# ---- missile_launcher_flat ----
$ cat src/rtl/space_invaders_pkg.sv
`default_nettype none
// ============================================================================
//  Module   : space_invaders_pkg
//  Brief    : Shared types and screen geometry for the space-invaders blocks.
//  Revision : 1.0  initial release
// ============================================================================
package space_invaders_pkg;

   localparam int COORD_W  = 10;
   localparam int SCREEN_W = 640;
   localparam int SCREEN_H = 480;

   typedef enum logic [1:0] {
      IDLE     = 2'd0,
      FLYING   = 2'd1,
      COOLDOWN = 2'd2
   } missile_state_t;

endpackage : space_invaders_pkg
`default_nettype wire

$ cat src/rtl/missile_launcher_if.sv
`default_nettype none
// ============================================================================
//  Module   : missile_launcher_if
//  Brief    : Player controls, raster position and missile sprite outputs.
//             master = game/video side, slave = missile_launcher.
//  Revision : 1.0  initial release
// ============================================================================
interface missile_launcher_if;
   import space_invaders_pkg::*;

   logic               fire;
   logic               is_playing;
   logic [COORD_W-1:0] ship_x;
   logic [COORD_W-1:0] DrawX;
   logic [COORD_W-1:0] DrawY;
   logic               enemy_on;
   logic               hit;
   logic               missile_on;
   logic [7:0]         missile_R;
   logic [7:0]         missile_G;
   logic [7:0]         missile_B;

   modport master (
      output fire, is_playing, ship_x, DrawX, DrawY, enemy_on,
      input  hit, missile_on, missile_R, missile_G, missile_B
   );

   modport slave (
      input  fire, is_playing, ship_x, DrawX, DrawY, enemy_on,
      output hit, missile_on, missile_R, missile_G, missile_B
   );

endinterface : missile_launcher_if
`default_nettype wire

$ cat src/rtl/frame_tick_sync.sv
`default_nettype none
// ============================================================================
//  Module   : frame_tick_sync
//  Brief    : 2-FF synchroniser for the asynchronous frame strobe plus a
//             rising-edge detector; o_tick is high for one Clk per frame.
//  Revision : 1.0  initial release
// ============================================================================
module frame_tick_sync (
   input  wire  Clk,
   input  wire  Reset_n,
   input  wire  i_frame_clk,
   output logic o_tick
);

   logic r_meta;
   logic r_sync;
   logic r_prev;

   // Two synchroniser stages followed by one delay stage for edge detection
   always_ff @(posedge Clk or negedge Reset_n) begin
      if (!Reset_n) begin
         r_meta <= 1'b0;
         r_sync <= 1'b0;
         r_prev <= 1'b0;
      end else begin
         r_meta <= i_frame_clk;
         r_sync <= r_meta;
         r_prev <= r_sync;
      end
   end

   assign o_tick = r_sync & ~r_prev;

endmodule : frame_tick_sync
`default_nettype wire

$ cat src/rtl/missile_launcher.sv
`default_nettype none
// ============================================================================
//  Module   : missile_launcher
//  Brief    : Launches a single player missile, moves it up once per frame,
//             latches pixel overlap with the enemy array and issues a one-Clk
//             hit pulse at the following frame tick. Drives sprite colour.
//  Options  : MISSILE_COOLDOWN_EN - after a missile ends, block firing for
//             COOLDOWN_FRAMES frame ticks.
//  Revision : 1.0  initial release
// ============================================================================
module missile_launcher
   import space_invaders_pkg::*;
#(
   parameter int         MISSILE_W       = 2,
   parameter int         MISSILE_H       = 8,
   parameter int         SPEED           = 4,
   parameter int         SHIP_Y          = 440,
   parameter int         COOLDOWN_FRAMES = 8,
   parameter logic [7:0] COLOR_R         = 8'hFF,
   parameter logic [7:0] COLOR_G         = 8'hFF,
   parameter logic [7:0] COLOR_B         = 8'h00
) (
   input  wire               Clk,
   input  wire               Reset_n,
   input  wire               frame_clk,
   missile_launcher_if.slave bus
);

   localparam logic [COORD_W-1:0] c_LAUNCH_Y = COORD_W'(SHIP_Y - MISSILE_H);
   localparam logic [COORD_W-1:0] c_SPEED    = COORD_W'(SPEED);
   localparam logic [COORD_W:0]   c_W_EXT    = (COORD_W+1)'(MISSILE_W);
   localparam logic [COORD_W:0]   c_H_EXT    = (COORD_W+1)'(MISSILE_H);

`ifdef MISSILE_COOLDOWN_EN
   localparam int                 c_CD_W      = (COOLDOWN_FRAMES > 1) ? $clog2(COOLDOWN_FRAMES) : 1;
   localparam logic [c_CD_W-1:0]  c_CD_LAST   = c_CD_W'(COOLDOWN_FRAMES - 1);
   localparam missile_state_t     c_END_STATE = COOLDOWN;
   logic [c_CD_W-1:0]             r_cd_cnt;
`else
   localparam missile_state_t     c_END_STATE = IDLE;
   localparam int                 c_unused_cooldown = COOLDOWN_FRAMES;
`endif

   missile_state_t      r_state;
   logic [COORD_W-1:0]  r_x;
   logic [COORD_W-1:0]  r_y;
   logic                r_collide;
   logic                r_hit;
   logic                w_tick;
   logic                w_missile_on;

   frame_tick_sync u_tick_sync (
      .Clk         (Clk),
      .Reset_n     (Reset_n),
      .i_frame_clk (frame_clk),
      .o_tick      (w_tick)
   );

   // Sprite hit-test; 11-bit compare so x+W / y+H cannot wrap at the top of the range
   always_comb begin
      w_missile_on = (r_state == FLYING)
                  && ({1'b0, bus.DrawX} >= {1'b0, r_x})
                  && ({1'b0, bus.DrawX} <  ({1'b0, r_x} + c_W_EXT))
                  && ({1'b0, bus.DrawY} >= {1'b0, r_y})
                  && ({1'b0, bus.DrawY} <  ({1'b0, r_y} + c_H_EXT));
   end

   // Missile FSM: launch, per-frame motion, collision latch and hit pulse
   always_ff @(posedge Clk or negedge Reset_n) begin
      if (!Reset_n) begin
         r_state   <= IDLE;
         r_x       <= '0;
         r_y       <= '0;
         r_collide <= 1'b0;
         r_hit     <= 1'b0;
`ifdef MISSILE_COOLDOWN_EN
         r_cd_cnt  <= '0;
`endif
      end else begin
         r_hit <= 1'b0;
`ifdef MISSILE_COOLDOWN_EN
         if (r_state != COOLDOWN)
            r_cd_cnt <= '0;
`endif
         if (!bus.is_playing) begin
            // Leaving play abandons the missile and any pending collision
            r_state   <= IDLE;
            r_collide <= 1'b0;
         end else if (w_tick) begin
            // The latched collision is consumed here and rearmed for the new frame
            r_collide <= 1'b0;
            case (r_state)
               IDLE: begin
                  if (bus.fire) begin
                     r_state <= FLYING;
                     r_x     <= bus.ship_x;
                     r_y     <= c_LAUNCH_Y;
                  end
               end
               FLYING: begin
                  if (r_collide) begin
                     r_hit   <= 1'b1;
                     r_state <= c_END_STATE;
                  end else if (r_y < c_SPEED) begin
                     r_state <= c_END_STATE;
                  end else begin
                     r_y <= r_y - c_SPEED;
                  end
               end
`ifdef MISSILE_COOLDOWN_EN
               COOLDOWN: begin
                  // The last cooldown tick may launch directly so a held button
                  // refires exactly COOLDOWN_FRAMES ticks after the missile ended
                  if (r_cd_cnt == c_CD_LAST) begin
                     if (bus.fire) begin
                        r_state <= FLYING;
                        r_x     <= bus.ship_x;
                        r_y     <= c_LAUNCH_Y;
                     end else begin
                        r_state <= IDLE;
                     end
                  end else begin
                     r_cd_cnt <= r_cd_cnt + 1'b1;
                  end
               end
`endif
               default: r_state <= IDLE;
            endcase
         end else if (w_missile_on && bus.enemy_on) begin
            r_collide <= 1'b1;
         end
      end
   end

   assign bus.hit        = r_hit;
   assign bus.missile_on = w_missile_on;
   assign bus.missile_R  = w_missile_on ? COLOR_R : 8'h00;
   assign bus.missile_G  = w_missile_on ? COLOR_G : 8'h00;
   assign bus.missile_B  = w_missile_on ? COLOR_B : 8'h00;

endmodule : missile_launcher
`default_nettype wire
$ cat src/flat_wrapper.sv
// flat-port wrapper written by rule: the top's interface ports become plain ports
module missile_launcher_flat import space_invaders_pkg::*;
#(
   parameter int         MISSILE_W       = 2,
   parameter int         MISSILE_H       = 8,
   parameter int         SPEED           = 4,
   parameter int         SHIP_Y          = 440,
   parameter int         COOLDOWN_FRAMES = 8,
   parameter logic [7:0] COLOR_R         = 8'hFF,
   parameter logic [7:0] COLOR_G         = 8'hFF,
   parameter logic [7:0] COLOR_B         = 8'h00
)
  (Clk, Reset_n, frame_clk, bus_fire, bus_is_playing, bus_ship_x, bus_DrawX, bus_DrawY, bus_enemy_on, bus_hit, bus_missile_on, bus_missile_R, bus_missile_G, bus_missile_B);
  missile_launcher_if bus_i ();
  input  wire Clk;
  input  wire Reset_n;
  input  wire frame_clk;
  input wire logic [$bits(bus_i.fire)-1:0] bus_fire;
  input wire logic [$bits(bus_i.is_playing)-1:0] bus_is_playing;
  input wire logic [$bits(bus_i.ship_x)-1:0] bus_ship_x;
  input wire logic [$bits(bus_i.DrawX)-1:0] bus_DrawX;
  input wire logic [$bits(bus_i.DrawY)-1:0] bus_DrawY;
  input wire logic [$bits(bus_i.enemy_on)-1:0] bus_enemy_on;
  output wire logic [$bits(bus_i.hit)-1:0] bus_hit;
  output wire logic [$bits(bus_i.missile_on)-1:0] bus_missile_on;
  output wire logic [$bits(bus_i.missile_R)-1:0] bus_missile_R;
  output wire logic [$bits(bus_i.missile_G)-1:0] bus_missile_G;
  output wire logic [$bits(bus_i.missile_B)-1:0] bus_missile_B;
  assign bus_i.fire = bus_fire;
  assign bus_i.is_playing = bus_is_playing;
  assign bus_i.ship_x = bus_ship_x;
  assign bus_i.DrawX = bus_DrawX;
  assign bus_i.DrawY = bus_DrawY;
  assign bus_i.enemy_on = bus_enemy_on;
  assign bus_hit = bus_i.hit;
  assign bus_missile_on = bus_i.missile_on;
  assign bus_missile_R = bus_i.missile_R;
  assign bus_missile_G = bus_i.missile_G;
  assign bus_missile_B = bus_i.missile_B;
  missile_launcher #(.MISSILE_W(MISSILE_W), .MISSILE_H(MISSILE_H), .SPEED(SPEED), .SHIP_Y(SHIP_Y), .COOLDOWN_FRAMES(COOLDOWN_FRAMES), .COLOR_R(COLOR_R), .COLOR_G(COLOR_G), .COLOR_B(COLOR_B)) u_core (.Clk(Clk), .Reset_n(Reset_n), .frame_clk(frame_clk), .bus(bus_i));
endmodule
$ cat config.mk
export PLATFORM = sky130hd
export DESIGN_NAME = missile_launcher_flat
export DESIGN_NICKNAME = d
export VERILOG_FILES = /design/src/rtl/space_invaders_pkg.sv /design/src/rtl/missile_launcher_if.sv /design/src/rtl/frame_tick_sync.sv /design/src/rtl/missile_launcher.sv /design/src/flat_wrapper.sv
export SDC_FILE = /design/constraint.sdc
export NUM_CORES = 1
export LEC_CHECK = 0
export CORE_MARGIN = 5
export CORE_UTILIZATION = 45
export CTS_BUF_LIST = sky130_fd_sc_hd__clkbuf_16
export DETAILED_ROUTE_END_ITERATION = 10
export PLACE_DENSITY = 0.9
export SLEW_MARGIN = 20
export SYNTH_ARGS = -nofsm -noshare
export SYNTH_HDL_FRONTEND = slang
export SYNTH_SLANG_ARGS = --single-unit
$ cat constraint.sdc
create_clock -name Clk -period 3.2 [get_ports Clk]
set_input_delay 0.32 -clock Clk [delete_from_list [all_inputs] [get_ports Clk]]
set_output_delay 0.32 -clock Clk [all_outputs]
set_load 0.01 [all_outputs]
==> missile_launcher_flat/final_clocks.png <==
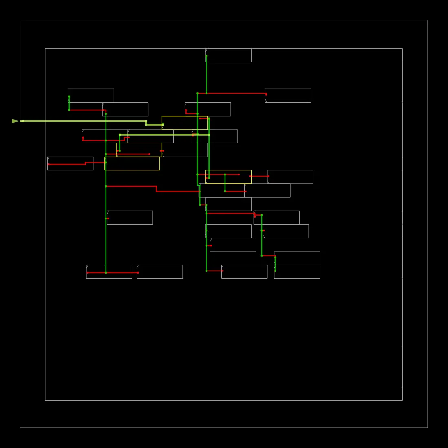
Clk. pwr: 355 uW
number of sequential cells in the layout: 24
worst clock skew: 4.42 ps

==> missile_launcher_flat/clock_map.png <==
Scale bar: 20 microns.
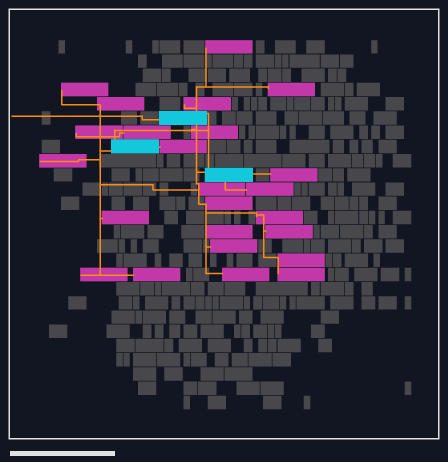
[cells driving clock nets] cyan | count: 3
[clock wires] orange | length: 283 microns
[flip-flops] magenta | count: 24
routed clock nets: 4

==> impl_metrics.tcl <==
# place-and-route summary
set metrics [dict create \
    outcome "finished with violations" \
    failed_checks "setup timing" \
    setup.worst_path.start "u_core.r_x[1]$_DFFE_PN0P_" \
    grt.overflow.total 0 \
    cellInternalPower_uw 952 \
    vdd_drop_max_v 0.000344 \
    floorplan.die_area_sq_um 6700 \
    postCtsSetupBuffers 8 \
    synth.mux.area_fraction_pct 0.485 \
    worst_ep_required_time_ps 2880 \
    final-setup-viol-count 8 \
    setup_total_negative_slack_ps -266 \
    max_flop_register "u_core.r_x" \
    yosys-stat-area_sq_um 2320 \
    grt_antenna_before_repair 0 \
    top_cells_by_count "39 x sky130_fd_sc_hd__ha_1, 25 x sky130_fd_sc_hd__nand2_1, 24 x sky130_fd_sc_hd__buf_4, 24 x sky130_fd_sc_hd__dfrtp_1, 21 x sky130_fd_sc_hd__inv_1" \
    critical_path.slowest_cell "sky130_fd_sc_hd__dfrtp_1" \
    final.setup.worst_slack_ps -70.1 \
    nClkBuffers 3 \
    ys_top_logic_family "adder cells" \
    power_sequential_uw 413 \
    clockPowerShare_pct 24.1 \
    top_cell "sky130_fd_sc_hd__ha_1" \
    mostFrequentLayoutCells "37 x sky130_fd_sc_hd__ha_1, 33 x sky130_fd_sc_hd__clkdlybuf4s50_1, 24 x sky130_fd_sc_hd__nand2_1, 24 x sky130_fd_sc_hd__dfrtp_1, 22 x sky130_fd_sc_hd__buf_4" \
    synth.yosys.num_cells 254 \
    place_inst 366 \
    clk-insertion-delay-late_ps 260 \
]

# ---- mul_ctrl ----
[src/rtl/mul_pkg.sv]
// Shared types and helpers for the M-extension multiply controller.
// Op encoding follows funct3[1:0].
package mul_pkg;

    localparam int MUL_XLEN = 32;

    typedef enum logic [1:0] {
        OP_MUL    = 2'd0,
        OP_MULH   = 2'd1,
        OP_MULHSU = 2'd2,
        OP_MULHU  = 2'd3
    } mul_op_e;

    typedef enum logic [1:0] {
        S_IDLE,
        S_BUSY,
        S_DRAIN,
        S_RESP
    } mul_state_e;

    // MUL and MULH take the signed product; MULHSU is fixed up from unsigned
    function automatic logic mul_needs_signed(mul_op_e op);
        return (op == OP_MUL) || (op == OP_MULH);
    endfunction

    function automatic logic [MUL_XLEN-1:0] mul_select(
        mul_op_e                   op,
        logic [2*MUL_XLEN-1:0]     p,
        logic                      a_msb,
        logic [MUL_XLEN-1:0]       b
    );
        logic [MUL_XLEN-1:0] hi;
        logic [MUL_XLEN-1:0] rd;
        hi = p[2*MUL_XLEN-1:MUL_XLEN];
        unique case (op)
            OP_MUL:    rd = p[MUL_XLEN-1:0];
            OP_MULHSU: rd = hi - (a_msb ? b : '0);
            default:   rd = hi;
        endcase
        return rd;
    endfunction

endpackage

[src/rtl/mul_ctrl_multiply.sv]
// Shared multi-cycle multiply primitive with stb/ack handshake.
// Operands must stay stable while stb is high; ack pulses one cycle.
module multiply #(
    parameter int A_W     = 32,
    parameter int B_W     = 32,
    parameter int LATENCY = 3
) (
    input  logic                 clk,
    input  logic                 rst,
    input  logic                 stb,
    input  logic                 is_signed,
    input  logic [A_W-1:0]       a,
    input  logic [B_W-1:0]       b,
    output logic                 ack,
    output logic [A_W+B_W-1:0]   product
);

    localparam int P_W = A_W + B_W;

    logic           run;
    logic [3:0]     cnt;
    logic [P_W-1:0] ea;
    logic [P_W-1:0] eb;

    // extend operands to product width so one multiply covers both modes
    always_comb begin
        ea = is_signed ? {{B_W{a[A_W-1]}}, a} : {{B_W{1'b0}}, a};
        eb = is_signed ? {{A_W{b[B_W-1]}}, b} : {{A_W{1'b0}}, b};
    end

    // count out the latency, then pulse ack with the product
    always_ff @(posedge clk or negedge rst) begin
        if (!rst) begin
            run     <= 1'b0;
            cnt     <= '0;
            ack     <= 1'b0;
            product <= '0;
        end else begin
            ack <= 1'b0;
            if (run) begin
                if (cnt == '0) begin
                    run     <= 1'b0;
                    ack     <= 1'b1;
                    product <= ea * eb;
                end else begin
                    cnt <= cnt - 4'd1;
                end
            end else if (stb && !ack) begin
                run <= 1'b1;
                cnt <= 4'(LATENCY - 1);
            end
        end
    end

endmodule

[src/rtl/mul_ctrl.sv]
// Sequences the multiply primitive for MUL/MULH/MULHSU/MULHU.
// A one-entry product cache lets MULH+MUL pairs share one multiply.
module mul_ctrl
    import mul_pkg::*;
#(
    parameter int XLEN     = MUL_XLEN,
    parameter bit CACHE_EN = 1'b1
) (
    input  logic            clk,
    input  logic            rst,
    input  logic            flush,
    input  logic            req_valid,
    output logic            req_ready,
    input  logic [1:0]      req_op,
    input  logic [XLEN-1:0] req_a,
    input  logic [XLEN-1:0] req_b,
    output logic            rsp_valid,
    input  logic            rsp_ready,
    output logic [XLEN-1:0] rsp_data
);

    mul_state_e        state;
    mul_state_e        state_n;
    mul_op_e           op_in;
    mul_op_e           op_q;
    logic [XLEN-1:0]   a_q;
    logic [XLEN-1:0]   b_q;
    logic              sgn_q;
    logic              stb;
    logic              ack;
    logic [2*XLEN-1:0] product;

    logic              c_valid;
    logic              c_sgn;
    logic [XLEN-1:0]   c_a;
    logic [XLEN-1:0]   c_b;
    logic [2*XLEN-1:0] c_prod;

    logic              hit;
    logic              accept;
    logic              fill;

    assign op_in     = mul_op_e'(req_op);
    assign req_ready = (state == S_IDLE) && !flush;
    assign rsp_valid = (state == S_RESP);

    // MUL low word is the same in either mode, so any cached mode serves it
    assign hit = CACHE_EN && c_valid
              && (req_a == c_a) && (req_b == c_b)
              && ((op_in == OP_MUL) || (c_sgn == mul_needs_signed(op_in)));

    multiply #(
        .A_W (XLEN),
        .B_W (XLEN)
    ) u_mul (
        .clk       (clk),
        .rst       (rst),
        .stb       (stb),
        .is_signed (sgn_q),
        .a         (a_q),
        .b         (b_q),
        .ack       (ack),
        .product   (product)
    );

    // state register
    always_ff @(posedge clk or negedge rst) begin
        if (!rst) state <= S_IDLE;
        else      state <= state_n;
    end

    // next state; a started multiply is always drained to its ack
    always_comb begin
        state_n = state;
        accept  = 1'b0;
        fill    = 1'b0;
        unique case (state)
            S_IDLE: begin
                if (req_valid && !flush) begin
                    accept  = 1'b1;
                    state_n = hit ? S_RESP : S_BUSY;
                end
            end
            S_BUSY: begin
                if (ack) begin
                    state_n = flush ? S_IDLE : S_RESP;
                    fill    = !flush;
                end else if (flush) begin
                    state_n = S_DRAIN;
                end
            end
            S_DRAIN: begin
                if (ack) state_n = S_IDLE;
            end
            S_RESP: begin
                if (flush || rsp_ready) state_n = S_IDLE;
            end
            default: state_n = S_IDLE;
        endcase
    end

    // operand latch, strobe and response register
    always_ff @(posedge clk or negedge rst) begin
        if (!rst) begin
            op_q     <= OP_MUL;
            a_q      <= '0;
            b_q      <= '0;
            sgn_q    <= 1'b0;
            stb      <= 1'b0;
            rsp_data <= '0;
        end else begin
            stb <= (state_n == S_BUSY) || (state_n == S_DRAIN);
            if (accept) begin
                op_q  <= op_in;
                a_q   <= req_a;
                b_q   <= req_b;
                sgn_q <= mul_needs_signed(op_in);
                if (hit)
                    rsp_data <= mul_select(op_in, c_prod,
                                           req_a[XLEN-1], req_b);
            end
            if (fill)
                rsp_data <= mul_select(op_q, product, a_q[XLEN-1], b_q);
        end
    end

    // single cache entry, refilled only by a completed, unflushed miss
    always_ff @(posedge clk or negedge rst) begin
        if (!rst) begin
            c_valid <= 1'b0;
            c_sgn   <= 1'b0;
            c_a     <= '0;
            c_b     <= '0;
            c_prod  <= '0;
        end else if (fill && CACHE_EN) begin
            c_valid <= 1'b1;
            c_sgn   <= sgn_q;
            c_a     <= a_q;
            c_b     <= b_q;
            c_prod  <= product;
        end
    end

endmodule

[config.mk]
export PLATFORM = sky130hd
export DESIGN_NAME = mul_ctrl
export DESIGN_NICKNAME = d
export VERILOG_FILES = /design/src/rtl/mul_pkg.sv /design/src/rtl/mul_ctrl_multiply.sv /design/src/rtl/mul_ctrl.sv
export SDC_FILE = /design/constraint.sdc
export NUM_CORES = 2
export LEC_CHECK = 0
export CORE_UTILIZATION = 40
export DETAILED_ROUTE_END_ITERATION = 6
export GPL_ROUTABILITY_DRIVEN = 0
export PLACE_DENSITY = 0.57
export SKIP_CTS_REPAIR_TIMING = 1
export SLEW_MARGIN = 10
export SYNTH_ARGS = -nofsm -noshare
export SYNTH_HDL_FRONTEND = slang
export SYNTH_SLANG_ARGS = --single-unit
[constraint.sdc]
create_clock -name clk -period 23.1 [get_ports clk]
set_input_delay 4.62 -clock clk [delete_from_list [all_inputs] [get_ports clk]]
set_output_delay 4.62 -clock clk [all_outputs]
set_load 0.01 [all_outputs]
==> impl_metrics.tcl <==
# place-and-route summary
set metrics [dict create \
    use_met1_pct 34.8 \
    finalMaxSlewViolations 0 \
    top_layer_used "met5" \
    final-hold-violation-count 0 \
    timing.fmax_ghz 0.0914 \
    path_clk_slew_ps 70 \
    critical_path.slowest_cell "sky130_fd_sc_hd__fa_1" \
    vias_per_cell 5.25 \
    dieWidth_microns 403 \
    layout.cell_area.non_filler_sq_um 68300 \
    final-setup-viol-count 0 \
    buffer_area_share_pct 2.50 \
    layout.area.comb_sq_um 49600 \
    final.hold.worst_slack_ps 470 \
    worst-r2r-cell-count 29 \
    warning_count 32 \
    global_route.usage.met3_pct 4.20 \
    iteration_tally_of_the_first_detailed_router_pass 6 \
    outcome "complete, no violations" \
    synth-async-reset-ratio_pct 100 \
    top_cells_by_count "1555 x sky130_fd_sc_hd__inv_1, 1416 x sky130_fd_sc_hd__fa_1, 1108 x sky130_fd_sc_hd__nand2_1, 560 x sky130_fd_sc_hd__and2_1, 379 x sky130_fd_sc_hd__ha_1" \
    yosys.area_share.aoi_pct 6.40 \
    setup.worst_path.start "a_q[31]$_DFFE_PN0P_" \
    post-route-min-period_ps 10940 \
    area_post_placement_sq_um 67300 \
    comb_share_pct 72.6 \
    vias 46700 \
    clock_tree_root "sky130_fd_sc_hd__clkbuf_16" \
    synth-warning-count 0 \
    path_delay_family "adder cells" \
    simple_gate_area_share_pct 14.6 \
    antenna_left 0 \
    mostFrequentLayoutCells "1555 x sky130_fd_sc_hd__inv_1, 1416 x sky130_fd_sc_hd__fa_1, 1108 x sky130_fd_sc_hd__nand2_1, 560 x sky130_fd_sc_hd__and2_1, 379 x sky130_fd_sc_hd__ha_1" \
    reg2reg_from "a_q[31]$_DFFE_PN0P_" \
    critical_path.max_stage_delay_ps 910 \
    grt_util_met2_pct 42.1 \
    whs_endpoint "c_b[26]$_DFFE_PN0P_" \
    number_of_remaining_drc_errors 0 \
    post_route_cells_drive_above_1_share_pct 3.78 \
    nNonClkInverters 1557 \
    std_cell_rows 146 \
    grt_antenna_before_repair 17 \
    cts_htree_levels 1 \
]
==> mul_ctrl/final_clocks.png <==
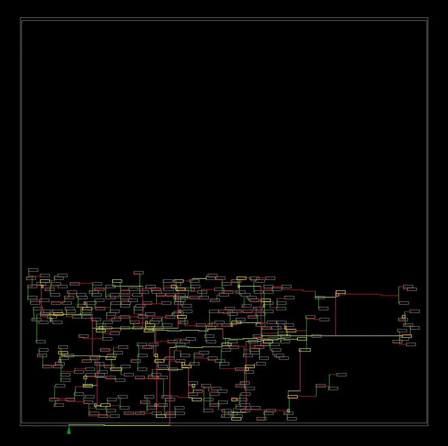
number of sinks on the clock net: 302
number of sequential cells in the layout: 302
number of buffers inserted during clock tree synthesis: 30
clock insertion delay at the later pin of the skew report: 650 ps

==> mul_ctrl/cell_classes.png <==
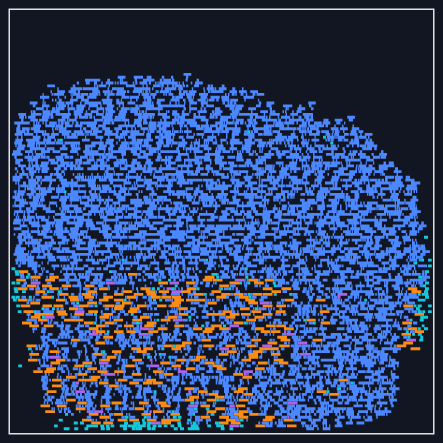
[clock drivers and dummy loads] purple | cells: 56 | share of their area: 1.5%
[other buffers and delay cells] cyan | cells: 193 | share of their area: 2.6%
[flip-flops] orange | cells: 302 | share of their area: 12%
[all other logic] blue | cells: 6278 | share of their area: 84%


# ---- bus_gnrtr_n_rbtr ----
==> bus_gnrtr_n_rbtr/cell_classes.png <==
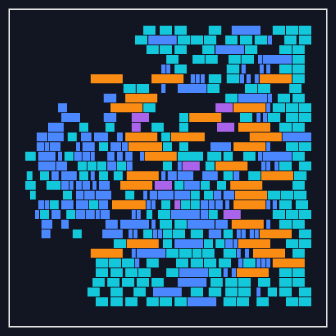
==> bus_gnrtr_n_rbtr/final_clocks.png <==
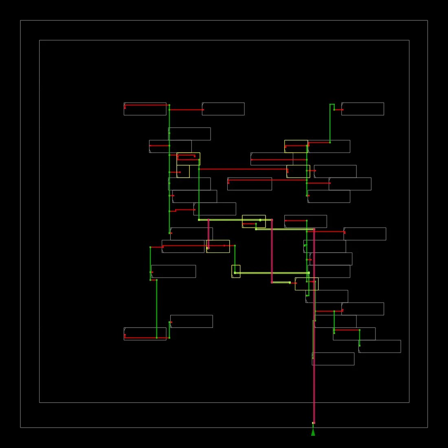
==> bus_gnrtr_n_rbtr/wire_density.png <==
The die is cut into 18 by 18 equal tiles; dark blue is low, red is high, scaled to the fullest tile. Values are wire area over tile area, all layers added.
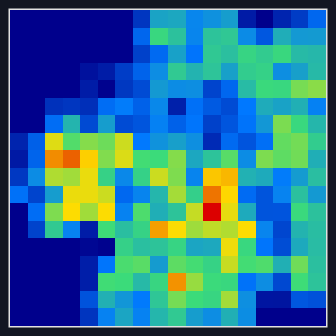
[src/rtl/bus_gnrtr_n_rbtr.sv]
// ---------------------------------------------------------------------------
// bus_gnrtr_n_rbtr
//
// Shared-bus generator and round-robin arbiter. Each of the `bits` buses
// connects `drvrs` first-word-fall-through driver FIFOs. Per bus, one packet
// at a time is popped from a pending driver. The destination ID in the
// packet's top byte selects where the packet is pushed:
//   - `broadcast`        : every driver except the source
//   - dest < drvrs       : that driver only (the source itself is allowed)
//   - anything else      : the packet is dropped
//
// Ports
//   clk     : rising-edge clock
//   reset   : asynchronous, active-low reset
//   pndng   : [bits][drvrs]          driver FIFO non-empty flags
//   D_pop   : [bits][drvrs][pckg_sz] head word of each driver FIFO
//   pop     : [bits][drvrs]          one-cycle pop strobe to the source FIFO
//   push    : [bits][drvrs]          one-cycle push strobe to destination(s)
//   D_push  : [bits][drvrs][pckg_sz] packet presented to every destination;
//             it holds the last packet, so receivers must qualify it with push
//
// Every output comes straight from a flop. Each packet takes at least three
// cycles: IDLE (grant) -> POP (pop strobe) -> PUSH (push strobe).
// ---------------------------------------------------------------------------
module bus_gnrtr_n_rbtr #(
    parameter int         bits      = 1,
    parameter int         drvrs     = 4,
    parameter int         pckg_sz   = 16,
    parameter logic [7:0] broadcast = 8'hFF
) (
    input  logic                                   clk,
    input  logic                                   reset,
    input  logic [bits-1:0][drvrs-1:0]              pndng,
    input  logic [bits-1:0][drvrs-1:0][pckg_sz-1:0] D_pop,
    output logic [bits-1:0][drvrs-1:0]              pop,
    output logic [bits-1:0][drvrs-1:0]              push,
    output logic [bits-1:0][drvrs-1:0][pckg_sz-1:0] D_push
);

    // Width of a driver index (at least one bit, so that drvrs == 1 works).
    localparam int IW = (drvrs > 1) ? $clog2(drvrs) : 1;

    typedef enum logic [1:0] {
        IDLE,
        POP,
        PUSH
    } state_t;

    for (genvar b = 0; b < bits; b++) begin : g_bus

        state_t             state_q, state_d;
        logic [IW-1:0]      rr_q, rr_d;       // first index to scan in IDLE
        logic [IW-1:0]      src_q, src_d;     // driver currently granted
        logic [pckg_sz-1:0] pkt_q, pkt_d;     // packet being delivered
        logic [drvrs-1:0]   pop_q, pop_d;
        logic [drvrs-1:0]   push_q, push_d;

        logic [pckg_sz-1:0] head;             // head word of granted FIFO
        logic [7:0]         dest;
        logic [IW-1:0]      idx;
        logic               found;

        assign head = D_pop[b][src_q];
        assign dest = head[pckg_sz-1 -: 8];

        // -------------------------------------------------------------------
        // Next-state and next-output logic
        // -------------------------------------------------------------------
        always_comb begin
            state_d = state_q;
            rr_d    = rr_q;
            src_d   = src_q;
            pkt_d   = pkt_q;
            pop_d   = '0;
            push_d  = '0;
            idx     = '0;
            found   = 1'b0;

            unique case (state_q)
                IDLE: begin
                    // Cyclic scan starting at rr_q; the first pending driver
                    // found wins, which gives round-robin fairness.
                    for (int unsigned k = 0; k < 32'(drvrs); k++) begin
                        idx = IW'((32'(rr_q) + k) % 32'(drvrs));
                        if (!found && pndng[b][idx]) begin
                            found = 1'b1;
                            src_d = idx;
                        end
                    end
                    if (found) begin
                        state_d = POP;
                        // Registered, so the strobe is visible in POP.
                        pop_d   = drvrs'(1) << src_d;
                    end
                end

                POP: begin
                    // The head word is captured at the end of POP whether or
                    // not pndng is still high; push strobes are prepared now
                    // so that they appear, registered, during PUSH.
                    pkt_d   = head;
                    rr_d    = (src_q == IW'(drvrs - 1)) ? '0 : src_q + 1'b1;
                    state_d = PUSH;
                    if (dest == broadcast) begin
                        push_d = ~(drvrs'(1) << src_q);
                    end else if (int'(dest) < drvrs) begin
                        push_d = drvrs'(1) << dest;
                    end
                end

                PUSH: begin
                    state_d = IDLE;
                end

                default: begin
                    state_d = IDLE;
                end
            endcase
        end

        // -------------------------------------------------------------------
        // State and output registers
        // -------------------------------------------------------------------
        always_ff @(posedge clk or negedge reset) begin
            if (!reset) begin
                state_q <= IDLE;
                rr_q    <= '0;
                src_q   <= '0;
                pkt_q   <= '0;
                pop_q   <= '0;
                push_q  <= '0;
            end else begin
                state_q <= state_d;
                rr_q    <= rr_d;
                src_q   <= src_d;
                pkt_q   <= pkt_d;
                pop_q   <= pop_d;
                push_q  <= push_d;
            end
        end

        assign pop[b]    = pop_q;
        assign push[b]   = push_q;
        // The packet register feeds every lane directly: D_push stays a pure
        // flop output and naturally holds the last packet between transfers.
        assign D_push[b] = {drvrs{pkt_q}};

    end : g_bus

endmodule

[config.mk]
export PLATFORM = sky130hd
export DESIGN_NAME = bus_gnrtr_n_rbtr
export DESIGN_NICKNAME = d
export VERILOG_FILES = /design/src/rtl/bus_gnrtr_n_rbtr.sv
export SDC_FILE = /design/constraint.sdc
export NUM_CORES = 1
export LEC_CHECK = 0
export CORE_MARGIN = 4
export CORE_UTILIZATION = 35
export CTS_BUF_LIST = sky130_fd_sc_hd__clkbuf_2 sky130_fd_sc_hd__clkbuf_4 sky130_fd_sc_hd__clkbuf_8
export DETAILED_ROUTE_END_ITERATION = 10
export PLACE_DENSITY = 0.83
export SLEW_MARGIN = 20
export SYNTH_ARGS = -nofsm -noshare
export SYNTH_HDL_FRONTEND = slang
export SYNTH_SLANG_ARGS = --single-unit
[constraint.sdc]
create_clock -name clk -period 1.95 [get_ports clk]
set_clock_uncertainty 0.2 [all_clocks]
set_input_delay 0.39 -clock clk [delete_from_list [all_inputs] [get_ports clk]]
set_output_delay 0.39 -clock clk [all_outputs]
set_load 0.01 [all_outputs]
==> impl_metrics.tcl <==
# place-and-route summary
set metrics [dict create \
    top_layer_used "met4" \
    tightest_slew_ps 520 \
    largest_reg_flops 16 \
    synthesis.area_per_instance_sq_um 9.48 \
    maximum_number_of_pins_on_one_net_before_global_route_repair 31 \
    final_cycle_utilization_of_the_critical_path_pct 107 \
    synth.cellmix.adderShare_pct 2.20 \
    setup.worst_path.start "g_bus[0].src_q[0]$_DFFE_PN0P_" \
    startpoint_type "register" \
    cts_hold_bufs 0 \
    final-setup-viol-count 4 \
    drv_cap 0 \
    grt_antenna_before_repair 0 \
    final.setup.worst_slack_ps -134 \
    use_met1_pct 19.4 \
    die_outline_height_microns 88.6 \
    synth-async-reset-ratio_pct 100 \
    critical_path.n_buffers_inverters 2 \
    n_multi_input_combinational_cell 142 \
    number_of_global_route_vias_before_repair 2256 \
    cts_resized 9 \
    post_synth_cell_types 48 \
    failed_checks "setup timing" \
    grt.overflow.total 0 \
    reg2reg_from "g_bus[0].src_q[0]$_DFFE_PN0P_" \
    lay_top_count "sky130_fd_sc_hd__clkdlybuf4s50_1" \
    power_leader "combinational logic" \
    outcome "finished with violations" \
    ioPinCount 142 \
    area_post_placement_sq_um 3670 \
    area_growth_syn_to_layout_pct 72.8 \
    critical_path.slowest_cell "sky130_fd_sc_hd__mux4_2" \
    critical_path.max_stage_delay_ps 550 \
    cts_tree "built" \
    total_power_uw 5910 \
    power_density_nw_per_um2 1500 \
    regToRegEndpoint "push[3]$_DFF_PN0_" \
    antenna_left 0 \
    met2_wl_microns 4110 \
    std_cell_rows 29 \
]
About bus_gnrtr_n_rbtr/cell_classes.png:
[clock drivers and dummy loads] purple | cells: 8 | share of their area: 2.5%
[flip-flops] orange | cells: 30 | share of their area: 20%
[other buffers and delay cells] cyan | cells: 191 | share of their area: 47%
[all other logic] blue | cells: 148 | share of their area: 31%

About bus_gnrtr_n_rbtr/final_clocks.png:
number of sequential cells in the layout: 30
clock insertion delay at the later pin of the skew report: 280 ps
number of sinks on the clock net: 30
number of buffers inserted during clock tree synthesis: 5
Clk. pwr: 530 uW

About bus_gnrtr_n_rbtr/wire_density.png:
tiles over half the peak: 20%
mean over tiles: 0.15
fullest tile: 0.49


# ---- vga_buf_arbiter ----
==> vga_buf_arbiter/cell_classes.png <==
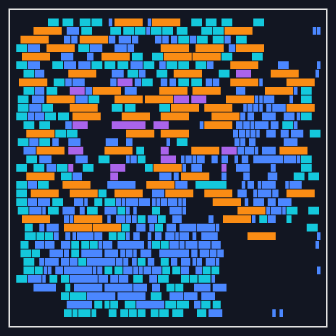
==> vga_buf_arbiter/clock_map.png <==
Scale bar: 20 microns.
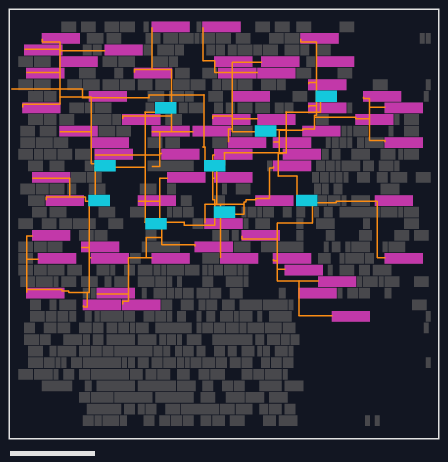
==> vga_buf_arbiter/final_clocks.png <==
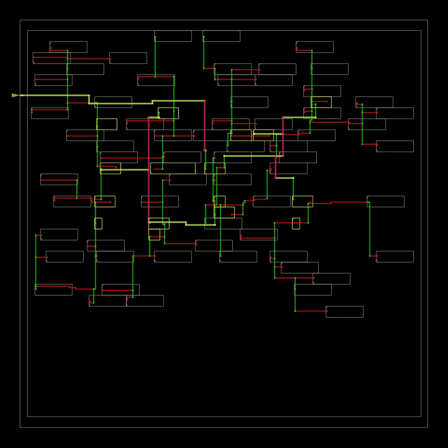
### src/rtl/vga_buf_arbiter.sv
// Single-port pixel memory arbiter: display reads take absolute priority, one host queues behind them.
// Define VGA_ARB_HOST_READ_EN to enable host reads; without it every host access is a write.
module vga_buf_arbiter #(
    parameter int WIDTH  = 640,
    parameter int HEIGHT = 480,
    parameter int AW     = 19,
    parameter int DW     = 12
) (
    input  logic          clk,
    input  logic          rst,
    input  logic [9:0]    x,
    input  logic [9:0]    y,
    input  logic          readPixel,
    input  logic          host_req,
    input  logic          host_we,
    input  logic [AW-1:0] host_addr,
    input  logic [DW-1:0] host_wdata,
    output logic          host_ack,
    output logic [DW-1:0] host_rdata,
    output logic          host_err,
    output logic          mem_en,
    output logic          mem_we,
    output logic [AW-1:0] mem_addr,
    output logic [DW-1:0] mem_wdata,
    input  logic [DW-1:0] mem_rdata,
    output logic [DW-1:0] rgb,
    output logic [7:0]    max_wait,
    output logic [1:0]    dbg_state
);

    // Host handshake: host_req is taken in IDLE and its fields must stay stable
    // until the single-cycle host_ack; a request still high after RESP starts a new one.
    typedef enum logic [1:0] {
        ST_IDLE = 2'd0,
        ST_WAIT = 2'd1,
        ST_RESP = 2'd2
    } state_t;

    localparam logic [31:0] LP_WIDTH  = WIDTH;
    localparam logic [31:0] LP_HEIGHT = HEIGHT;
    localparam logic [AW:0] LP_NPIX   = (AW+1)'(WIDTH * HEIGHT);

    state_t        r_state;
    state_t        w_next;
    logic [AW-1:0] r_addr;
    logic          r_we;
    logic [DW-1:0] r_wdata;
    logic          r_err;
    logic          r_disp_v;
    logic [DW-1:0] r_rgb;
    logic [7:0]    r_wait_cnt;
    logic [7:0]    r_max_wait;

    logic          w_x_ok;
    logic          w_y_ok;
    logic          w_disp_hit;
    logic [AW-1:0] w_disp_addr;
    logic          w_host_go;
    logic          w_host_mem;
    logic          w_addr_oor;
    logic [7:0]    w_wait_inc;

`ifndef VGA_ARB_HOST_READ_EN
    logic          w_unused;
    assign w_unused = host_we;
`endif

    // Display path is gated by reset so the memory bus is quiet while rst is low.
    assign w_x_ok      = ({22'd0, x} < LP_WIDTH);
    assign w_y_ok      = ({22'd0, y} < LP_HEIGHT);
    assign w_disp_hit  = rst & readPixel & w_x_ok & w_y_ok;
    assign w_disp_addr = AW'(y) * AW'(WIDTH) + AW'(x);
    assign w_addr_oor  = ({1'b0, host_addr} >= LP_NPIX);
    assign w_host_mem  = w_host_go & ~r_err;
    assign w_wait_inc  = (r_wait_cnt == 8'hFF) ? 8'hFF : r_wait_cnt + 8'd1;

    assign rgb       = r_rgb;
    assign max_wait  = r_max_wait;
    assign dbg_state = r_state;

    always_ff @(posedge clk or negedge rst) begin
        if (!rst) begin
            r_state <= ST_IDLE;
        end else begin
            r_state <= w_next;
        end
    end

    always_comb begin
        w_next = r_state;
        case (r_state)
            ST_IDLE: if (host_req)   w_next = ST_WAIT;
            ST_WAIT: if (!readPixel) w_next = ST_RESP;
            ST_RESP: w_next = ST_IDLE;
            default: w_next = ST_IDLE;
        endcase
    end

    always_comb begin
        host_ack   = 1'b0;
        host_err   = 1'b0;
        host_rdata = '0;
        w_host_go  = 1'b0;
        case (r_state)
            ST_WAIT: w_host_go = ~readPixel;
            ST_RESP: begin
                host_ack = 1'b1;
                host_err = r_err;
`ifdef VGA_ARB_HOST_READ_EN
                if (!r_we && !r_err) host_rdata = mem_rdata;
`endif
            end
            default: ;
        endcase
    end

    // Display and host grants are mutually exclusive: the host only goes when readPixel is low.
    always_comb begin
        mem_en    = 1'b0;
        mem_we    = 1'b0;
        mem_addr  = '0;
        mem_wdata = '0;
        if (w_disp_hit) begin
            mem_en   = 1'b1;
            mem_addr = w_disp_addr;
        end else if (w_host_mem) begin
            mem_en    = 1'b1;
            mem_we    = r_we;
            mem_addr  = r_addr;
            mem_wdata = r_we ? r_wdata : '0;
        end
    end

    always_ff @(posedge clk or negedge rst) begin
        if (!rst) begin
            r_addr  <= '0;
            r_we    <= 1'b0;
            r_wdata <= '0;
            r_err   <= 1'b0;
        end else if (r_state == ST_IDLE && host_req) begin
            r_addr  <= host_addr;
`ifdef VGA_ARB_HOST_READ_EN
            r_we    <= host_we;
`else
            r_we    <= 1'b1;
`endif
            r_wdata <= host_wdata;
            r_err   <= w_addr_oor;
        end
    end

    // Read data arrives one cycle after the request; rgb samples it on the following edge.
    always_ff @(posedge clk or negedge rst) begin
        if (!rst) begin
            r_disp_v <= 1'b0;
            r_rgb    <= '0;
        end else begin
            r_disp_v <= w_disp_hit;
            r_rgb    <= r_disp_v ? mem_rdata : '0;
        end
    end

    always_ff @(posedge clk or negedge rst) begin
        if (!rst) begin
            r_wait_cnt <= 8'd0;
            r_max_wait <= 8'd0;
        end else if (r_state == ST_WAIT && readPixel) begin
            r_wait_cnt <= w_wait_inc;
            if (w_wait_inc > r_max_wait) r_max_wait <= w_wait_inc;
        end else begin
            r_wait_cnt <= 8'd0;
        end
    end

    a_ack_pulse : assert property (@(posedge clk) disable iff (!rst)
        host_ack |=> !host_ack);
    a_idle_bus : assert property (@(posedge clk) disable iff (!rst)
        !mem_en |-> (!mem_we && mem_addr == '0 && mem_wdata == '0));
    a_no_write_in_display : assert property (@(posedge clk) disable iff (!rst)
        mem_we |-> !readPixel);

endmodule

### config.mk
export PLATFORM = sky130hd
export DESIGN_NAME = vga_buf_arbiter
export DESIGN_NICKNAME = d
export VERILOG_FILES = /design/src/rtl/vga_buf_arbiter.sv
export SDC_FILE = /design/constraint.sdc
export NUM_CORES = 1
export LEC_CHECK = 0
export CAP_MARGIN = 40
export CORE_MARGIN = 1.5
export CORE_UTILIZATION = 40
export DETAILED_ROUTE_END_ITERATION = 10
export GPL_ROUTABILITY_DRIVEN = 1
export GPL_TIMING_DRIVEN = 1
export PLACE_DENSITY = 0.79
export SLEW_MARGIN = 25
export SYNTH_ARGS = -nofsm -noshare
export SYNTH_HDL_FRONTEND = slang
export SYNTH_SLANG_ARGS = --single-unit
### constraint.sdc
create_clock -name clk -period 3.88 [get_ports clk]
set_input_delay 0.776 -clock clk [delete_from_list [all_inputs] [get_ports clk]]
set_output_delay 0.776 -clock clk [all_outputs]
set_load 0.03 [all_outputs]
==> impl_metrics.tcl <==
# place-and-route summary
set metrics [dict create \
    outcome "finished with violations" \
    failed_checks "setup timing" \
    post_synthesis_share_of_cell_area_spent_on_xor_and_xnor_gates_pct 3.22 \
    yosys_register_bits 64 \
    final-setup-viol-count 1 \
    drv_cap 0 \
    cellInternalPower_uw 1630 \
    crit_path_cell_trace "buf_8 -> ha_4 -> ha_4 -> fa_2 -> o211ai_1 -> nor3b_4 -> nor4b_4 -> o2111ai_2 -> xnor2_2 -> o21ai_2 -> buf_6" \
    switching_share_pct 33.0 \
    cp_data_arrival_time_ps 3150 \
    grt_pass1_wl_microns 16200 \
    final.setup.worst_slack_ps -44.4 \
    nFillCells 728 \
    clock_path_buffers 2 \
    tritoncts_num_sinks 64 \
    route.met3.wl_microns 614 \
    antenna_left 0 \
    top_layer_used "met4" \
    lay_top_count "sky130_fd_sc_hd__clkdlybuf4s50_1" \
    finalClockSkew_ps 7.25 \
    regToRegEndpoint "max_wait[5]$_DFFE_PN0P_" \
    postSynthSeqShare_pct 42.1 \
    cts_htree_levels 3 \
    iteration_tally_of_the_first_detailed_router_pass 4 \
    grt_antenna_before_repair 0 \
    power_sequential_uw 903 \
    global_route.usage.met3_pct 6.03 \
    simple_gate_area_share_pct 14.8 \
    post_synth_cell_types 54 \
    timing.fmax_ghz 0.255 \
    number_of_remaining_drc_errors 0 \
    worstSetupPathType "primary input to output pin" \
    combinationalPowerShare_pct 38.8 \
    path_delay_family "adder cells" \
    synth.yosys.num_cells 360 \
    cts_tree "built" \
    post-route-min-period_ps 3920 \
    dpl.hpwl_microns 7510 \
    sh_seq_area_pct 27.5 \
    port-buffer-count 123 \
    critical_path_depth 11 \
    synthCells 360 \
    setup_total_negative_slack_ps -44.4 \
    grt_busiest_layer "met2" \
    area_post_placement_sq_um 5370 \
    clkCellAreaFrac_pct 3.55 \
    critical_path.max_stage_delay_ps 530 \
    floorplan.die_area_sq_um 10100 \
    maximum_number_of_pins_on_one_net_before_global_route_repair 65 \
    synthesis.area_per_instance_sq_um 10.6 \
    gp_routability_congestion 0.885 \
    sequential_cell_total 64 \
    total_power_uw 2430 \
    final_core_util_pct 63.0 \
]
## Picture notes: vga_buf_arbiter/cell_classes.png
[clock drivers and dummy loads] purple | cells: 16 | share of their area: 3.6%
[other buffers and delay cells] cyan | cells: 166 | share of their area: 27%
[all other logic] blue | cells: 285 | share of their area: 41%
[flip-flops] orange | cells: 64 | share of their area: 28%

## Picture notes: vga_buf_arbiter/clock_map.png
[clock wires] orange | length: 846 microns
[flip-flops] magenta | count: 64
[cells driving clock nets] cyan | count: 9
routed clock nets: 10

## Picture notes: vga_buf_arbiter/final_clocks.png
Clk. pwr: 584 uW
clock tree buffer count of the final layout: 11


# ---- mips_cpu_sequencer ----
==> mips_cpu_sequencer/final_clocks.png <==
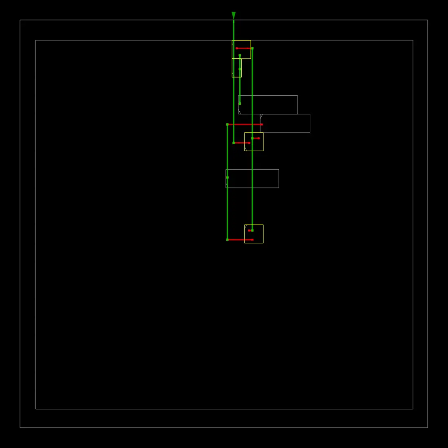
==> config.mk <==
export PLATFORM = sky130hd
export DESIGN_NAME = mips_cpu_sequencer
export DESIGN_NICKNAME = d
export VERILOG_FILES = /design/src/rtl/mips_cpu_pkg.sv /design/src/rtl/mips_cpu_perf_counters.sv /design/src/rtl/mips_cpu_sequencer.sv
export SDC_FILE = /design/constraint.sdc
export NUM_CORES = 1
export LEC_CHECK = 0
export CORE_MARGIN = 2
export CORE_UTILIZATION = 24
export DETAILED_ROUTE_END_ITERATION = 10
export GPL_ROUTABILITY_DRIVEN = 0
export HOLD_SLACK_MARGIN = 0.03
export PLACE_DENSITY = 0.92
export SETUP_SLACK_MARGIN = 0.1
export SLEW_MARGIN = 20
export SYNTH_ARGS = -nofsm -noshare
export SYNTH_HDL_FRONTEND = slang
export SYNTH_HIERARCHICAL = 1
export SYNTH_SLANG_ARGS = --single-unit
==> constraint.sdc <==
create_clock -name clk -period 1.4 [get_ports clk]
set_input_delay 0.21 -clock clk [delete_from_list [all_inputs] [get_ports clk]]
set_output_delay 0.21 -clock clk [all_outputs]
set_load 0.02 [all_outputs]
==> src/rtl/mips_cpu_pkg.sv <==
// rtl/mips_cpu_pkg.sv - shared MIPS CPU state encoding and address constants
package mips_cpu_pkg;

    typedef enum logic [2:0] {
        HALT   = 3'd0,
        FETCH  = 3'd1,
        DECODE = 3'd2,
        EXEC1  = 3'd3,
        EXEC2  = 3'd4
    } state_t;

    localparam logic [31:0] RESET_VECTOR = 32'hBFC0_0000;
    localparam logic [31:0] HALT_ADDR    = 32'h0000_0000;

endpackage

==> src/rtl/mips_cpu_perf_counters.sv <==
// rtl/mips_cpu_perf_counters.sv - free-running cycle and retired-instruction counters
module mips_cpu_perf_counters #(
    parameter int CNT_W = 32
) (
    input  logic             clk,
    input  logic             reset,
    input  logic             count_en,
    input  logic             instr_done,
    output logic [CNT_W-1:0] cycle_count,
    output logic [CNT_W-1:0] instr_count
);

    // Both counters wrap naturally; count_en is low in HALT so they freeze there.
    always_ff @(posedge clk) begin
        if (reset) begin
            cycle_count <= '0;
            instr_count <= '0;
        end else begin
            if (count_en) begin
                cycle_count <= cycle_count + 1'b1;
            end
            if (instr_done) begin
                instr_count <= instr_count + 1'b1;
            end
        end
    end

endmodule

==> src/rtl/mips_cpu_sequencer.sv <==
// rtl/mips_cpu_sequencer.sv - multicycle FETCH/DECODE/EXEC sequencer; MIPS_CPU_PERF_COUNTERS_EN adds debug counters
module mips_cpu_sequencer
    import mips_cpu_pkg::*;
#(
    parameter int CNT_W = 32
) (
    input  logic             clk,
    input  logic             reset,
    input  logic             threecycle,
    input  logic             memread,
    input  logic             memwrite,
    input  logic             waitrequest,
    input  logic [31:0]      pc,
    output logic [2:0]       state,
    output logic             active,
    output logic             cycle_en,
    output logic             bus_en,
    output logic             instr_done,
    output logic [CNT_W-1:0] cycle_count,
    output logic [CNT_W-1:0] instr_count
);

    state_t state_q;
    state_t state_n;
    logic   stall_req;

    assign state     = state_q;
    assign stall_req = (memread | memwrite) & waitrequest;

    // State register; reset always restarts at FETCH.
    always_ff @(posedge clk) begin
        if (reset) begin
            state_q <= FETCH;
        end else begin
            state_q <= state_n;
        end
    end

    // Next state and qualifiers; halt detect and illegal codes take priority over a stall.
    always_comb begin
        state_n    = state_q;
        active     = 1'b1;
        cycle_en   = 1'b0;
        bus_en     = 1'b0;
        instr_done = 1'b0;
        case (state_q)
            HALT: begin
                active  = 1'b0;
                state_n = HALT;
            end
            FETCH: begin
                if (pc == HALT_ADDR) begin
                    state_n = HALT;
                end else begin
                    bus_en = 1'b1;
                    if (!stall_req) begin
                        cycle_en = 1'b1;
                        state_n  = DECODE;
                    end
                end
            end
            DECODE: begin
                bus_en = 1'b1;
                if (!stall_req) begin
                    cycle_en = 1'b1;
                    state_n  = EXEC1;
                end
            end
            EXEC1: begin
                bus_en = 1'b1;
                if (!stall_req) begin
                    cycle_en   = 1'b1;
                    instr_done = threecycle;
                    state_n    = threecycle ? FETCH : EXEC2;
                end
            end
            EXEC2: begin
                bus_en = 1'b1;
                if (!stall_req) begin
                    cycle_en   = 1'b1;
                    instr_done = 1'b1;
                    state_n    = FETCH;
                end
            end
            default: begin
                state_n = HALT;
            end
        endcase
        if (reset) begin
            active     = 1'b1;
            cycle_en   = 1'b0;
            bus_en     = 1'b0;
            instr_done = 1'b0;
        end
    end

`ifdef MIPS_CPU_PERF_COUNTERS_EN
    logic count_en;

    assign count_en = (state_q != HALT);

    mips_cpu_perf_counters #(
        .CNT_W(CNT_W)
    ) u_perf_counters (
        .clk        (clk),
        .reset      (reset),
        .count_en   (count_en),
        .instr_done (instr_done),
        .cycle_count(cycle_count),
        .instr_count(instr_count)
    );
`else
    assign cycle_count = '0;
    assign instr_count = '0;
`endif

endmodule

==> impl_metrics.tcl <==
# place-and-route summary
set metrics [dict create \
    post-synth-top-area-cell "sky130_fd_sc_hd__buf_4" \
    comb-power_uw 428 \
    sequentialPowerShare_pct 15.4 \
    reg2reg_from "state[1]$_SDFFE_PP0P_" \
    synth.mux.area_fraction_pct 0 \
    power_sequential_uw 106 \
    post_route_cells_drive_above_1_share_pct 39.8 \
    yosys-stat-area_sq_um 756 \
    edf_count 0 \
    final.hold.worst_slack_ps 424 \
    cts_htree_levels 1 \
    synth.cellmix.adderShare_pct 0 \
    path_clk_slew_ps 40 \
    total_power_uw 685 \
    ys.flop_type "sky130_fd_sc_hd__dfxtp_1" \
    floorplan.die_area_sq_um 3610 \
    dpl_worst_slack_ps -975 \
    failed_checks "setup timing" \
    top_layer_used "met3" \
    cts_resized 132 \
    non_clock_buffer_count 58 \
    fp_util_pct 25.0 \
    ys_top_logic_family "buffers and inverters" \
    clockPowerShare_pct 22.1 \
    finalClockSkew_ps 4.93 \
    worst-r2r-cell-count 3 \
    final.setup.worst_slack_ps -59.9 \
    grt_usage_pct 9.22 \
    final-setup-viol-count 3 \
    vias 738 \
    vdd_drop_max_v 0.000161 \
    rsz0062_at_grt "true" \
    worstSetupPathType "primary input to output pin" \
    postSynthSeqShare_pct 7.95 \
    met2_wl_microns 1040 \
    power_switching_uw 326 \
    tap_cells 44 \
    combinationalPowerShare_pct 62.5 \
    top_cells_by_count "64 x sky130_fd_sc_hd__buf_4, 8 x sky130_fd_sc_hd__nor4_1, 6 x sky130_fd_sc_hd__nor2_1, 3 x sky130_fd_sc_hd__dfxtp_1, 3 x sky130_fd_sc_hd__nand2_1" \
    postCtsSetupBuffers 3 \
    yosys_register_bits 3 \
    port-buffer-count 44 \
    largest_fanout_on_the_critical_path 2 \
    critical_path.max_stage_delay_ps 220 \
    whs_endpoint "state[1]$_SDFFE_PP0P_" \
    outcome "finished with violations" \
    maximum_number_of_pins_on_one_net_before_global_route_repair 7 \
    area_inside_the_core_boundary_sq_um 3030 \
    buffer_area_share_pct 38.3 \
]
Notes on mips_cpu_sequencer/final_clocks.png above:
clock insertion delay at the later pin of the skew report: 230 ps
number of buffers inserted during clock tree synthesis: 3
Clk. pwr: 151 uW


# ---- dct_transpose_ctrl_flat ----
==> dct_transpose_ctrl_flat/registers.png <==
Other sequential cells in the stronger gray, the rest of the logic in the fainter gray.
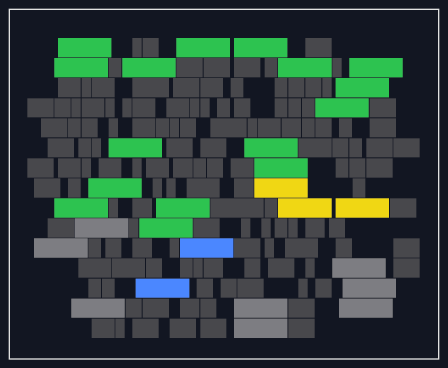
==> dct_transpose_ctrl_flat/clock_map.png <==
Scale bar: 20 microns.
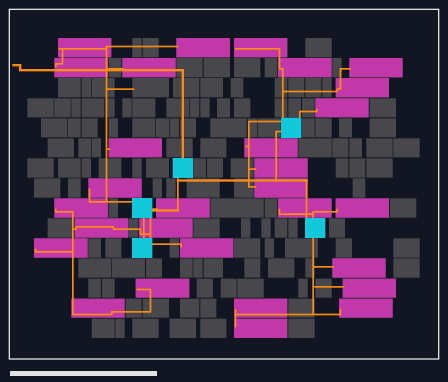
[src/rtl/dct_transpose_ctrl_if.sv]
// Row-in / column-out control bundle between the transpose sequencer and its neighbours.
// master = controller side (drives memory strobes and column flags), slave = surroundings.
interface dct_transpose_ctrl_if #(
    parameter int BLK_CNT_W = 16
);
    logic                 row_valid;
    logic                 row_ready;
    logic                 mem_wr;
    logic                 mem_rst;
    logic                 col_valid;
    logic [2:0]           col_idx;
    logic                 block_done;
    logic [BLK_CNT_W-1:0] blk_count;
    logic                 busy;

    modport master (
        input  row_valid,
        output row_ready, mem_wr, mem_rst, col_valid, col_idx, block_done, blk_count, busy
    );

    modport slave (
        output row_valid,
        input  row_ready, mem_wr, mem_rst, col_valid, col_idx, block_done, blk_count, busy
    );
endinterface

[src/rtl/dct_transpose_ctrl.sv]
// Sequences an 8x8 transpose buffer: 8 row writes, 1 pointer-realign cycle, 8 column reads.
// Columns appear 1 cycle after their read; rows are refused outside FILL, column side has no stall.
module dct_transpose_ctrl #(
    parameter int N         = 8,
    parameter int BLK_CNT_W = 16
) (
    input  logic                 clk_i,
    input  logic                 reset_i,
    dct_transpose_ctrl_if.master bus
);
    localparam logic [2:0] LAST = 3'(N - 1);

    typedef enum logic [1:0] {FILL, SYNC, DRAIN} state_t;

    state_t               state_q, state_d;
    logic [2:0]           row_cnt_q, row_cnt_d;
    logic [2:0]           rd_cnt_q, rd_cnt_d;
    logic                 col_valid_q;
    logic [2:0]           col_idx_q;
    logic                 block_done_q;
    logic [BLK_CNT_W-1:0] blk_count_q;
    logic                 row_ready_c;
    logic                 wr_c;
    logic                 sync_c;
    logic                 drain_last;

    always_comb begin
        state_d     = state_q;
        row_cnt_d   = row_cnt_q;
        rd_cnt_d    = rd_cnt_q;
        row_ready_c = 1'b0;
        wr_c        = 1'b0;
        sync_c      = 1'b0;
        unique case (state_q)
            FILL: begin
                row_ready_c = 1'b1;
                wr_c        = bus.row_valid;
                if (bus.row_valid) begin
                    if (row_cnt_q == LAST) begin
                        row_cnt_d = 3'd0;
                        state_d   = SYNC;
                    end else begin
                        row_cnt_d = row_cnt_q + 3'd1;
                    end
                end
            end
            // Write pointer has already wrapped, so this pulse only realigns the read pointer.
            SYNC: begin
                sync_c  = 1'b1;
                state_d = DRAIN;
            end
            DRAIN: begin
                if (rd_cnt_q == LAST) begin
                    rd_cnt_d = 3'd0;
                    state_d  = FILL;
                end else begin
                    rd_cnt_d = rd_cnt_q + 3'd1;
                end
            end
            default: state_d = FILL;
        endcase
    end

    assign drain_last = (state_q == DRAIN) && (rd_cnt_q == LAST);

    always_ff @(posedge clk_i) begin
        if (reset_i) begin
            state_q      <= FILL;
            row_cnt_q    <= 3'd0;
            rd_cnt_q     <= 3'd0;
            col_valid_q  <= 1'b0;
            col_idx_q    <= 3'd0;
            block_done_q <= 1'b0;
            blk_count_q  <= '0;
        end else begin
            state_q      <= state_d;
            row_cnt_q    <= row_cnt_d;
            rd_cnt_q     <= rd_cnt_d;
            col_valid_q  <= (state_q == DRAIN);
            col_idx_q    <= rd_cnt_q;
            block_done_q <= drain_last;
            if (drain_last) begin
                blk_count_q <= blk_count_q + BLK_CNT_W'(1);
            end
        end
    end

    assign bus.row_ready  = row_ready_c & ~reset_i;
    assign bus.mem_wr     = wr_c & ~reset_i;
    assign bus.mem_rst    = reset_i | sync_c;
    assign bus.col_valid  = col_valid_q;
    assign bus.col_idx    = col_idx_q;
    assign bus.block_done = block_done_q;
    assign bus.blk_count  = blk_count_q;
    assign bus.busy       = (state_q != FILL) | col_valid_q;
endmodule

[src/flat_wrapper.sv]
// flat-port wrapper written by rule: the top's interface ports become plain ports
module dct_transpose_ctrl_flat 
#(
    parameter int N         = 8,
    parameter int BLK_CNT_W = 16
)
  (clk_i, reset_i, bus_row_valid, bus_row_ready, bus_mem_wr, bus_mem_rst, bus_col_valid, bus_col_idx, bus_block_done, bus_blk_count, bus_busy);
  dct_transpose_ctrl_if #(.BLK_CNT_W(BLK_CNT_W)) bus_i ();
  input  logic clk_i;
  input  logic reset_i;
  input wire logic [$bits(bus_i.row_valid)-1:0] bus_row_valid;
  output wire logic [$bits(bus_i.row_ready)-1:0] bus_row_ready;
  output wire logic [$bits(bus_i.mem_wr)-1:0] bus_mem_wr;
  output wire logic [$bits(bus_i.mem_rst)-1:0] bus_mem_rst;
  output wire logic [$bits(bus_i.col_valid)-1:0] bus_col_valid;
  output wire logic [$bits(bus_i.col_idx)-1:0] bus_col_idx;
  output wire logic [$bits(bus_i.block_done)-1:0] bus_block_done;
  output wire logic [$bits(bus_i.blk_count)-1:0] bus_blk_count;
  output wire logic [$bits(bus_i.busy)-1:0] bus_busy;
  assign bus_i.row_valid = bus_row_valid;
  assign bus_row_ready = bus_i.row_ready;
  assign bus_mem_wr = bus_i.mem_wr;
  assign bus_mem_rst = bus_i.mem_rst;
  assign bus_col_valid = bus_i.col_valid;
  assign bus_col_idx = bus_i.col_idx;
  assign bus_block_done = bus_i.block_done;
  assign bus_blk_count = bus_i.blk_count;
  assign bus_busy = bus_i.busy;
  dct_transpose_ctrl #(.N(N), .BLK_CNT_W(BLK_CNT_W)) u_core (.clk_i(clk_i), .reset_i(reset_i), .bus(bus_i));
endmodule
[config.mk]
export PLATFORM = sky130hd
export DESIGN_NAME = dct_transpose_ctrl_flat
export DESIGN_NICKNAME = d
export VERILOG_FILES = /design/src/rtl/dct_transpose_ctrl_if.sv /design/src/rtl/dct_transpose_ctrl.sv /design/src/flat_wrapper.sv
export SDC_FILE = /design/constraint.sdc
export NUM_CORES = 1
export LEC_CHECK = 0
export CORE_ASPECT_RATIO = 0.8
export CORE_MARGIN = 2
export CORE_UTILIZATION = 52
export DETAILED_ROUTE_END_ITERATION = 16
export PLACE_DENSITY = 0.88
export SYNTH_ARGS = -nofsm -noshare
export SYNTH_HDL_FRONTEND = slang
export SYNTH_SLANG_ARGS = --single-unit
[constraint.sdc]
create_clock -name clk_i -period 3 [get_ports clk_i]
set_input_delay 0.45 -clock clk_i [delete_from_list [all_inputs] [get_ports clk_i]]
set_output_delay 0.45 -clock clk_i [all_outputs]
set_load 0.01 [all_outputs]
==> impl_metrics.tcl <==
# place-and-route summary
set metrics [dict create \
    port-buffer-count 27 \
    power_switching_uw 133 \
    ys_top_logic_family "simple AND/OR/NAND/NOR gates" \
    synthesis.area_sq_um 1220 \
    setup.worst_path.start "reset_i" \
    synth-warning-count 0 \
    final_core_util_pct 71.8 \
    grt_antenna_before_repair 0 \
    critical_path.n_buffers_inverters 3 \
    setup.worst_path.end "bus_mem_rst" \
    outcome "complete, no violations" \
    top_layer_used "met4" \
    top_cells_by_count "29 x sky130_fd_sc_hd__dfxtp_1, 18 x sky130_fd_sc_hd__nor2_1, 9 x sky130_fd_sc_hd__a21oi_1, 9 x sky130_fd_sc_hd__nand2_1, 7 x sky130_fd_sc_hd__or3_1" \
    final_cycle_utilization_of_the_critical_path_pct 77.7 \
    edf_count 0 \
    yosys_register_bits 29 \
    clk-power_uw 229 \
]
About dct_transpose_ctrl_flat/registers.png:
[u_core.bus.blk_count] green | flops: 16
[u_core.rd_cnt_q] yellow | flops: 3
[u_core.state_q] blue | flops: 2
not colored: 8

About dct_transpose_ctrl_flat/clock_map.png:
[cells driving clock nets] cyan | count: 5
[flip-flops] magenta | count: 29
[clock wires] orange | length: 304 microns
flops lie: widely spread


# ---- program_loader ----
File: src/rtl/program_loader_pkg.sv
// Shared definitions for the program loader: defaults, FSM states, error codes.
package program_loader_pkg;

  localparam int unsigned ADDR_W_DEF  = 4;
  localparam int unsigned DATA_W_DEF  = 8;
  localparam int unsigned TIMEOUT_DEF = 255;
  localparam logic [7:0]  SYNC_BYTE_DEF = 8'hA5;

  typedef enum logic [2:0] {
    ST_IDLE = 3'd0,
    ST_HDR  = 3'd1,
    ST_DATA = 3'd2,
    ST_CSUM = 3'd3,
    ST_ERR  = 3'd4
  } state_t;

  localparam logic [1:0] ERR_NONE    = 2'd0;
  localparam logic [1:0] ERR_CSUM    = 2'd1;
  localparam logic [1:0] ERR_TIMEOUT = 2'd2;

  // True while a frame is being received (idle timer is armed).
  function automatic logic frame_active(input state_t s);
    return (s == ST_HDR) || (s == ST_DATA) || (s == ST_CSUM);
  endfunction

endpackage

File: src/rtl/loader_timeout.sv
// Idle timer for the program loader: a down-counter reloaded on every
// accepted byte, decremented while enabled, with a terminal-count flag.
// Ports:
//   clk, reset   clock, async active-high reset
//   load         reload to TIMEOUT_CYCLES (byte accepted)
//   en           count down this cycle (frame in progress)
//   tc_c         combinational: the next idle edge is the timeout edge
module loader_timeout #(
  parameter int unsigned TIMEOUT_CYCLES = 255
) (
  input  logic clk,
  input  logic reset,
  input  logic load,
  input  logic en,
  output logic tc_c
);

  localparam int unsigned CNT_W = $clog2(TIMEOUT_CYCLES + 1);

  logic [CNT_W-1:0] cnt_q, cnt_d;

  // Reload wins over decrement; counter parks at zero.
  always_comb begin
    cnt_d = cnt_q;
    if (load) begin
      cnt_d = CNT_W'(TIMEOUT_CYCLES);
    end else if (en && (cnt_q != '0)) begin
      cnt_d = cnt_q - CNT_W'(1);
    end
  end

  // Count of 1 means TIMEOUT_CYCLES-1 idle edges have already passed.
  assign tc_c = en && (cnt_q == CNT_W'(1));

  always_ff @(posedge clk or posedge reset) begin
    if (reset) begin
      cnt_q <= CNT_W'(TIMEOUT_CYCLES);
    end else begin
      cnt_q <= cnt_d;
    end
  end

endmodule

File: src/rtl/program_loader.sv
// Program loader: receives framed bytes {SYNC, HDR, data..., CSUM} over
// valid/ready, writes the data into instruction memory and releases the CPU
// with a start address once the frame checksum (XOR of HDR and data) matches.
// Ports:
//   clk, reset          clock, async active-high reset
//   in_valid/in_data    input byte stream; in_ready low only in ERR
//   err_clear           pulse to leave ERR
//   mem_we/addr/wdata   instruction memory write port (1 cycle per byte)
//   cpu_hold            processor reset request
//   start_address       processor start address, valid when cpu_hold=0
//   load_done           pulse when a frame is loaded and verified
//   error/err_code      sticky error flag and cause
module program_loader
  import program_loader_pkg::*;
#(
  parameter int unsigned          ADDR_W         = ADDR_W_DEF,
  parameter int unsigned          DATA_W         = DATA_W_DEF,
  parameter logic [DATA_W-1:0]    SYNC_BYTE      = DATA_W'(SYNC_BYTE_DEF),
  parameter int unsigned          TIMEOUT_CYCLES = TIMEOUT_DEF
) (
  input  logic              clk,
  input  logic              reset,
  input  logic              in_valid,
  input  logic [DATA_W-1:0] in_data,
  output logic              in_ready,
  input  logic              err_clear,
  output logic              mem_we,
  output logic [ADDR_W-1:0] mem_addr,
  output logic [DATA_W-1:0] mem_wdata,
  output logic              cpu_hold,
  output logic [ADDR_W-1:0] start_address,
  output logic              load_done,
  output logic              error,
  output logic [1:0]        err_code
);

  localparam int unsigned HALF_W = DATA_W / 2;

  state_t            state_q, state_d;
  logic [ADDR_W-1:0] base_q, base_d;
  logic [ADDR_W-1:0] cnt_m1_q, cnt_m1_d;
  logic [ADDR_W-1:0] idx_q, idx_d;
  logic [DATA_W-1:0] xor_q, xor_d;
  logic              in_ready_q, in_ready_d;
  logic              mem_we_q, mem_we_d;
  logic [ADDR_W-1:0] mem_addr_q, mem_addr_d;
  logic [DATA_W-1:0] mem_wdata_q, mem_wdata_d;
  logic              cpu_hold_q, cpu_hold_d;
  logic [ADDR_W-1:0] start_q, start_d;
  logic              load_done_q, load_done_d;
  logic              error_q, error_d;
  logic [1:0]        err_code_q, err_code_d;

  logic accept;
  logic timeout_tc;

  assign accept = in_valid && in_ready_q;

  loader_timeout #(
    .TIMEOUT_CYCLES (TIMEOUT_CYCLES)
  ) u_timeout (
    .clk   (clk),
    .reset (reset),
    .load  (accept),
    .en    (frame_active(state_q)),
    .tc_c  (timeout_tc)
  );

  // Next-state and output computation.
  always_comb begin
    state_d     = state_q;
    base_d      = base_q;
    cnt_m1_d    = cnt_m1_q;
    idx_d       = idx_q;
    xor_d       = xor_q;
    mem_we_d    = 1'b0;
    mem_addr_d  = mem_addr_q;
    mem_wdata_d = mem_wdata_q;
    cpu_hold_d  = cpu_hold_q;
    start_d     = start_q;
    load_done_d = 1'b0;
    error_d     = error_q;
    err_code_d  = err_code_q;

    unique case (state_q)
      ST_IDLE: begin
        if (accept && (in_data == SYNC_BYTE)) begin
          state_d    = ST_HDR;
          cpu_hold_d = 1'b1;
        end
      end
      ST_HDR: begin
        if (accept) begin
          base_d   = ADDR_W'(in_data[DATA_W-1:HALF_W]);
          cnt_m1_d = ADDR_W'(in_data[HALF_W-1:0]);
          idx_d    = '0;
          xor_d    = in_data;
          state_d  = ST_DATA;
        end
      end
      ST_DATA: begin
        if (accept) begin
          mem_we_d    = 1'b1;
          // Address arithmetic wraps at the memory depth.
          mem_addr_d  = base_q + idx_q;
          mem_wdata_d = in_data;
          xor_d       = xor_q ^ in_data;
          if (idx_q == cnt_m1_q) begin
            state_d = ST_CSUM;
          end else begin
            idx_d = idx_q + ADDR_W'(1);
          end
        end
      end
      ST_CSUM: begin
        if (accept) begin
          if (in_data == xor_q) begin
            load_done_d = 1'b1;
            cpu_hold_d  = 1'b0;
            start_d     = base_q;
            state_d     = ST_IDLE;
          end else begin
            error_d    = 1'b1;
            err_code_d = ERR_CSUM;
            state_d    = ST_ERR;
          end
        end
      end
      ST_ERR: begin
        if (err_clear) begin
          error_d    = 1'b0;
          err_code_d = ERR_NONE;
          state_d    = ST_IDLE;
        end
      end
      default: begin
        state_d = ST_IDLE;
      end
    endcase

    // A byte accepted on the terminal cycle restarts the timer instead.
    if (timeout_tc && !accept && frame_active(state_q)) begin
      error_d    = 1'b1;
      err_code_d = ERR_TIMEOUT;
      state_d    = ST_ERR;
    end

    in_ready_d = (state_d != ST_ERR);
  end

  always_ff @(posedge clk or posedge reset) begin
    if (reset) begin
      state_q     <= ST_IDLE;
      base_q      <= '0;
      cnt_m1_q    <= '0;
      idx_q       <= '0;
      xor_q       <= '0;
      in_ready_q  <= 1'b1;
      mem_we_q    <= 1'b0;
      mem_addr_q  <= '0;
      mem_wdata_q <= '0;
      cpu_hold_q  <= 1'b1;
      start_q     <= '0;
      load_done_q <= 1'b0;
      error_q     <= 1'b0;
      err_code_q  <= ERR_NONE;
    end else begin
      state_q     <= state_d;
      base_q      <= base_d;
      cnt_m1_q    <= cnt_m1_d;
      idx_q       <= idx_d;
      xor_q       <= xor_d;
      in_ready_q  <= in_ready_d;
      mem_we_q    <= mem_we_d;
      mem_addr_q  <= mem_addr_d;
      mem_wdata_q <= mem_wdata_d;
      cpu_hold_q  <= cpu_hold_d;
      start_q     <= start_d;
      load_done_q <= load_done_d;
      error_q     <= error_d;
      err_code_q  <= err_code_d;
    end
  end

  assign in_ready      = in_ready_q;
  assign mem_we        = mem_we_q;
  assign mem_addr      = mem_addr_q;
  assign mem_wdata     = mem_wdata_q;
  assign cpu_hold      = cpu_hold_q;
  assign start_address = start_q;
  assign load_done     = load_done_q;
  assign error         = error_q;
  assign err_code      = err_code_q;

endmodule
File: config.mk
export PLATFORM = sky130hd
export DESIGN_NAME = program_loader
export DESIGN_NICKNAME = d
export VERILOG_FILES = /design/src/rtl/program_loader_pkg.sv /design/src/rtl/loader_timeout.sv /design/src/rtl/program_loader.sv
export SDC_FILE = /design/constraint.sdc
export NUM_CORES = 1
export LEC_CHECK = 0
export CAP_MARGIN = 25
export CORE_MARGIN = 5
export CORE_UTILIZATION = 54
export CTS_BUF_LIST = sky130_fd_sc_hd__clkbuf_4
export DETAILED_ROUTE_END_ITERATION = 8
export PLACE_DENSITY = 0.83
export REMOVE_ABC_BUFFERS = 1
export SYNTH_ARGS = -nofsm -noshare
export SYNTH_HDL_FRONTEND = slang
export SYNTH_SLANG_ARGS = --single-unit
export TNS_END_PERCENT = 1
File: constraint.sdc
create_clock -name clk -period 2.65 [get_ports clk]
set_clock_uncertainty 0.2 [all_clocks]
set_input_delay 0.3975 -clock clk [delete_from_list [all_inputs] [get_ports clk]]
set_output_delay 0.3975 -clock clk [all_outputs]
set_load 0.01 [all_outputs]
==> program_loader/wire_density.png <==
The die is cut into 16 by 16 equal tiles; dark blue is low, red is high, scaled to the fullest tile. Values are wire area over tile area, all layers added.
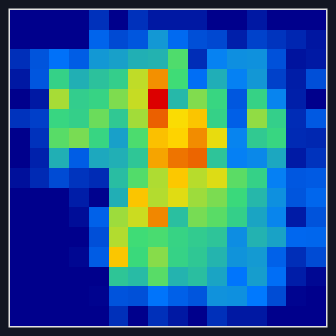
mean over tiles: 0.14
nearly empty tiles: 22%
tiles over half the peak: 18%

==> impl_metrics.tcl <==
# place-and-route summary
set metrics [dict create \
    outcome "complete, no violations" \
    dpl_worst_slack_ps 214 \
    clock_tree_root "sky130_fd_sc_hd__clkbuf_4" \
    post_synth_cell_types 49 \
    maximum_number_of_pins_on_one_net_before_global_route_repair 32 \
    synth.cellmix.adderShare_pct 3.86 \
    fp_util_pct 55.0 \
    area_post_placement_sq_um 3330 \
    met2_wl_microns 3090 \
    switching_share_pct 36.1 \
    crit_end_element "output pin" \
    grt_usage_pct 20.4 \
    cellInternalPower_uw 1600 \
    yosys-stat-area_sq_um 2790 \
    buffer_area_share_pct 14.4 \
    global_route.usage.met3_pct 3.62 \
    floorplan.die_area_sq_um 6700 \
    drv_cap 0 \
    mostFrequentLayoutCells "65 x sky130_fd_sc_hd__nand2_1, 44 x sky130_fd_sc_hd__dfrtp_1, 34 x sky130_fd_sc_hd__clkdlybuf4s50_1, 18 x sky130_fd_sc_hd__nor2_1, 17 x sky130_fd_sc_hd__buf_4" \
    dieWidth_microns 81.9 \
    worstSetupPathType "register to output pin" \
    path_delay_family "flip-flops" \
    flop_area_sq_um 1360 \
    top_cells_by_area "sky130_fd_sc_hd__dfrtp_1 39%, sky130_fd_sc_hd__dfstp_2 9.4%, sky130_fd_sc_hd__nand2_1 8.7%" \
    clock_path_buffers 2 \
    setup_total_negative_slack_ps 0 \
    finalMaxSlewViolations 0 \
    yosys.area_share.aoi_pct 16.3 \
]

# ---- ifetch_stage ----
==> ifetch_stage/cell_classes.png <==
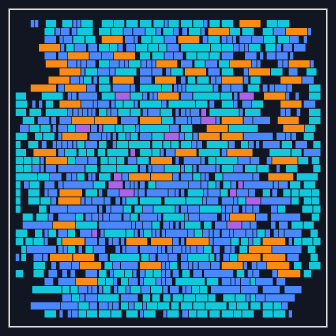
==> ifetch_stage/final_clocks.png <==
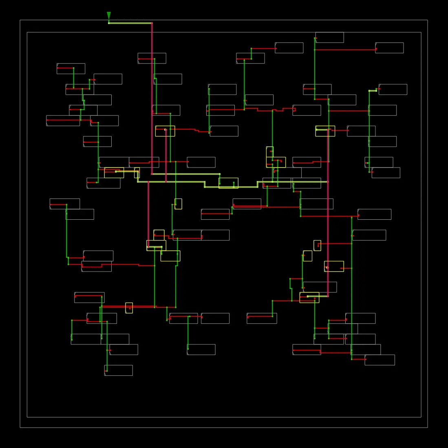
`src/rtl/ifetch_stage.sv`:
```
// ifetch_stage: instruction fetch stage feeding if_id_reg.
// Owns the PC, issues one instruction-memory request at a time over a
// req/ready + rvalid port, buffers the returned instruction and presents it
// (or a NOP bubble) to Decode. Execute-stage redirects may arrive at any time;
// a redirect that races an in-flight request marks that response to be killed.
// Optional feature macro: IFETCH_MISALIGN_EN (misaligned redirect -> FAULT).
module ifetch_stage #(
  parameter int unsigned      XLEN     = 32,
  parameter logic [XLEN-1:0]  RESET_PC = '0
) (
  input  logic            clk,
  input  logic            rst,
  input  logic            StallF,
  input  logic            PCSrcE,
  input  logic [XLEN-1:0] PCTargetE,
  output logic            imem_req,
  output logic [XLEN-1:0] imem_addr,
  input  logic            imem_ready,
  input  logic            imem_rvalid,
  input  logic [31:0]     imem_rdata,
  output logic [XLEN-1:0] PCF,
  output logic [XLEN-1:0] PCPlus4F,
  output logic [31:0]     InstrF,
  output logic            InstrValidF,
  output logic            FetchBusyF,
  output logic            InstrMisalignF
);

  localparam logic [31:0] INSTR_NOP = 32'h0000_0013;

  typedef enum logic [1:0] {
    S_ISSUE = 2'd0,
    S_WAIT  = 2'd1,
    S_HOLD  = 2'd2
`ifdef IFETCH_MISALIGN_EN
    ,
    S_FAULT = 2'd3
`endif
  } state_t;

  state_t          state, state_n;
  logic [XLEN-1:0] pc_n;
  logic            kill_q, kill_n;
  logic [31:0]     buf_q, buf_n;
  logic [XLEN-1:0] target;
  logic            accept;

`ifdef IFETCH_MISALIGN_EN
  logic            misaligned;
  assign target     = PCTargetE;
  assign misaligned = |PCTargetE[1:0];
`else
  // Without fault support the low two target bits are simply cleared.
  assign target     = PCTargetE & ~XLEN'(3);
`endif

  assign PCPlus4F       = PCF + XLEN'(4);
  assign imem_req       = (state == S_ISSUE) && !rst;
  assign imem_addr      = PCF;
  assign accept         = imem_req && imem_ready;
  assign InstrValidF    = (state == S_HOLD);
  assign InstrF         = InstrValidF ? buf_q : INSTR_NOP;
  assign FetchBusyF     = (state != S_HOLD);
`ifdef IFETCH_MISALIGN_EN
  assign InstrMisalignF = (state == S_FAULT);
`else
  assign InstrMisalignF = 1'b0;
`endif

  // State register: PC, FSM state, kill flag and instruction buffer.
  always_ff @(posedge clk) begin
    if (rst) begin
      state  <= S_ISSUE;
      PCF    <= RESET_PC;
      kill_q <= 1'b0;
      buf_q  <= INSTR_NOP;
    end else begin
      state  <= state_n;
      PCF    <= pc_n;
      kill_q <= kill_n;
      buf_q  <= buf_n;
    end
  end

  // Next-state logic: redirects take priority over StallF everywhere.
  always_comb begin
    state_n = state;
    pc_n    = PCF;
    kill_n  = kill_q;
    buf_n   = buf_q;
    case (state)
      S_ISSUE: begin
        if (PCSrcE) begin
          pc_n = target;
          if (accept) kill_n = 1'b1;
          state_n = accept ? S_WAIT : S_ISSUE;
`ifdef IFETCH_MISALIGN_EN
          if (misaligned) state_n = S_FAULT;
`endif
        end else if (accept) begin
          state_n = S_WAIT;
        end
      end
      S_WAIT: begin
        if (PCSrcE) begin
          pc_n = target;
          if (imem_rvalid) begin
            kill_n  = 1'b0;
            state_n = S_ISSUE;
          end else begin
            kill_n  = 1'b1;
          end
`ifdef IFETCH_MISALIGN_EN
          if (misaligned) state_n = S_FAULT;
`endif
        end else if (imem_rvalid) begin
          if (kill_q) begin
            kill_n  = 1'b0;
            state_n = S_ISSUE;
          end else begin
            buf_n   = imem_rdata;
            state_n = S_HOLD;
          end
        end
      end
      S_HOLD: begin
        if (PCSrcE) begin
          pc_n    = target;
          state_n = S_ISSUE;
`ifdef IFETCH_MISALIGN_EN
          if (misaligned) state_n = S_FAULT;
`endif
        end else if (!StallF) begin
          pc_n    = PCPlus4F;
          state_n = S_ISSUE;
        end
      end
`ifdef IFETCH_MISALIGN_EN
      S_FAULT: begin
        if (kill_q && imem_rvalid) kill_n = 1'b0;
        if (PCSrcE) begin
          pc_n = target;
          if (!misaligned)
            state_n = (kill_q && !imem_rvalid) ? S_WAIT : S_ISSUE;
        end
      end
`endif
      default: state_n = S_ISSUE;
    endcase
  end

  // A response is only legal while a request is outstanding.
  rvalid_protocol: assert property (@(posedge clk) disable iff (rst)
    !(imem_rvalid && (state == S_ISSUE || state == S_HOLD)));

endmodule

```
`config.mk`:
```
export PLATFORM = sky130hd
export DESIGN_NAME = ifetch_stage
export DESIGN_NICKNAME = d
export VERILOG_FILES = /design/src/rtl/ifetch_stage.sv
export SDC_FILE = /design/constraint.sdc
export NUM_CORES = 1
export LEC_CHECK = 0
export ABC_AREA = 1
export CORE_MARGIN = 1.5
export CORE_UTILIZATION = 37
export DETAILED_ROUTE_END_ITERATION = 12
export PLACE_DENSITY = 0.78
export SLEW_MARGIN = 20
export SYNTH_ARGS = -nofsm -noshare
export SYNTH_HDL_FRONTEND = slang
export SYNTH_SLANG_ARGS = --single-unit
```
`constraint.sdc`:
```
create_clock -name clk -period 1.45 [get_ports clk]
set_input_delay 0.29 -clock clk [delete_from_list [all_inputs] [get_ports clk]]
set_output_delay 0.29 -clock clk [all_outputs]
set_load 0.03 [all_outputs]
```
==> impl_metrics.tcl <==
# place-and-route summary
set metrics [dict create \
    cts_hold_bufs 0 \
    nNonClkInverters 61 \
    path_clk_slew_ps 90 \
    number_of_global_route_vias_before_repair 5198 \
    area_growth_syn_to_layout_pct 119 \
    nFillCells 531 \
    power_density_nw_per_um2 643 \
    rsz0062_at_grt "true" \
    critical_path.max_stage_delay_ps 380 \
    final_core_util_pct 83.9 \
    yosys-stat-area_sq_um 3970 \
    failed_checks "setup timing" \
    regToRegEndpoint "PCF[28]$_SDFFE_PP0P_" \
    gp_routability_congestion 0.975 \
    clk-insertion-delay-late_ps 350 \
    worst-r2r-setup-slack_ps -420 \
    combinationalPowerShare_pct 39.2 \
    top_cells_by_area "sky130_fd_sc_hd__dfxtp_1 33%, sky130_fd_sc_hd__a21oi_1 11%, sky130_fd_sc_hd__nand2_1 11%" \
    num-nets-final 942 \
    worst-r2r-cell-count 11 \
    port-buffer-count 192 \
    grt_antenna_before_repair 0 \
    global_route.usage.met3_pct 5.59 \
    simple_gate_area_share_pct 27.3 \
    floorplan.die_area_sq_um 11400 \
    path_delay_family "simple AND/OR/NAND/NOR gates" \
    post-synth-top-area-cell "sky130_fd_sc_hd__dfxtp_1" \
    outcome "finished with violations" \
    final.setup.worst_slack_ps -780 \
    crit_end_element "output pin" \
    route.met3.wl_microns 1960 \
    hold-path-cell-count 4 \
    netlist.area_leader.share_pct 32.8 \
    postCtsSetupBuffers 26 \
    synth.cellmix.adderShare_pct 0.315 \
    top_cell "sky130_fd_sc_hd__nand2_1" \
    final_cycle_utilization_of_the_critical_path_pct 154 \
    synth-async-reset-ratio_pct 0 \
    final-setup-viol-count 97 \
    edf_count 0 \
    whs_endpoint "state[1]$_SDFFE_PP0P_" \
    critical_path.slowest_cell "sky130_fd_sc_hd__dfxtp_4" \
    max_flop_register "buf_q" \
]
About ifetch_stage/cell_classes.png:
[flip-flops] orange | cells: 65 | share of their area: 16%
[clock drivers and dummy loads] purple | cells: 16 | share of their area: 1.9%
[all other logic] blue | cells: 467 | share of their area: 41%
[other buffers and delay cells] cyan | cells: 328 | share of their area: 41%

About ifetch_stage/final_clocks.png:
number of sequential cells in the layout: 65
number of buffers inserted during clock tree synthesis: 9


# ---- atan2_cordic ----
`src/rtl/atan2_cordic_pkg.sv`:
```
// ============================================================================
// atan2_cordic_pkg : fixed-point format and CORDIC constants for atan2_cordic
// Rev 1.0
// ============================================================================
`default_nettype none

package atan2_cordic_pkg;

   localparam int FLOAT_BITS        = 32;
   localparam int FLOAT_DCM_BITS    = 16;
   localparam int FLOAT_DOUBLE_BITS = 2 * FLOAT_BITS;

   // Q16.16 values, rounded to nearest
   localparam logic signed [FLOAT_BITS-1:0] PI              = 32'sd205887;
   localparam logic signed [FLOAT_BITS-1:0] CORDIC_INV_GAIN = 32'sd39797;

   localparam logic signed [FLOAT_BITS-1:0] ATAN_0  = 32'sd51472;
   localparam logic signed [FLOAT_BITS-1:0] ATAN_1  = 32'sd30386;
   localparam logic signed [FLOAT_BITS-1:0] ATAN_2  = 32'sd16055;
   localparam logic signed [FLOAT_BITS-1:0] ATAN_3  = 32'sd8150;
   localparam logic signed [FLOAT_BITS-1:0] ATAN_4  = 32'sd4091;
   localparam logic signed [FLOAT_BITS-1:0] ATAN_5  = 32'sd2047;
   localparam logic signed [FLOAT_BITS-1:0] ATAN_6  = 32'sd1024;
   localparam logic signed [FLOAT_BITS-1:0] ATAN_7  = 32'sd512;
   localparam logic signed [FLOAT_BITS-1:0] ATAN_8  = 32'sd256;
   localparam logic signed [FLOAT_BITS-1:0] ATAN_9  = 32'sd128;
   localparam logic signed [FLOAT_BITS-1:0] ATAN_10 = 32'sd64;
   localparam logic signed [FLOAT_BITS-1:0] ATAN_11 = 32'sd32;
   localparam logic signed [FLOAT_BITS-1:0] ATAN_12 = 32'sd16;
   localparam logic signed [FLOAT_BITS-1:0] ATAN_13 = 32'sd8;
   localparam logic signed [FLOAT_BITS-1:0] ATAN_14 = 32'sd4;
   localparam logic signed [FLOAT_BITS-1:0] ATAN_15 = 32'sd2;

endpackage

`default_nettype wire

```
`src/rtl/atan2_cordic_atan_table.sv`:
```
// ============================================================================
// atan_table : combinational ROM of atan(2^-i), zero for out-of-range indices
// Rev 1.0
// ============================================================================
`default_nettype none

module atan_table
   import atan2_cordic_pkg::*;
(
   input  logic [4:0]                   idx,
   output logic signed [FLOAT_BITS-1:0] angle
);

   always_comb begin
      angle = '0;
      case (idx)
         5'd0:    angle = ATAN_0;
         5'd1:    angle = ATAN_1;
         5'd2:    angle = ATAN_2;
         5'd3:    angle = ATAN_3;
         5'd4:    angle = ATAN_4;
         5'd5:    angle = ATAN_5;
         5'd6:    angle = ATAN_6;
         5'd7:    angle = ATAN_7;
         5'd8:    angle = ATAN_8;
         5'd9:    angle = ATAN_9;
         5'd10:   angle = ATAN_10;
         5'd11:   angle = ATAN_11;
         5'd12:   angle = ATAN_12;
         5'd13:   angle = ATAN_13;
         5'd14:   angle = ATAN_14;
         5'd15:   angle = ATAN_15;
         default: angle = '0;
      endcase
   end

endmodule

`default_nettype wire

```
`src/rtl/atan2_cordic.sv`:
```
// ============================================================================
// atan2_cordic : iterative vectoring-mode CORDIC returning atan2(y, x) and |v|
// Rev 1.0
// ============================================================================
`default_nettype none

module atan2_cordic
   import atan2_cordic_pkg::*;
#(
   parameter int ITERATIONS = 16
)(
   input  logic                         clk,
   input  logic                         rst,
   input  logic                         in_valid,
   output logic                         in_ready,
   input  logic signed [FLOAT_BITS-1:0] in_x,
   input  logic signed [FLOAT_BITS-1:0] in_y,
   output logic                         out_valid,
   input  logic                         out_ready,
   output logic signed [FLOAT_BITS-1:0] out_angle,
   output logic signed [FLOAT_BITS-1:0] out_mag
);

   localparam int         W    = FLOAT_BITS + 2;
   localparam logic [4:0] LAST = 5'(ITERATIONS - 1);

   typedef enum logic [1:0] {
      IDLE   = 2'd0,
      ROTATE = 2'd1,
      SCALE  = 2'd2,
      DONE   = 2'd3
   } state_t;

   state_t                              state;
   logic signed [W-1:0]                 x, y, z;
   logic [4:0]                          iter;
   logic                                zero_vec;

   logic signed [FLOAT_BITS-1:0]        atan_i;
   logic signed [W-1:0]                 x_sh, y_sh, atan_w, ext_x, ext_y;
   logic signed [FLOAT_DOUBLE_BITS-1:0] prod;
   logic                                y_pos;

   atan_table u_atan_table (
      .idx   (iter),
      .angle (atan_i)
   );

   assign y_pos  = ~y[W-1];
   assign x_sh   = x >>> iter;
   assign y_sh   = y >>> iter;
   assign atan_w = W'(atan_i);
   assign ext_x  = W'(in_x);
   assign ext_y  = W'(in_y);
   assign prod   = FLOAT_DOUBLE_BITS'(x) * FLOAT_DOUBLE_BITS'(CORDIC_INV_GAIN);

   always_ff @(posedge clk or posedge rst) begin
      if (rst) begin
         state     <= IDLE;
         x         <= '0;
         y         <= '0;
         z         <= '0;
         iter      <= '0;
         zero_vec  <= 1'b0;
         in_ready  <= 1'b1;
         out_valid <= 1'b0;
         out_angle <= '0;
         out_mag   <= '0;
      end else begin
         case (state)
            IDLE: begin
               if (in_valid) begin
                  in_ready <= 1'b0;
                  iter     <= '0;
                  zero_vec <= (in_x == '0) && (in_y == '0);
                  // Left half-plane: rotate by 180 deg so the core only sees x >= 0
                  if (in_x[FLOAT_BITS-1]) begin
                     x <= -ext_x;
                     y <= -ext_y;
                     z <= in_y[FLOAT_BITS-1] ? -W'(PI) : W'(PI);
                  end else begin
                     x <= ext_x;
                     y <= ext_y;
                     z <= '0;
                  end
                  state <= ROTATE;
               end
            end
            ROTATE: begin
               if (y_pos) begin
                  x <= x + y_sh;
                  y <= y - x_sh;
                  z <= z + atan_w;
               end else begin
                  x <= x - y_sh;
                  y <= y + x_sh;
                  z <= z - atan_w;
               end
               iter <= iter + 5'd1;
               if (iter == LAST) state <= SCALE;
            end
            SCALE: begin
               out_mag   <= FLOAT_BITS'(prod >>> FLOAT_DCM_BITS);
               // A null vector never flips d, so z would hold the table sum
               out_angle <= zero_vec ? '0 : FLOAT_BITS'(z);
               state     <= DONE;
            end
            DONE: begin
               if (!out_valid) begin
                  out_valid <= 1'b1;
               end else if (out_ready) begin
                  out_valid <= 1'b0;
                  in_ready  <= 1'b1;
                  state     <= IDLE;
               end
            end
            default: state <= IDLE;
         endcase
      end
   end

endmodule

`default_nettype wire

```
`config.mk`:
```
export PLATFORM = sky130hd
export DESIGN_NAME = atan2_cordic
export DESIGN_NICKNAME = d
export VERILOG_FILES = /design/src/rtl/atan2_cordic_pkg.sv /design/src/rtl/atan2_cordic_atan_table.sv /design/src/rtl/atan2_cordic.sv
export SDC_FILE = /design/constraint.sdc
export NUM_CORES = 2
export LEC_CHECK = 0
export ABC_AREA = 0
export CAP_MARGIN = 20
export CORE_ASPECT_RATIO = 0.7
export CORE_UTILIZATION = 60
export CTS_CLUSTER_SIZE = 20
export DETAILED_ROUTE_END_ITERATION = 8
export PLACE_DENSITY = 0.77
export REMOVE_ABC_BUFFERS = 1
export SYNTH_ARGS = -nofsm -noshare
export SYNTH_HDL_FRONTEND = slang
export SYNTH_HIERARCHICAL = 1
export SYNTH_SLANG_ARGS = --single-unit
```
`constraint.sdc`:
```
create_clock -name clk -period 19.95 [get_ports clk]
set_input_delay 3.99 -clock clk [delete_from_list [all_inputs] [get_ports clk]]
set_output_delay 3.99 -clock clk [all_outputs]
set_load 0.02 [all_outputs]
```
==> impl_metrics.tcl <==
# place-and-route summary
set metrics [dict create \
    hold-path-cell-count 2 \
    number_of_remaining_drc_errors 8 \
    tap_cells 674 \
    cts_tree "built" \
    non_clock_buffer_count 169 \
    hold_path.class "register to register" \
    worst_hold_path_startpoint "out_mag[8]$_DFFE_PP0P_" \
    cts_htree_levels 4 \
    clkCellAreaFrac_pct 1.89 \
    post_route_cells_drive_above_1_share_pct 7.51 \
    synth.yosys.num_cells 3580 \
    final.setup.worst_slack_ps 12050 \
    failed_checks "DRC" \
    clock_path_buffers 2 \
    largest_fanout_on_the_critical_path 49 \
    top_cells_by_area "sky130_fd_sc_hd__ha_1 15%, sky130_fd_sc_hd__fa_1 14%, sky130_fd_sc_hd__dfrtp_1 14%" \
    nNonClkInverters 441 \
    place_inst 4274 \
    netlist.area_leader.share_pct 14.9 \
    mostFrequentLayoutCells "435 x sky130_fd_sc_hd__inv_1, 371 x sky130_fd_sc_hd__ha_1, 306 x sky130_fd_sc_hd__a21oi_1, 272 x sky130_fd_sc_hd__nor2_1, 226 x sky130_fd_sc_hd__fa_1" \
    outcome "finished with violations" \
    synthCells 3580 \
    post_synthesis_share_of_cell_area_spent_on_xor_and_xnor_gates_pct 8.64 \
    clk-insertion-delay-late_ps 500 \
]
==> atan2_cordic/clock_map.png <==
Scale bar: 100 microns.
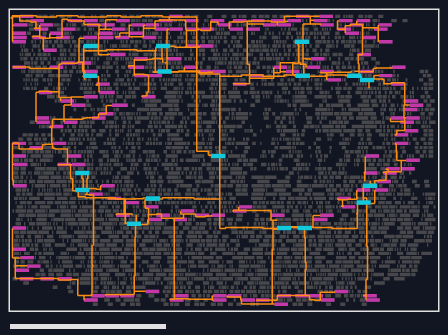
[clock wires] orange | length: 3150 microns
[cells driving clock nets] cyan | count: 17
[flip-flops] magenta | count: 174
flops lie: widely spread
routed clock nets: 18

==> atan2_cordic/final_clocks.png <==
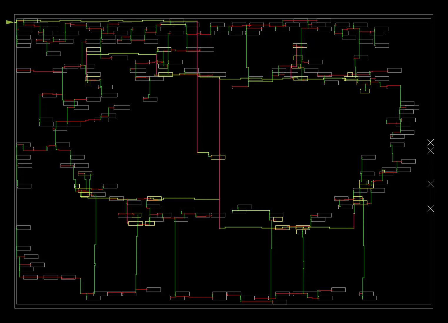
worst clock skew: 18.7 ps
number of sequential cells in the layout: 174
number of sinks on the clock net: 174


# ---- accum_reduce_flat ----
[src/rtl/accum_reduce_if.sv]
// Operand stream in, reduction result out, status flags.
// Signals: in/in_valid/tstart, out/out_valid/out_ready, busy, err.
interface accum_reduce_if #(
   parameter int WIDTH = 32
);
   logic [WIDTH-1:0] in;
   logic             in_valid;
   logic             tstart;
   logic [WIDTH-1:0] out;
   logic             out_valid;
   logic             out_ready;
   logic             busy;
   logic             err;

   modport master (
      output in, in_valid, tstart, out_ready,
      input  out, out_valid, busy, err
   );

   modport slave (
      input  in, in_valid, tstart, out_ready,
      output out, out_valid, busy, err
   );
endinterface

[src/rtl/accum_reduce.sv]
// Streaming reduction: sums LEN operands per tstart-marked group.
// Ports: clk, rst (sync, active high), bus (slave side of accum_reduce_if).
module accum_reduce #(
   parameter int WIDTH = 32,
   parameter int LEN   = 8
) (
   input logic          clk,
   input logic          rst,
   accum_reduce_if.slave bus
);
   localparam int CW = $clog2(LEN + 1);

   if (LEN < 1 || LEN > 65535) begin : g_len_chk
      $error("accum_reduce: LEN out of range 1..65535");
   end

   typedef enum logic [1:0] {
      IDLE,
      ACCUM,
      HOLD
   } state_t;

   state_t           state;
   logic [WIDTH-1:0] acc;
   logic [CW-1:0]    cnt;
   logic [WIDTH-1:0] out_r;
   logic             ov;
   logic             err_r;
   logic [WIDTH-1:0] sum;

   // Carry out of the top bit is dropped.
   assign sum = acc + bus.in;

   always_ff @(posedge clk) begin
      if (rst) begin
         state <= IDLE;
         acc   <= '0;
         cnt   <= '0;
         out_r <= '0;
         ov    <= 1'b0;
         err_r <= 1'b0;
      end else begin
         unique case (state)
            IDLE: begin
               if (bus.in_valid) begin
                  if (bus.tstart) begin
                     acc <= bus.in;
                     cnt <= CW'(1);
                     if (LEN == 1) begin
                        out_r <= bus.in;
                        ov    <= 1'b1;
                        state <= HOLD;
                     end else begin
                        state <= ACCUM;
                     end
                  end else begin
                     err_r <= 1'b1;
                  end
               end
            end
            ACCUM: begin
               if (bus.in_valid) begin
                  if (bus.tstart) begin
                     // Restart: partial sum discarded.
                     err_r <= 1'b1;
                     acc   <= bus.in;
                     cnt   <= CW'(1);
                     if (LEN == 1) begin
                        out_r <= bus.in;
                        ov    <= 1'b1;
                        state <= HOLD;
                     end
                  end else begin
                     cnt <= cnt + CW'(1);
                     if (cnt == CW'(LEN - 1)) begin
                        out_r <= sum;
                        ov    <= 1'b1;
                        state <= HOLD;
                     end else begin
                        acc <= sum;
                     end
                  end
               end
            end
            HOLD: begin
               if (!bus.out_ready) begin
                  if (bus.in_valid) begin
                     err_r <= 1'b1;
                  end
               end else begin
                  ov    <= 1'b0;
                  state <= IDLE;
                  // Same-cycle start keeps back-to-back groups bubble free.
                  if (bus.in_valid) begin
                     if (bus.tstart) begin
                        acc <= bus.in;
                        cnt <= CW'(1);
                        if (LEN == 1) begin
                           out_r <= bus.in;
                           ov    <= 1'b1;
                           state <= HOLD;
                        end else begin
                           state <= ACCUM;
                        end
                     end else begin
                        err_r <= 1'b1;
                     end
                  end
               end
            end
            default: state <= IDLE;
         endcase
      end
   end

   assign bus.out       = out_r;
   assign bus.out_valid = ov;
   assign bus.err       = err_r;
   assign bus.busy      = (state != IDLE);
endmodule

[src/flat_wrapper.sv]
// flat-port wrapper written by rule: the top's interface ports become plain ports
module accum_reduce_flat 
#(
   parameter int WIDTH = 32,
   parameter int LEN   = 8
)
  (clk, rst, bus_in, bus_in_valid, bus_tstart, bus_out_ready, bus_out, bus_out_valid, bus_busy, bus_err);
  accum_reduce_if #(.WIDTH(WIDTH)) bus_i ();
  input logic clk;
  input logic rst;
  input wire logic [$bits(bus_i.in)-1:0] bus_in;
  input wire logic [$bits(bus_i.in_valid)-1:0] bus_in_valid;
  input wire logic [$bits(bus_i.tstart)-1:0] bus_tstart;
  input wire logic [$bits(bus_i.out_ready)-1:0] bus_out_ready;
  output wire logic [$bits(bus_i.out)-1:0] bus_out;
  output wire logic [$bits(bus_i.out_valid)-1:0] bus_out_valid;
  output wire logic [$bits(bus_i.busy)-1:0] bus_busy;
  output wire logic [$bits(bus_i.err)-1:0] bus_err;
  assign bus_i.in = bus_in;
  assign bus_i.in_valid = bus_in_valid;
  assign bus_i.tstart = bus_tstart;
  assign bus_i.out_ready = bus_out_ready;
  assign bus_out = bus_i.out;
  assign bus_out_valid = bus_i.out_valid;
  assign bus_busy = bus_i.busy;
  assign bus_err = bus_i.err;
  accum_reduce #(.WIDTH(WIDTH), .LEN(LEN)) u_core (.clk(clk), .rst(rst), .bus(bus_i));
endmodule
[config.mk]
export PLATFORM = sky130hd
export DESIGN_NAME = accum_reduce_flat
export DESIGN_NICKNAME = d
export VERILOG_FILES = /design/src/rtl/accum_reduce_if.sv /design/src/rtl/accum_reduce.sv /design/src/flat_wrapper.sv
export SDC_FILE = /design/constraint.sdc
export NUM_CORES = 1
export LEC_CHECK = 0
export CORE_MARGIN = 10
export CORE_UTILIZATION = 44
export DETAILED_ROUTE_END_ITERATION = 16
export GPL_ROUTABILITY_DRIVEN = 0
export PLACE_DENSITY_LB_ADDON = 0.05
export SKIP_CTS_REPAIR_TIMING = 1
export SYNTH_ARGS = -nofsm -noshare
export SYNTH_HDL_FRONTEND = slang
export SYNTH_SLANG_ARGS = --single-unit
[constraint.sdc]
create_clock -name clk -period 3.8 [get_ports clk]
set_input_delay 0.76 -clock clk [delete_from_list [all_inputs] [get_ports clk]]
set_output_delay 0.76 -clock clk [all_outputs]
set_load 0.01 [all_outputs]
==> accum_reduce_flat/clock_map.png <==
Scale bar: 20 microns.
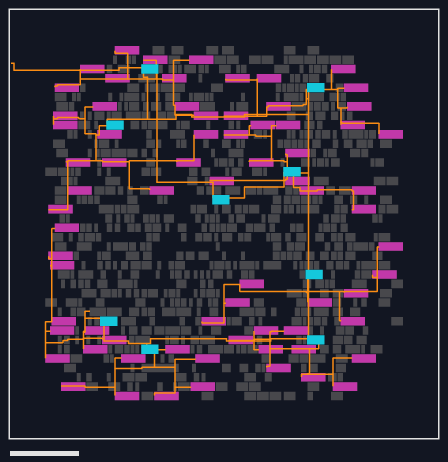
[clock wires] orange | length: 1120 microns
[cells driving clock nets] cyan | count: 9
[flip-flops] magenta | count: 72
routed clock nets: 10

==> impl_metrics.tcl <==
# place-and-route summary
set metrics [dict create \
    postSynthSeqShare_pct 29.9 \
    synth-async-reset-ratio_pct 0 \
    outcome "complete, no violations" \
    final-setup-viol-count 0 \
    grt_pass1_wl_microns 24200 \
    comb-power_uw 654 \
    nFillCells 1022 \
    finalClockSkew_ps 8.82 \
    timing.critical_path.mode_cell "sky130_fd_sc_hd__a211o_1" \
    dpl_worst_slack_ps 1.55 \
    yosys_register_bits 72 \
    worst_hold_path_startpoint "u_core.bus.out[16]$_SDFFE_PP0P_" \
    drv_cap 0 \
    grt_util_met2_pct 30.9 \
    post-route-min-period_ps 3430 \
    area_inside_the_core_boundary_sq_um 10800 \
    buffer_area_share_pct 13.9 \
    flop_area_sq_um 1440 \
    syn_nets 710 \
    met2_wl_microns 6970 \
    critical_path_depth 11 \
    switching_share_pct 33.4 \
    clock_path_buffers 2 \
    maximum_number_of_pins_on_one_net_before_global_route_repair 52 \
    route.met3.wl_microns 755 \
    ys.flop_type "sky130_fd_sc_hd__dfxtp_1" \
    cellInternalPower_uw 1430 \
    final_cycle_utilization_of_the_critical_path_pct 90.2 \
    global_route.usage.met3_pct 4.81 \
    post_synthesis_share_of_cell_area_spent_on_xor_and_xnor_gates_pct 5.09 \
    critical_path.max_stage_delay_ps 420 \
    power_sequential_uw 813 \
    final.hold.worst_slack_ps 454 \
    grt_busiest_layer "met2" \
    finalMaxSlewViolations 0 \
    yosys.area_share.aoi_pct 26.0 \
    wl_met1_microns 6420 \
    power_leader "sequential cells" \
    setup.worst_path.start "bus_in[0]" \
    synthesis.area_per_instance_sq_um 7.57 \
    vdd_drop_max_v 0.000244 \
    edf_count 0 \
    cp_data_arrival_time_ps 3710 \
    clockPowerShare_pct 31.5 \
    clock_tree_root "sky130_fd_sc_hd__clkbuf_8" \
    setup_total_negative_slack_ps 0 \
    clk-insertion-delay-late_ps 370 \
    synthesis.area_sq_um 4820 \
    tritoncts_num_sinks 72 \
    n_multi_input_combinational_cell 520 \
    routed_wire_length_per_instance_microns 17.1 \
    sequential_cell_total 72 \
    clk-power_uw 675 \
    path_delay_family "AND-OR/OR-AND gates" \
    rsz0062_at_grt "false" \
    grt_antenna_before_repair 0 \
    crit_end_element "register" \
    crit_path_cell_trace "clkdlybuf4s50_1 -> ha_1 -> fa_1 -> a211o_1 -> a211o_1 -> a21boi_1 -> nand3_1 -> a311oi_2 -> o21a_1 -> xor2_1 -> a221oi_1" \
    synth.cellmix.adderShare_pct 9.77 \
    ioPinCount 72 \
    post_route_cells_drive_above_1_share_pct 6.58 \
    routed_wirelength_microns 14300 \
    antenna_left 0 \
    synth-warning-count 0 \
    netlist.area_leader.share_pct 29.9 \
]

# ---- t_ff_counter ----
==> t_ff_counter/clock_map.png <==
Scale bar: 20 microns.
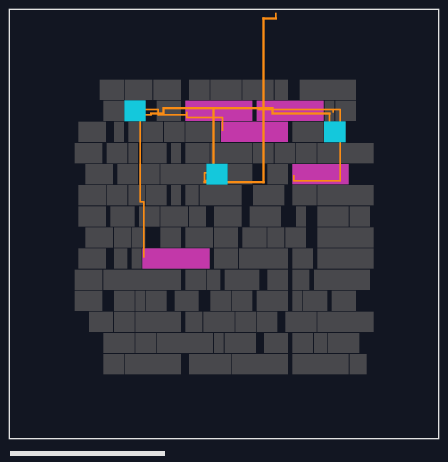
File: config.mk
export PLATFORM = sky130hd
export DESIGN_NAME = t_ff_counter
export DESIGN_NICKNAME = d
export VERILOG_FILES = /design/src/rtl/t_ff_counter.sv
export SDC_FILE = /design/constraint.sdc
export NUM_CORES = 1
export LEC_CHECK = 0
export CORE_MARGIN = 8
export CORE_UTILIZATION = 36
export DETAILED_ROUTE_END_ITERATION = 12
export PLACE_DENSITY = 0.81
export SYNTH_ARGS = -nofsm -noshare
export SYNTH_HDL_FRONTEND = slang
export SYNTH_SLANG_ARGS = --single-unit
File: constraint.sdc
create_clock -name Clk -period 1.15 [get_ports Clk]
set_input_delay 0.115 -clock Clk [delete_from_list [all_inputs] [get_ports Clk]]
set_output_delay 0.115 -clock Clk [all_outputs]
set_load 0.05 [all_outputs]
File: src/rtl/t_ff_counter.sv
// WIDTH-bit register of T flip-flops that runs either as a bank of independent
// toggle cells or as a synchronous modulo-MODULUS up/down counter with load.
module t_ff_counter #(
  parameter int WIDTH   = 4,
  parameter int MODULUS = 10
) (
  input  logic             Clk,
  input  logic             Reset,
  input  logic             Mode,
  input  logic             En,
  input  logic [WIDTH-1:0] T,
  input  logic             Up,
  input  logic             Load,
  input  logic [WIDTH-1:0] D,
  output logic [WIDTH-1:0] Q,
  output logic [WIDTH-1:0] Q_bar,
  output logic             Tc,
  output logic             Wrap
);

  // Compares run one bit wider so MODULUS = 2**WIDTH is representable.
  localparam logic [WIDTH:0]   MOD_EXT = (WIDTH+1)'(MODULUS);
  localparam logic [WIDTH:0]   TOP_EXT = (WIDTH+1)'(MODULUS - 1);
  localparam logic [WIDTH-1:0] TOP     = WIDTH'(MODULUS - 1);

  typedef enum logic [1:0] {
    OP_HOLD,
    OP_LOAD,
    OP_BANK,
    OP_COUNT
  } op_e;

  op_e              op;
  logic [WIDTH:0]   q_ext;
  logic [WIDTH:0]   d_ext;
  logic             at_top;
  logic             at_zero;
  logic             in_range;
  logic [WIDTH-1:0] next_q;
  logic             next_wrap;
  logic [WIDTH-1:0] toggle;

  assign q_ext    = {1'b0, Q};
  assign d_ext    = {1'b0, D};
  assign at_top   = (q_ext == TOP_EXT);
  assign at_zero  = (Q == '0);
  assign in_range = (q_ext < MOD_EXT);

  always_comb begin
    // NOTE: every output of this block gets a default first so no path leaves
    // a variable unassigned, which would otherwise infer a latch.
    next_q    = Q;
    next_wrap = 1'b0;

    if (Load)       op = OP_LOAD;
    else if (!En)   op = OP_HOLD;
    else if (!Mode) op = OP_BANK;
    else            op = OP_COUNT;

    unique case (op)
      OP_LOAD: begin
        if (Mode && (d_ext >= MOD_EXT)) next_q = TOP;
        else                            next_q = D;
      end
      OP_BANK: begin
        next_q = Q ^ T;
      end
      OP_COUNT: begin
        // Out-of-range values only arise after leaving bank mode; they resolve
        // as a wrap in the direction of travel.
        if (!in_range) begin
          next_q    = Up ? '0 : TOP;
          next_wrap = 1'b1;
        end else if (Up) begin
          if (at_top) begin
            next_q    = '0;
            next_wrap = 1'b1;
          end else begin
            next_q = WIDTH'(q_ext + 1'b1);
          end
        end else begin
          if (at_zero) begin
            next_q    = TOP;
            next_wrap = 1'b1;
          end else begin
            next_q = WIDTH'(q_ext - 1'b1);
          end
        end
      end
      default: begin
        next_q = Q;
      end
    endcase
  end

  // Each storage bit is a T flip-flop; its toggle input is the bit difference.
  assign toggle = Q ^ next_q;

  always_ff @(posedge Clk) begin
    // NOTE: state registers use non-blocking assignments so every flop samples
    // the pre-edge values, independent of statement order.
    if (Reset) begin
      Q    <= '0;
      Wrap <= 1'b0;
    end else begin
      Q    <= Q ^ toggle;
      Wrap <= next_wrap;
    end
  end

  assign Q_bar = ~Q;
  assign Tc    = Mode & En & ~Load & ((Up & at_top) | (~Up & at_zero));

endmodule

==> impl_metrics.tcl <==
# place-and-route summary
set metrics [dict create \
    top_cells_by_area "sky130_fd_sc_hd__dfxtp_1 18%, sky130_fd_sc_hd__buf_6 10%, sky130_fd_sc_hd__xnor2_1 4.8%" \
    area_inside_the_core_boundary_sq_um 1470 \
    ys.flop_type "sky130_fd_sc_hd__dfxtp_1" \
    worst-r2r-cell-count 6 \
    mostFrequentLayoutCells "23 x sky130_fd_sc_hd__buf_4, 12 x sky130_fd_sc_hd__clkdlybuf4s50_1, 11 x sky130_fd_sc_hd__buf_12, 10 x sky130_fd_sc_hd__buf_6, 5 x sky130_fd_sc_hd__nand2_1" \
    iteration_tally_of_the_first_detailed_router_pass 4 \
    floorplan.die_area_sq_um 3040 \
    worst-r2r-setup-slack_ps -360 \
    cts_hold_bufs 0 \
    failed_checks "setup timing" \
    crit_end_element "output pin" \
    warning_count 29 \
    synth.yosys.num_cells 69 \
    outcome "finished with violations" \
    final.setup.worst_slack_ps -361 \
    number_of_global_route_vias_before_repair 834 \
    num_antenna_cells 0 \
    maxSlewHeadroom_pct 73.4 \
    whs_endpoint "Wrap$_SDFF_PP0_" \
    dominant-cell-class "non-clock buffers" \
    yosys.area_share.aoi_pct 32.2 \
    final-setup-viol-count 9 \
    top_layer_used "met4" \
    post_route_cells_drive_above_1_share_pct 57.3 \
    maximum_number_of_pins_on_one_net_before_global_route_repair 10 \
    antenna_left 0 \
    port-buffer-count 23 \
    dieWidth_microns 55.2 \
    comb_share_pct 35.0 \
    nClkBuffers 4 \
    finalClockSkew_ps 3.36 \
]
Notes on t_ff_counter/clock_map.png above:
[clock wires] orange | length: 135 microns
[flip-flops] magenta | count: 5
[cells driving clock nets] cyan | count: 3
routed clock nets: 4


# ---- wb_lcd ----
==> wb_lcd/clock_map.png <==
Scale bar: 20 microns.
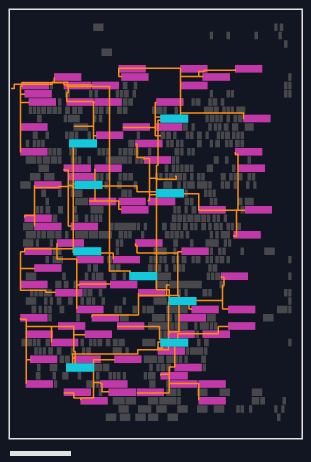
==> wb_lcd/met4.png <==
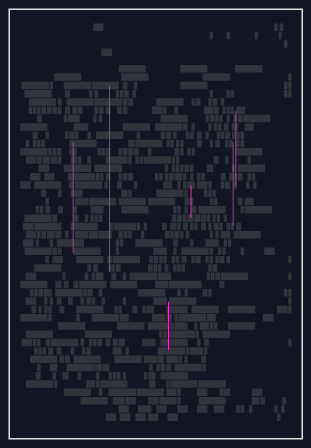
==> wb_lcd/wire_density.png <==
The die is cut into 19 by 28 equal tiles; dark blue is low, red is high, scaled to the fullest tile. Values are wire area over tile area, all layers added.
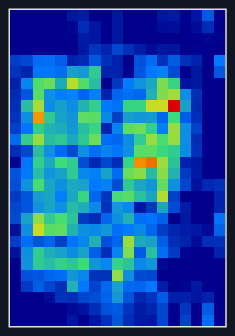
$ cat src/rtl/wb_lcd.sv
// Wishbone slave driving an HD44780 character LCD in 8-bit write-only mode.
// Bus writes queue {RS, byte} in a 4-deep FIFO; a timed FSM replays each entry onto the LCD bus.
module wb_lcd #(
    parameter int T_SU   = 2,
    parameter int T_E    = 12,
    parameter int T_EXEC = 1850,
    parameter int T_CLR  = 76000
) (
    input  logic        clk,
    input  logic        rst,
    input  logic        wb_stb_i,
    input  logic        wb_cyc_i,
    output logic        wb_ack_o,
    input  logic        wb_we_i,
    input  logic [31:0] wb_adr_i,
    input  logic [3:0]  wb_sel_i,
    input  logic [31:0] wb_dat_i,
    output logic [31:0] wb_dat_o,
    output logic        lcd_rs,
    output logic        lcd_rw,
    output logic        lcd_e,
    output logic [7:0]  lcd_data,
    output logic        lcd_bl
);

    localparam int CNT_W = ($clog2(T_CLR + 1) > 17) ? $clog2(T_CLR + 1) : 17;

    typedef enum logic [1:0] {
        S_IDLE  = 2'd0,
        S_SETUP = 2'd1,
        S_PULSE = 2'd2,
        S_WAIT  = 2'd3
    } state_t;

    state_t             state_q, state_d;
    logic [CNT_W-1:0]   tmr_q, tmr_d;
    logic               rs_q, rs_d;
    logic [7:0]         data_q, data_d;

    logic               ack_q;
    logic [31:0]        dat_q, dat_d;
    logic               ctrl_q;
    logic               ovf_q, ovf_d;

    logic [8:0]         fifo_q [4];
    logic [1:0]         wp_q, rp_q;
    logic [2:0]         cnt_q, cnt_d;

    logic               access;
    logic [1:0]         reg_idx;
    logic               wr_data, wr_ctrl, rd_stat;
    logic               fifo_full, fifo_empty, busy;
    logic               pop, push;
    logic               long_wait;
    logic [31:0]        status_word;

    logic               unused_bits;
    assign unused_bits = ^{wb_sel_i, wb_adr_i[31:4], wb_adr_i[1:0], wb_dat_i[31:9]};

    // Side effects happen only in the cycle whose ack is being generated.
    assign access  = wb_stb_i & wb_cyc_i & ~ack_q;
    assign reg_idx = wb_adr_i[3:2];
    assign wr_data = access & wb_we_i & (reg_idx == 2'd0);
    assign wr_ctrl = access & wb_we_i & (reg_idx == 2'd2);
    assign rd_stat = access & ~wb_we_i & (reg_idx == 2'd1);

    assign fifo_full   = (cnt_q == 3'd4);
    assign fifo_empty  = (cnt_q == 3'd0);
    assign busy        = (state_q != S_IDLE) | ~fifo_empty;
    assign pop         = (state_q == S_IDLE) & ~fifo_empty;
    // A pop in the same cycle frees the slot, so a full FIFO still accepts the push.
    assign push        = wr_data & (~fifo_full | pop);
    assign cnt_d       = cnt_q + {2'b00, push} - {2'b00, pop};
    assign status_word = {25'd0, cnt_q, ovf_q, fifo_empty, fifo_full, busy};

    always_comb begin
        ovf_d = ovf_q;
        if (wr_data && !push) begin
            ovf_d = 1'b1;
        end else if (rd_stat) begin
            ovf_d = 1'b0;
        end
    end

    always_comb begin
        dat_d = 32'd0;
        if (access && !wb_we_i) begin
            case (reg_idx)
                2'd1:    dat_d = status_word;
                2'd2:    dat_d = {31'd0, ctrl_q};
                default: dat_d = 32'd0;
            endcase
        end
    end

    always_ff @(posedge clk or posedge rst) begin
        if (rst) begin
            ack_q  <= 1'b0;
            dat_q  <= 32'd0;
            ctrl_q <= 1'b0;
            ovf_q  <= 1'b0;
            wp_q   <= 2'd0;
            rp_q   <= 2'd0;
            cnt_q  <= 3'd0;
            for (int i = 0; i < 4; i++) begin
                fifo_q[i] <= 9'd0;
            end
        end else begin
            ack_q <= access;
            dat_q <= dat_d;
            ovf_q <= ovf_d;
            cnt_q <= cnt_d;
            if (wr_ctrl) begin
                ctrl_q <= wb_dat_i[0];
            end
            if (push) begin
                fifo_q[wp_q] <= wb_dat_i[8:0];
                wp_q         <= wp_q + 2'd1;
            end
            if (pop) begin
                rp_q <= rp_q + 2'd1;
            end
        end
    end

    // Clear (0x01) and home (0x02/0x03) need the long execution time.
    assign long_wait = ~rs_q & (data_q[7:2] == 6'd0) & (data_q[1:0] != 2'd0);

    always_comb begin
        state_d = state_q;
        tmr_d   = tmr_q;
        rs_d    = rs_q;
        data_d  = data_q;
        case (state_q)
            S_IDLE: begin
                if (pop) begin
                    state_d = S_SETUP;
                    tmr_d   = CNT_W'(T_SU - 1);
                    rs_d    = fifo_q[rp_q][8];
                    data_d  = fifo_q[rp_q][7:0];
                end
            end
            S_SETUP: begin
                if (tmr_q == '0) begin
                    state_d = S_PULSE;
                    tmr_d   = CNT_W'(T_E - 1);
                end else begin
                    tmr_d = tmr_q - 1'b1;
                end
            end
            S_PULSE: begin
                if (tmr_q == '0) begin
                    state_d = S_WAIT;
                    tmr_d   = long_wait ? CNT_W'(T_CLR - 1) : CNT_W'(T_EXEC - 1);
                end else begin
                    tmr_d = tmr_q - 1'b1;
                end
            end
            S_WAIT: begin
                if (tmr_q == '0) begin
                    state_d = S_IDLE;
                    tmr_d   = '0;
                end else begin
                    tmr_d = tmr_q - 1'b1;
                end
            end
            default: begin
                state_d = S_IDLE;
                tmr_d   = '0;
            end
        endcase
    end

    always_ff @(posedge clk or posedge rst) begin
        if (rst) begin
            state_q <= S_IDLE;
            tmr_q   <= '0;
            rs_q    <= 1'b0;
            data_q  <= 8'd0;
        end else begin
            state_q <= state_d;
            tmr_q   <= tmr_d;
            rs_q    <= rs_d;
            data_q  <= data_d;
        end
    end

    // lcd_e decodes the reset-cleared state register, so reset drops it at once.
    assign lcd_e    = (state_q == S_PULSE);
    assign lcd_rs   = rs_q;
    assign lcd_data = data_q;
    assign lcd_rw   = 1'b0;
    assign lcd_bl   = ctrl_q;
    assign wb_ack_o = ack_q;
    assign wb_dat_o = dat_q;

endmodule

$ cat config.mk
export PLATFORM = sky130hd
export DESIGN_NAME = wb_lcd
export DESIGN_NICKNAME = d
export VERILOG_FILES = /design/src/rtl/wb_lcd.sv
export SDC_FILE = /design/constraint.sdc
export NUM_CORES = 1
export LEC_CHECK = 0
export ABC_AREA = 1
export ABC_CLOCK_PERIOD_IN_PS = 7300
export CAP_MARGIN = 10
export CORE_ASPECT_RATIO = 1.5
export CORE_MARGIN = 3
export CORE_UTILIZATION = 37
export DETAILED_ROUTE_END_ITERATION = 6
export PLACE_DENSITY_LB_ADDON = 0.25
export SLEW_MARGIN = 5
export SYNTH_ARGS = -nofsm -noshare
export SYNTH_HDL_FRONTEND = slang
export SYNTH_SLANG_ARGS = --single-unit
$ cat constraint.sdc
create_clock -name clk -period 7.3 [get_ports clk]
set_input_delay 1.46 -clock clk [delete_from_list [all_inputs] [get_ports clk]]
set_output_delay 1.46 -clock clk [all_outputs]
set_load 0.05 [all_outputs]
==> impl_metrics.tcl <==
# place-and-route summary
set metrics [dict create \
    top_layer_used "met4" \
    cts_hold_bufs 0 \
    routed_wirelength_microns 9970 \
    final.setup.worst_slack_ps 3780 \
    synthesis.area_sq_um 4450 \
    antenna_left 0 \
    grt_pass1_wl_microns 16800 \
    lay_top_count "sky130_fd_sc_hd__nand2_1" \
    critical_path_depth 10 \
    drv_cap 0 \
    switching_share_pct 30.5 \
    path_clk_slew_ps 60 \
    cellInternalPower_uw 884 \
    fp_util_pct 38.2 \
    cts_htree_levels 3 \
    post_synth_cell_types 40 \
    wl_met1_microns 4090 \
    hold-path-cell-count 2 \
    warning_count 91 \
    ioPinCount 118 \
    synthCells 551 \
    grt_util_met2_pct 27.9 \
    startpoint_type "primary input" \
    post_route_cells_drive_above_1_share_pct 5.96 \
    worst-r2r-cell-count 10 \
    path_delay_family "adder cells" \
    synthesis.area_per_instance_sq_um 8.08 \
    nFillCells 1187 \
    synth.mux.area_fraction_pct 0.253 \
    grt_usage_pct 16.2 \
    timing.fmax_ghz 0.284 \
    tightest_slew_ps 1050 \
    combinationalPowerShare_pct 19.9 \
    max_flop_register "fifo_q" \
    cts_resized 0 \
    top_cell "sky130_fd_sc_hd__nand2_1" \
    num-nets-final 670 \
    nNonClkInverters 70 \
    crit_path_cell_trace "clkdlybuf4s50_1 -> inv_2 -> nor3_4 -> and3_4 -> nand2_8 -> ha_1 -> inv_1 -> ha_1 -> fa_1 -> xor2_1" \
    die_outline_height_microns 140 \
    regToRegEndpoint "cnt_q[2]$_DFF_PP0_" \
    comb-power_uw 253 \
    power_switching_uw 388 \
    cellLeakagePower_uw 0.00261 \
    tritoncts_num_sinks 81 \
    largest_fanout_on_the_critical_path 26 \
    grt_busiest_layer "met2" \
    yosys.area_share.aoi_pct 11.9 \
    power_leader "sequential cells" \
    outcome "complete, no violations" \
    dieWidth_microns 95.6 \
    buffer_area_share_pct 6.98 \
    post_synthesis_share_of_cell_area_spent_on_xor_and_xnor_gates_pct 1.97 \
]
Notes on wb_lcd/clock_map.png above:
[cells driving clock nets] cyan | count: 9
[flip-flops] magenta | count: 81
[clock wires] orange | length: 1110 microns
flops lie: widely spread
routed clock nets: 10

Notes on wb_lcd/met4.png above:
longest straight run: 60.5 microns
nets with wire on the layer: 5
main direction: vertical

Notes on wb_lcd/wire_density.png above:
fullest tile: 0.58
mean over tiles: 0.12
tiles over half the peak: 8.5%



==> gallery <==
Metal 4.
picture 1
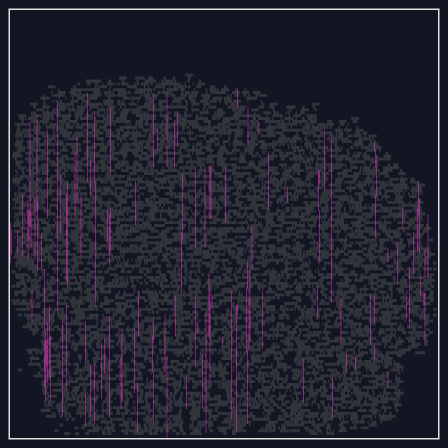
picture 2
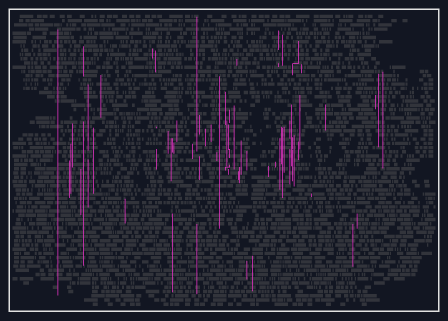
picture 3
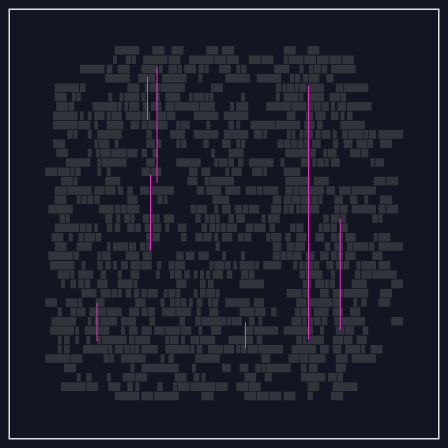
picture 4
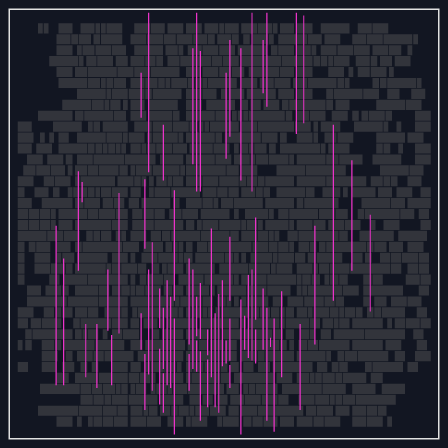
picture 5
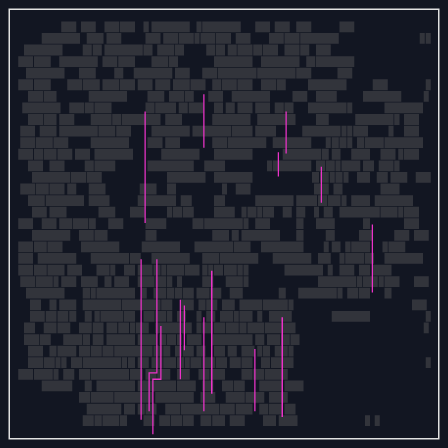
picture 6
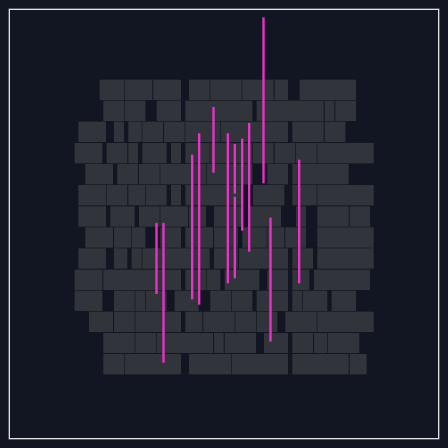
| from | picture |
|---|---|
| atan2_cordic | picture 2 |
| mul_ctrl | picture 1 |
| accum_reduce_flat | picture 3 |
| vga_buf_arbiter | picture 5 |
| ifetch_stage | picture 4 |
| t_ff_counter | picture 6 |


==> notes/layouts.md <==
Pictures saved along the way, in no particular order.

Clock nets.
image #1
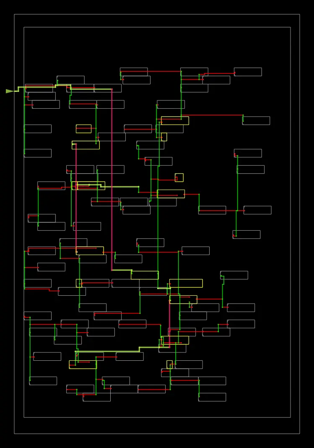
image #2
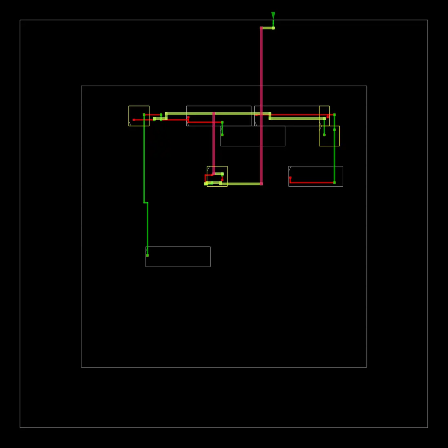
image #3
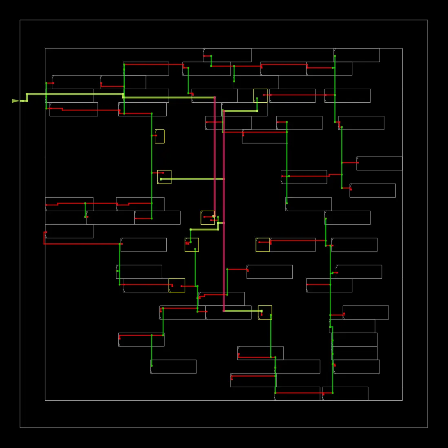
image #4
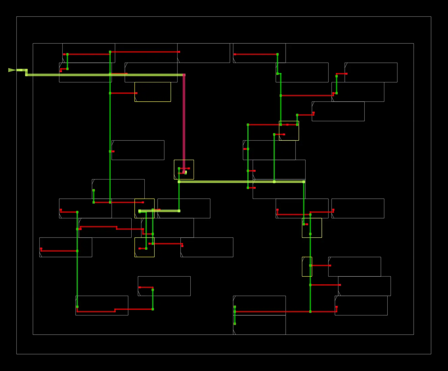
image #5
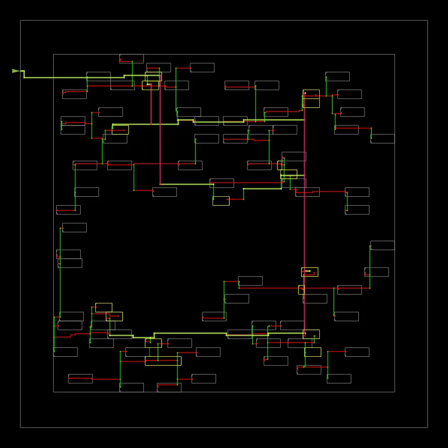
For t_ff_counter, see image #2.
For program_loader, see image #3.
For dct_transpose_ctrl_flat, see image #4.
For accum_reduce_flat, see image #5.
For wb_lcd, see image #1.

No activity file was given, so power comes from the tool's default toggle rates.
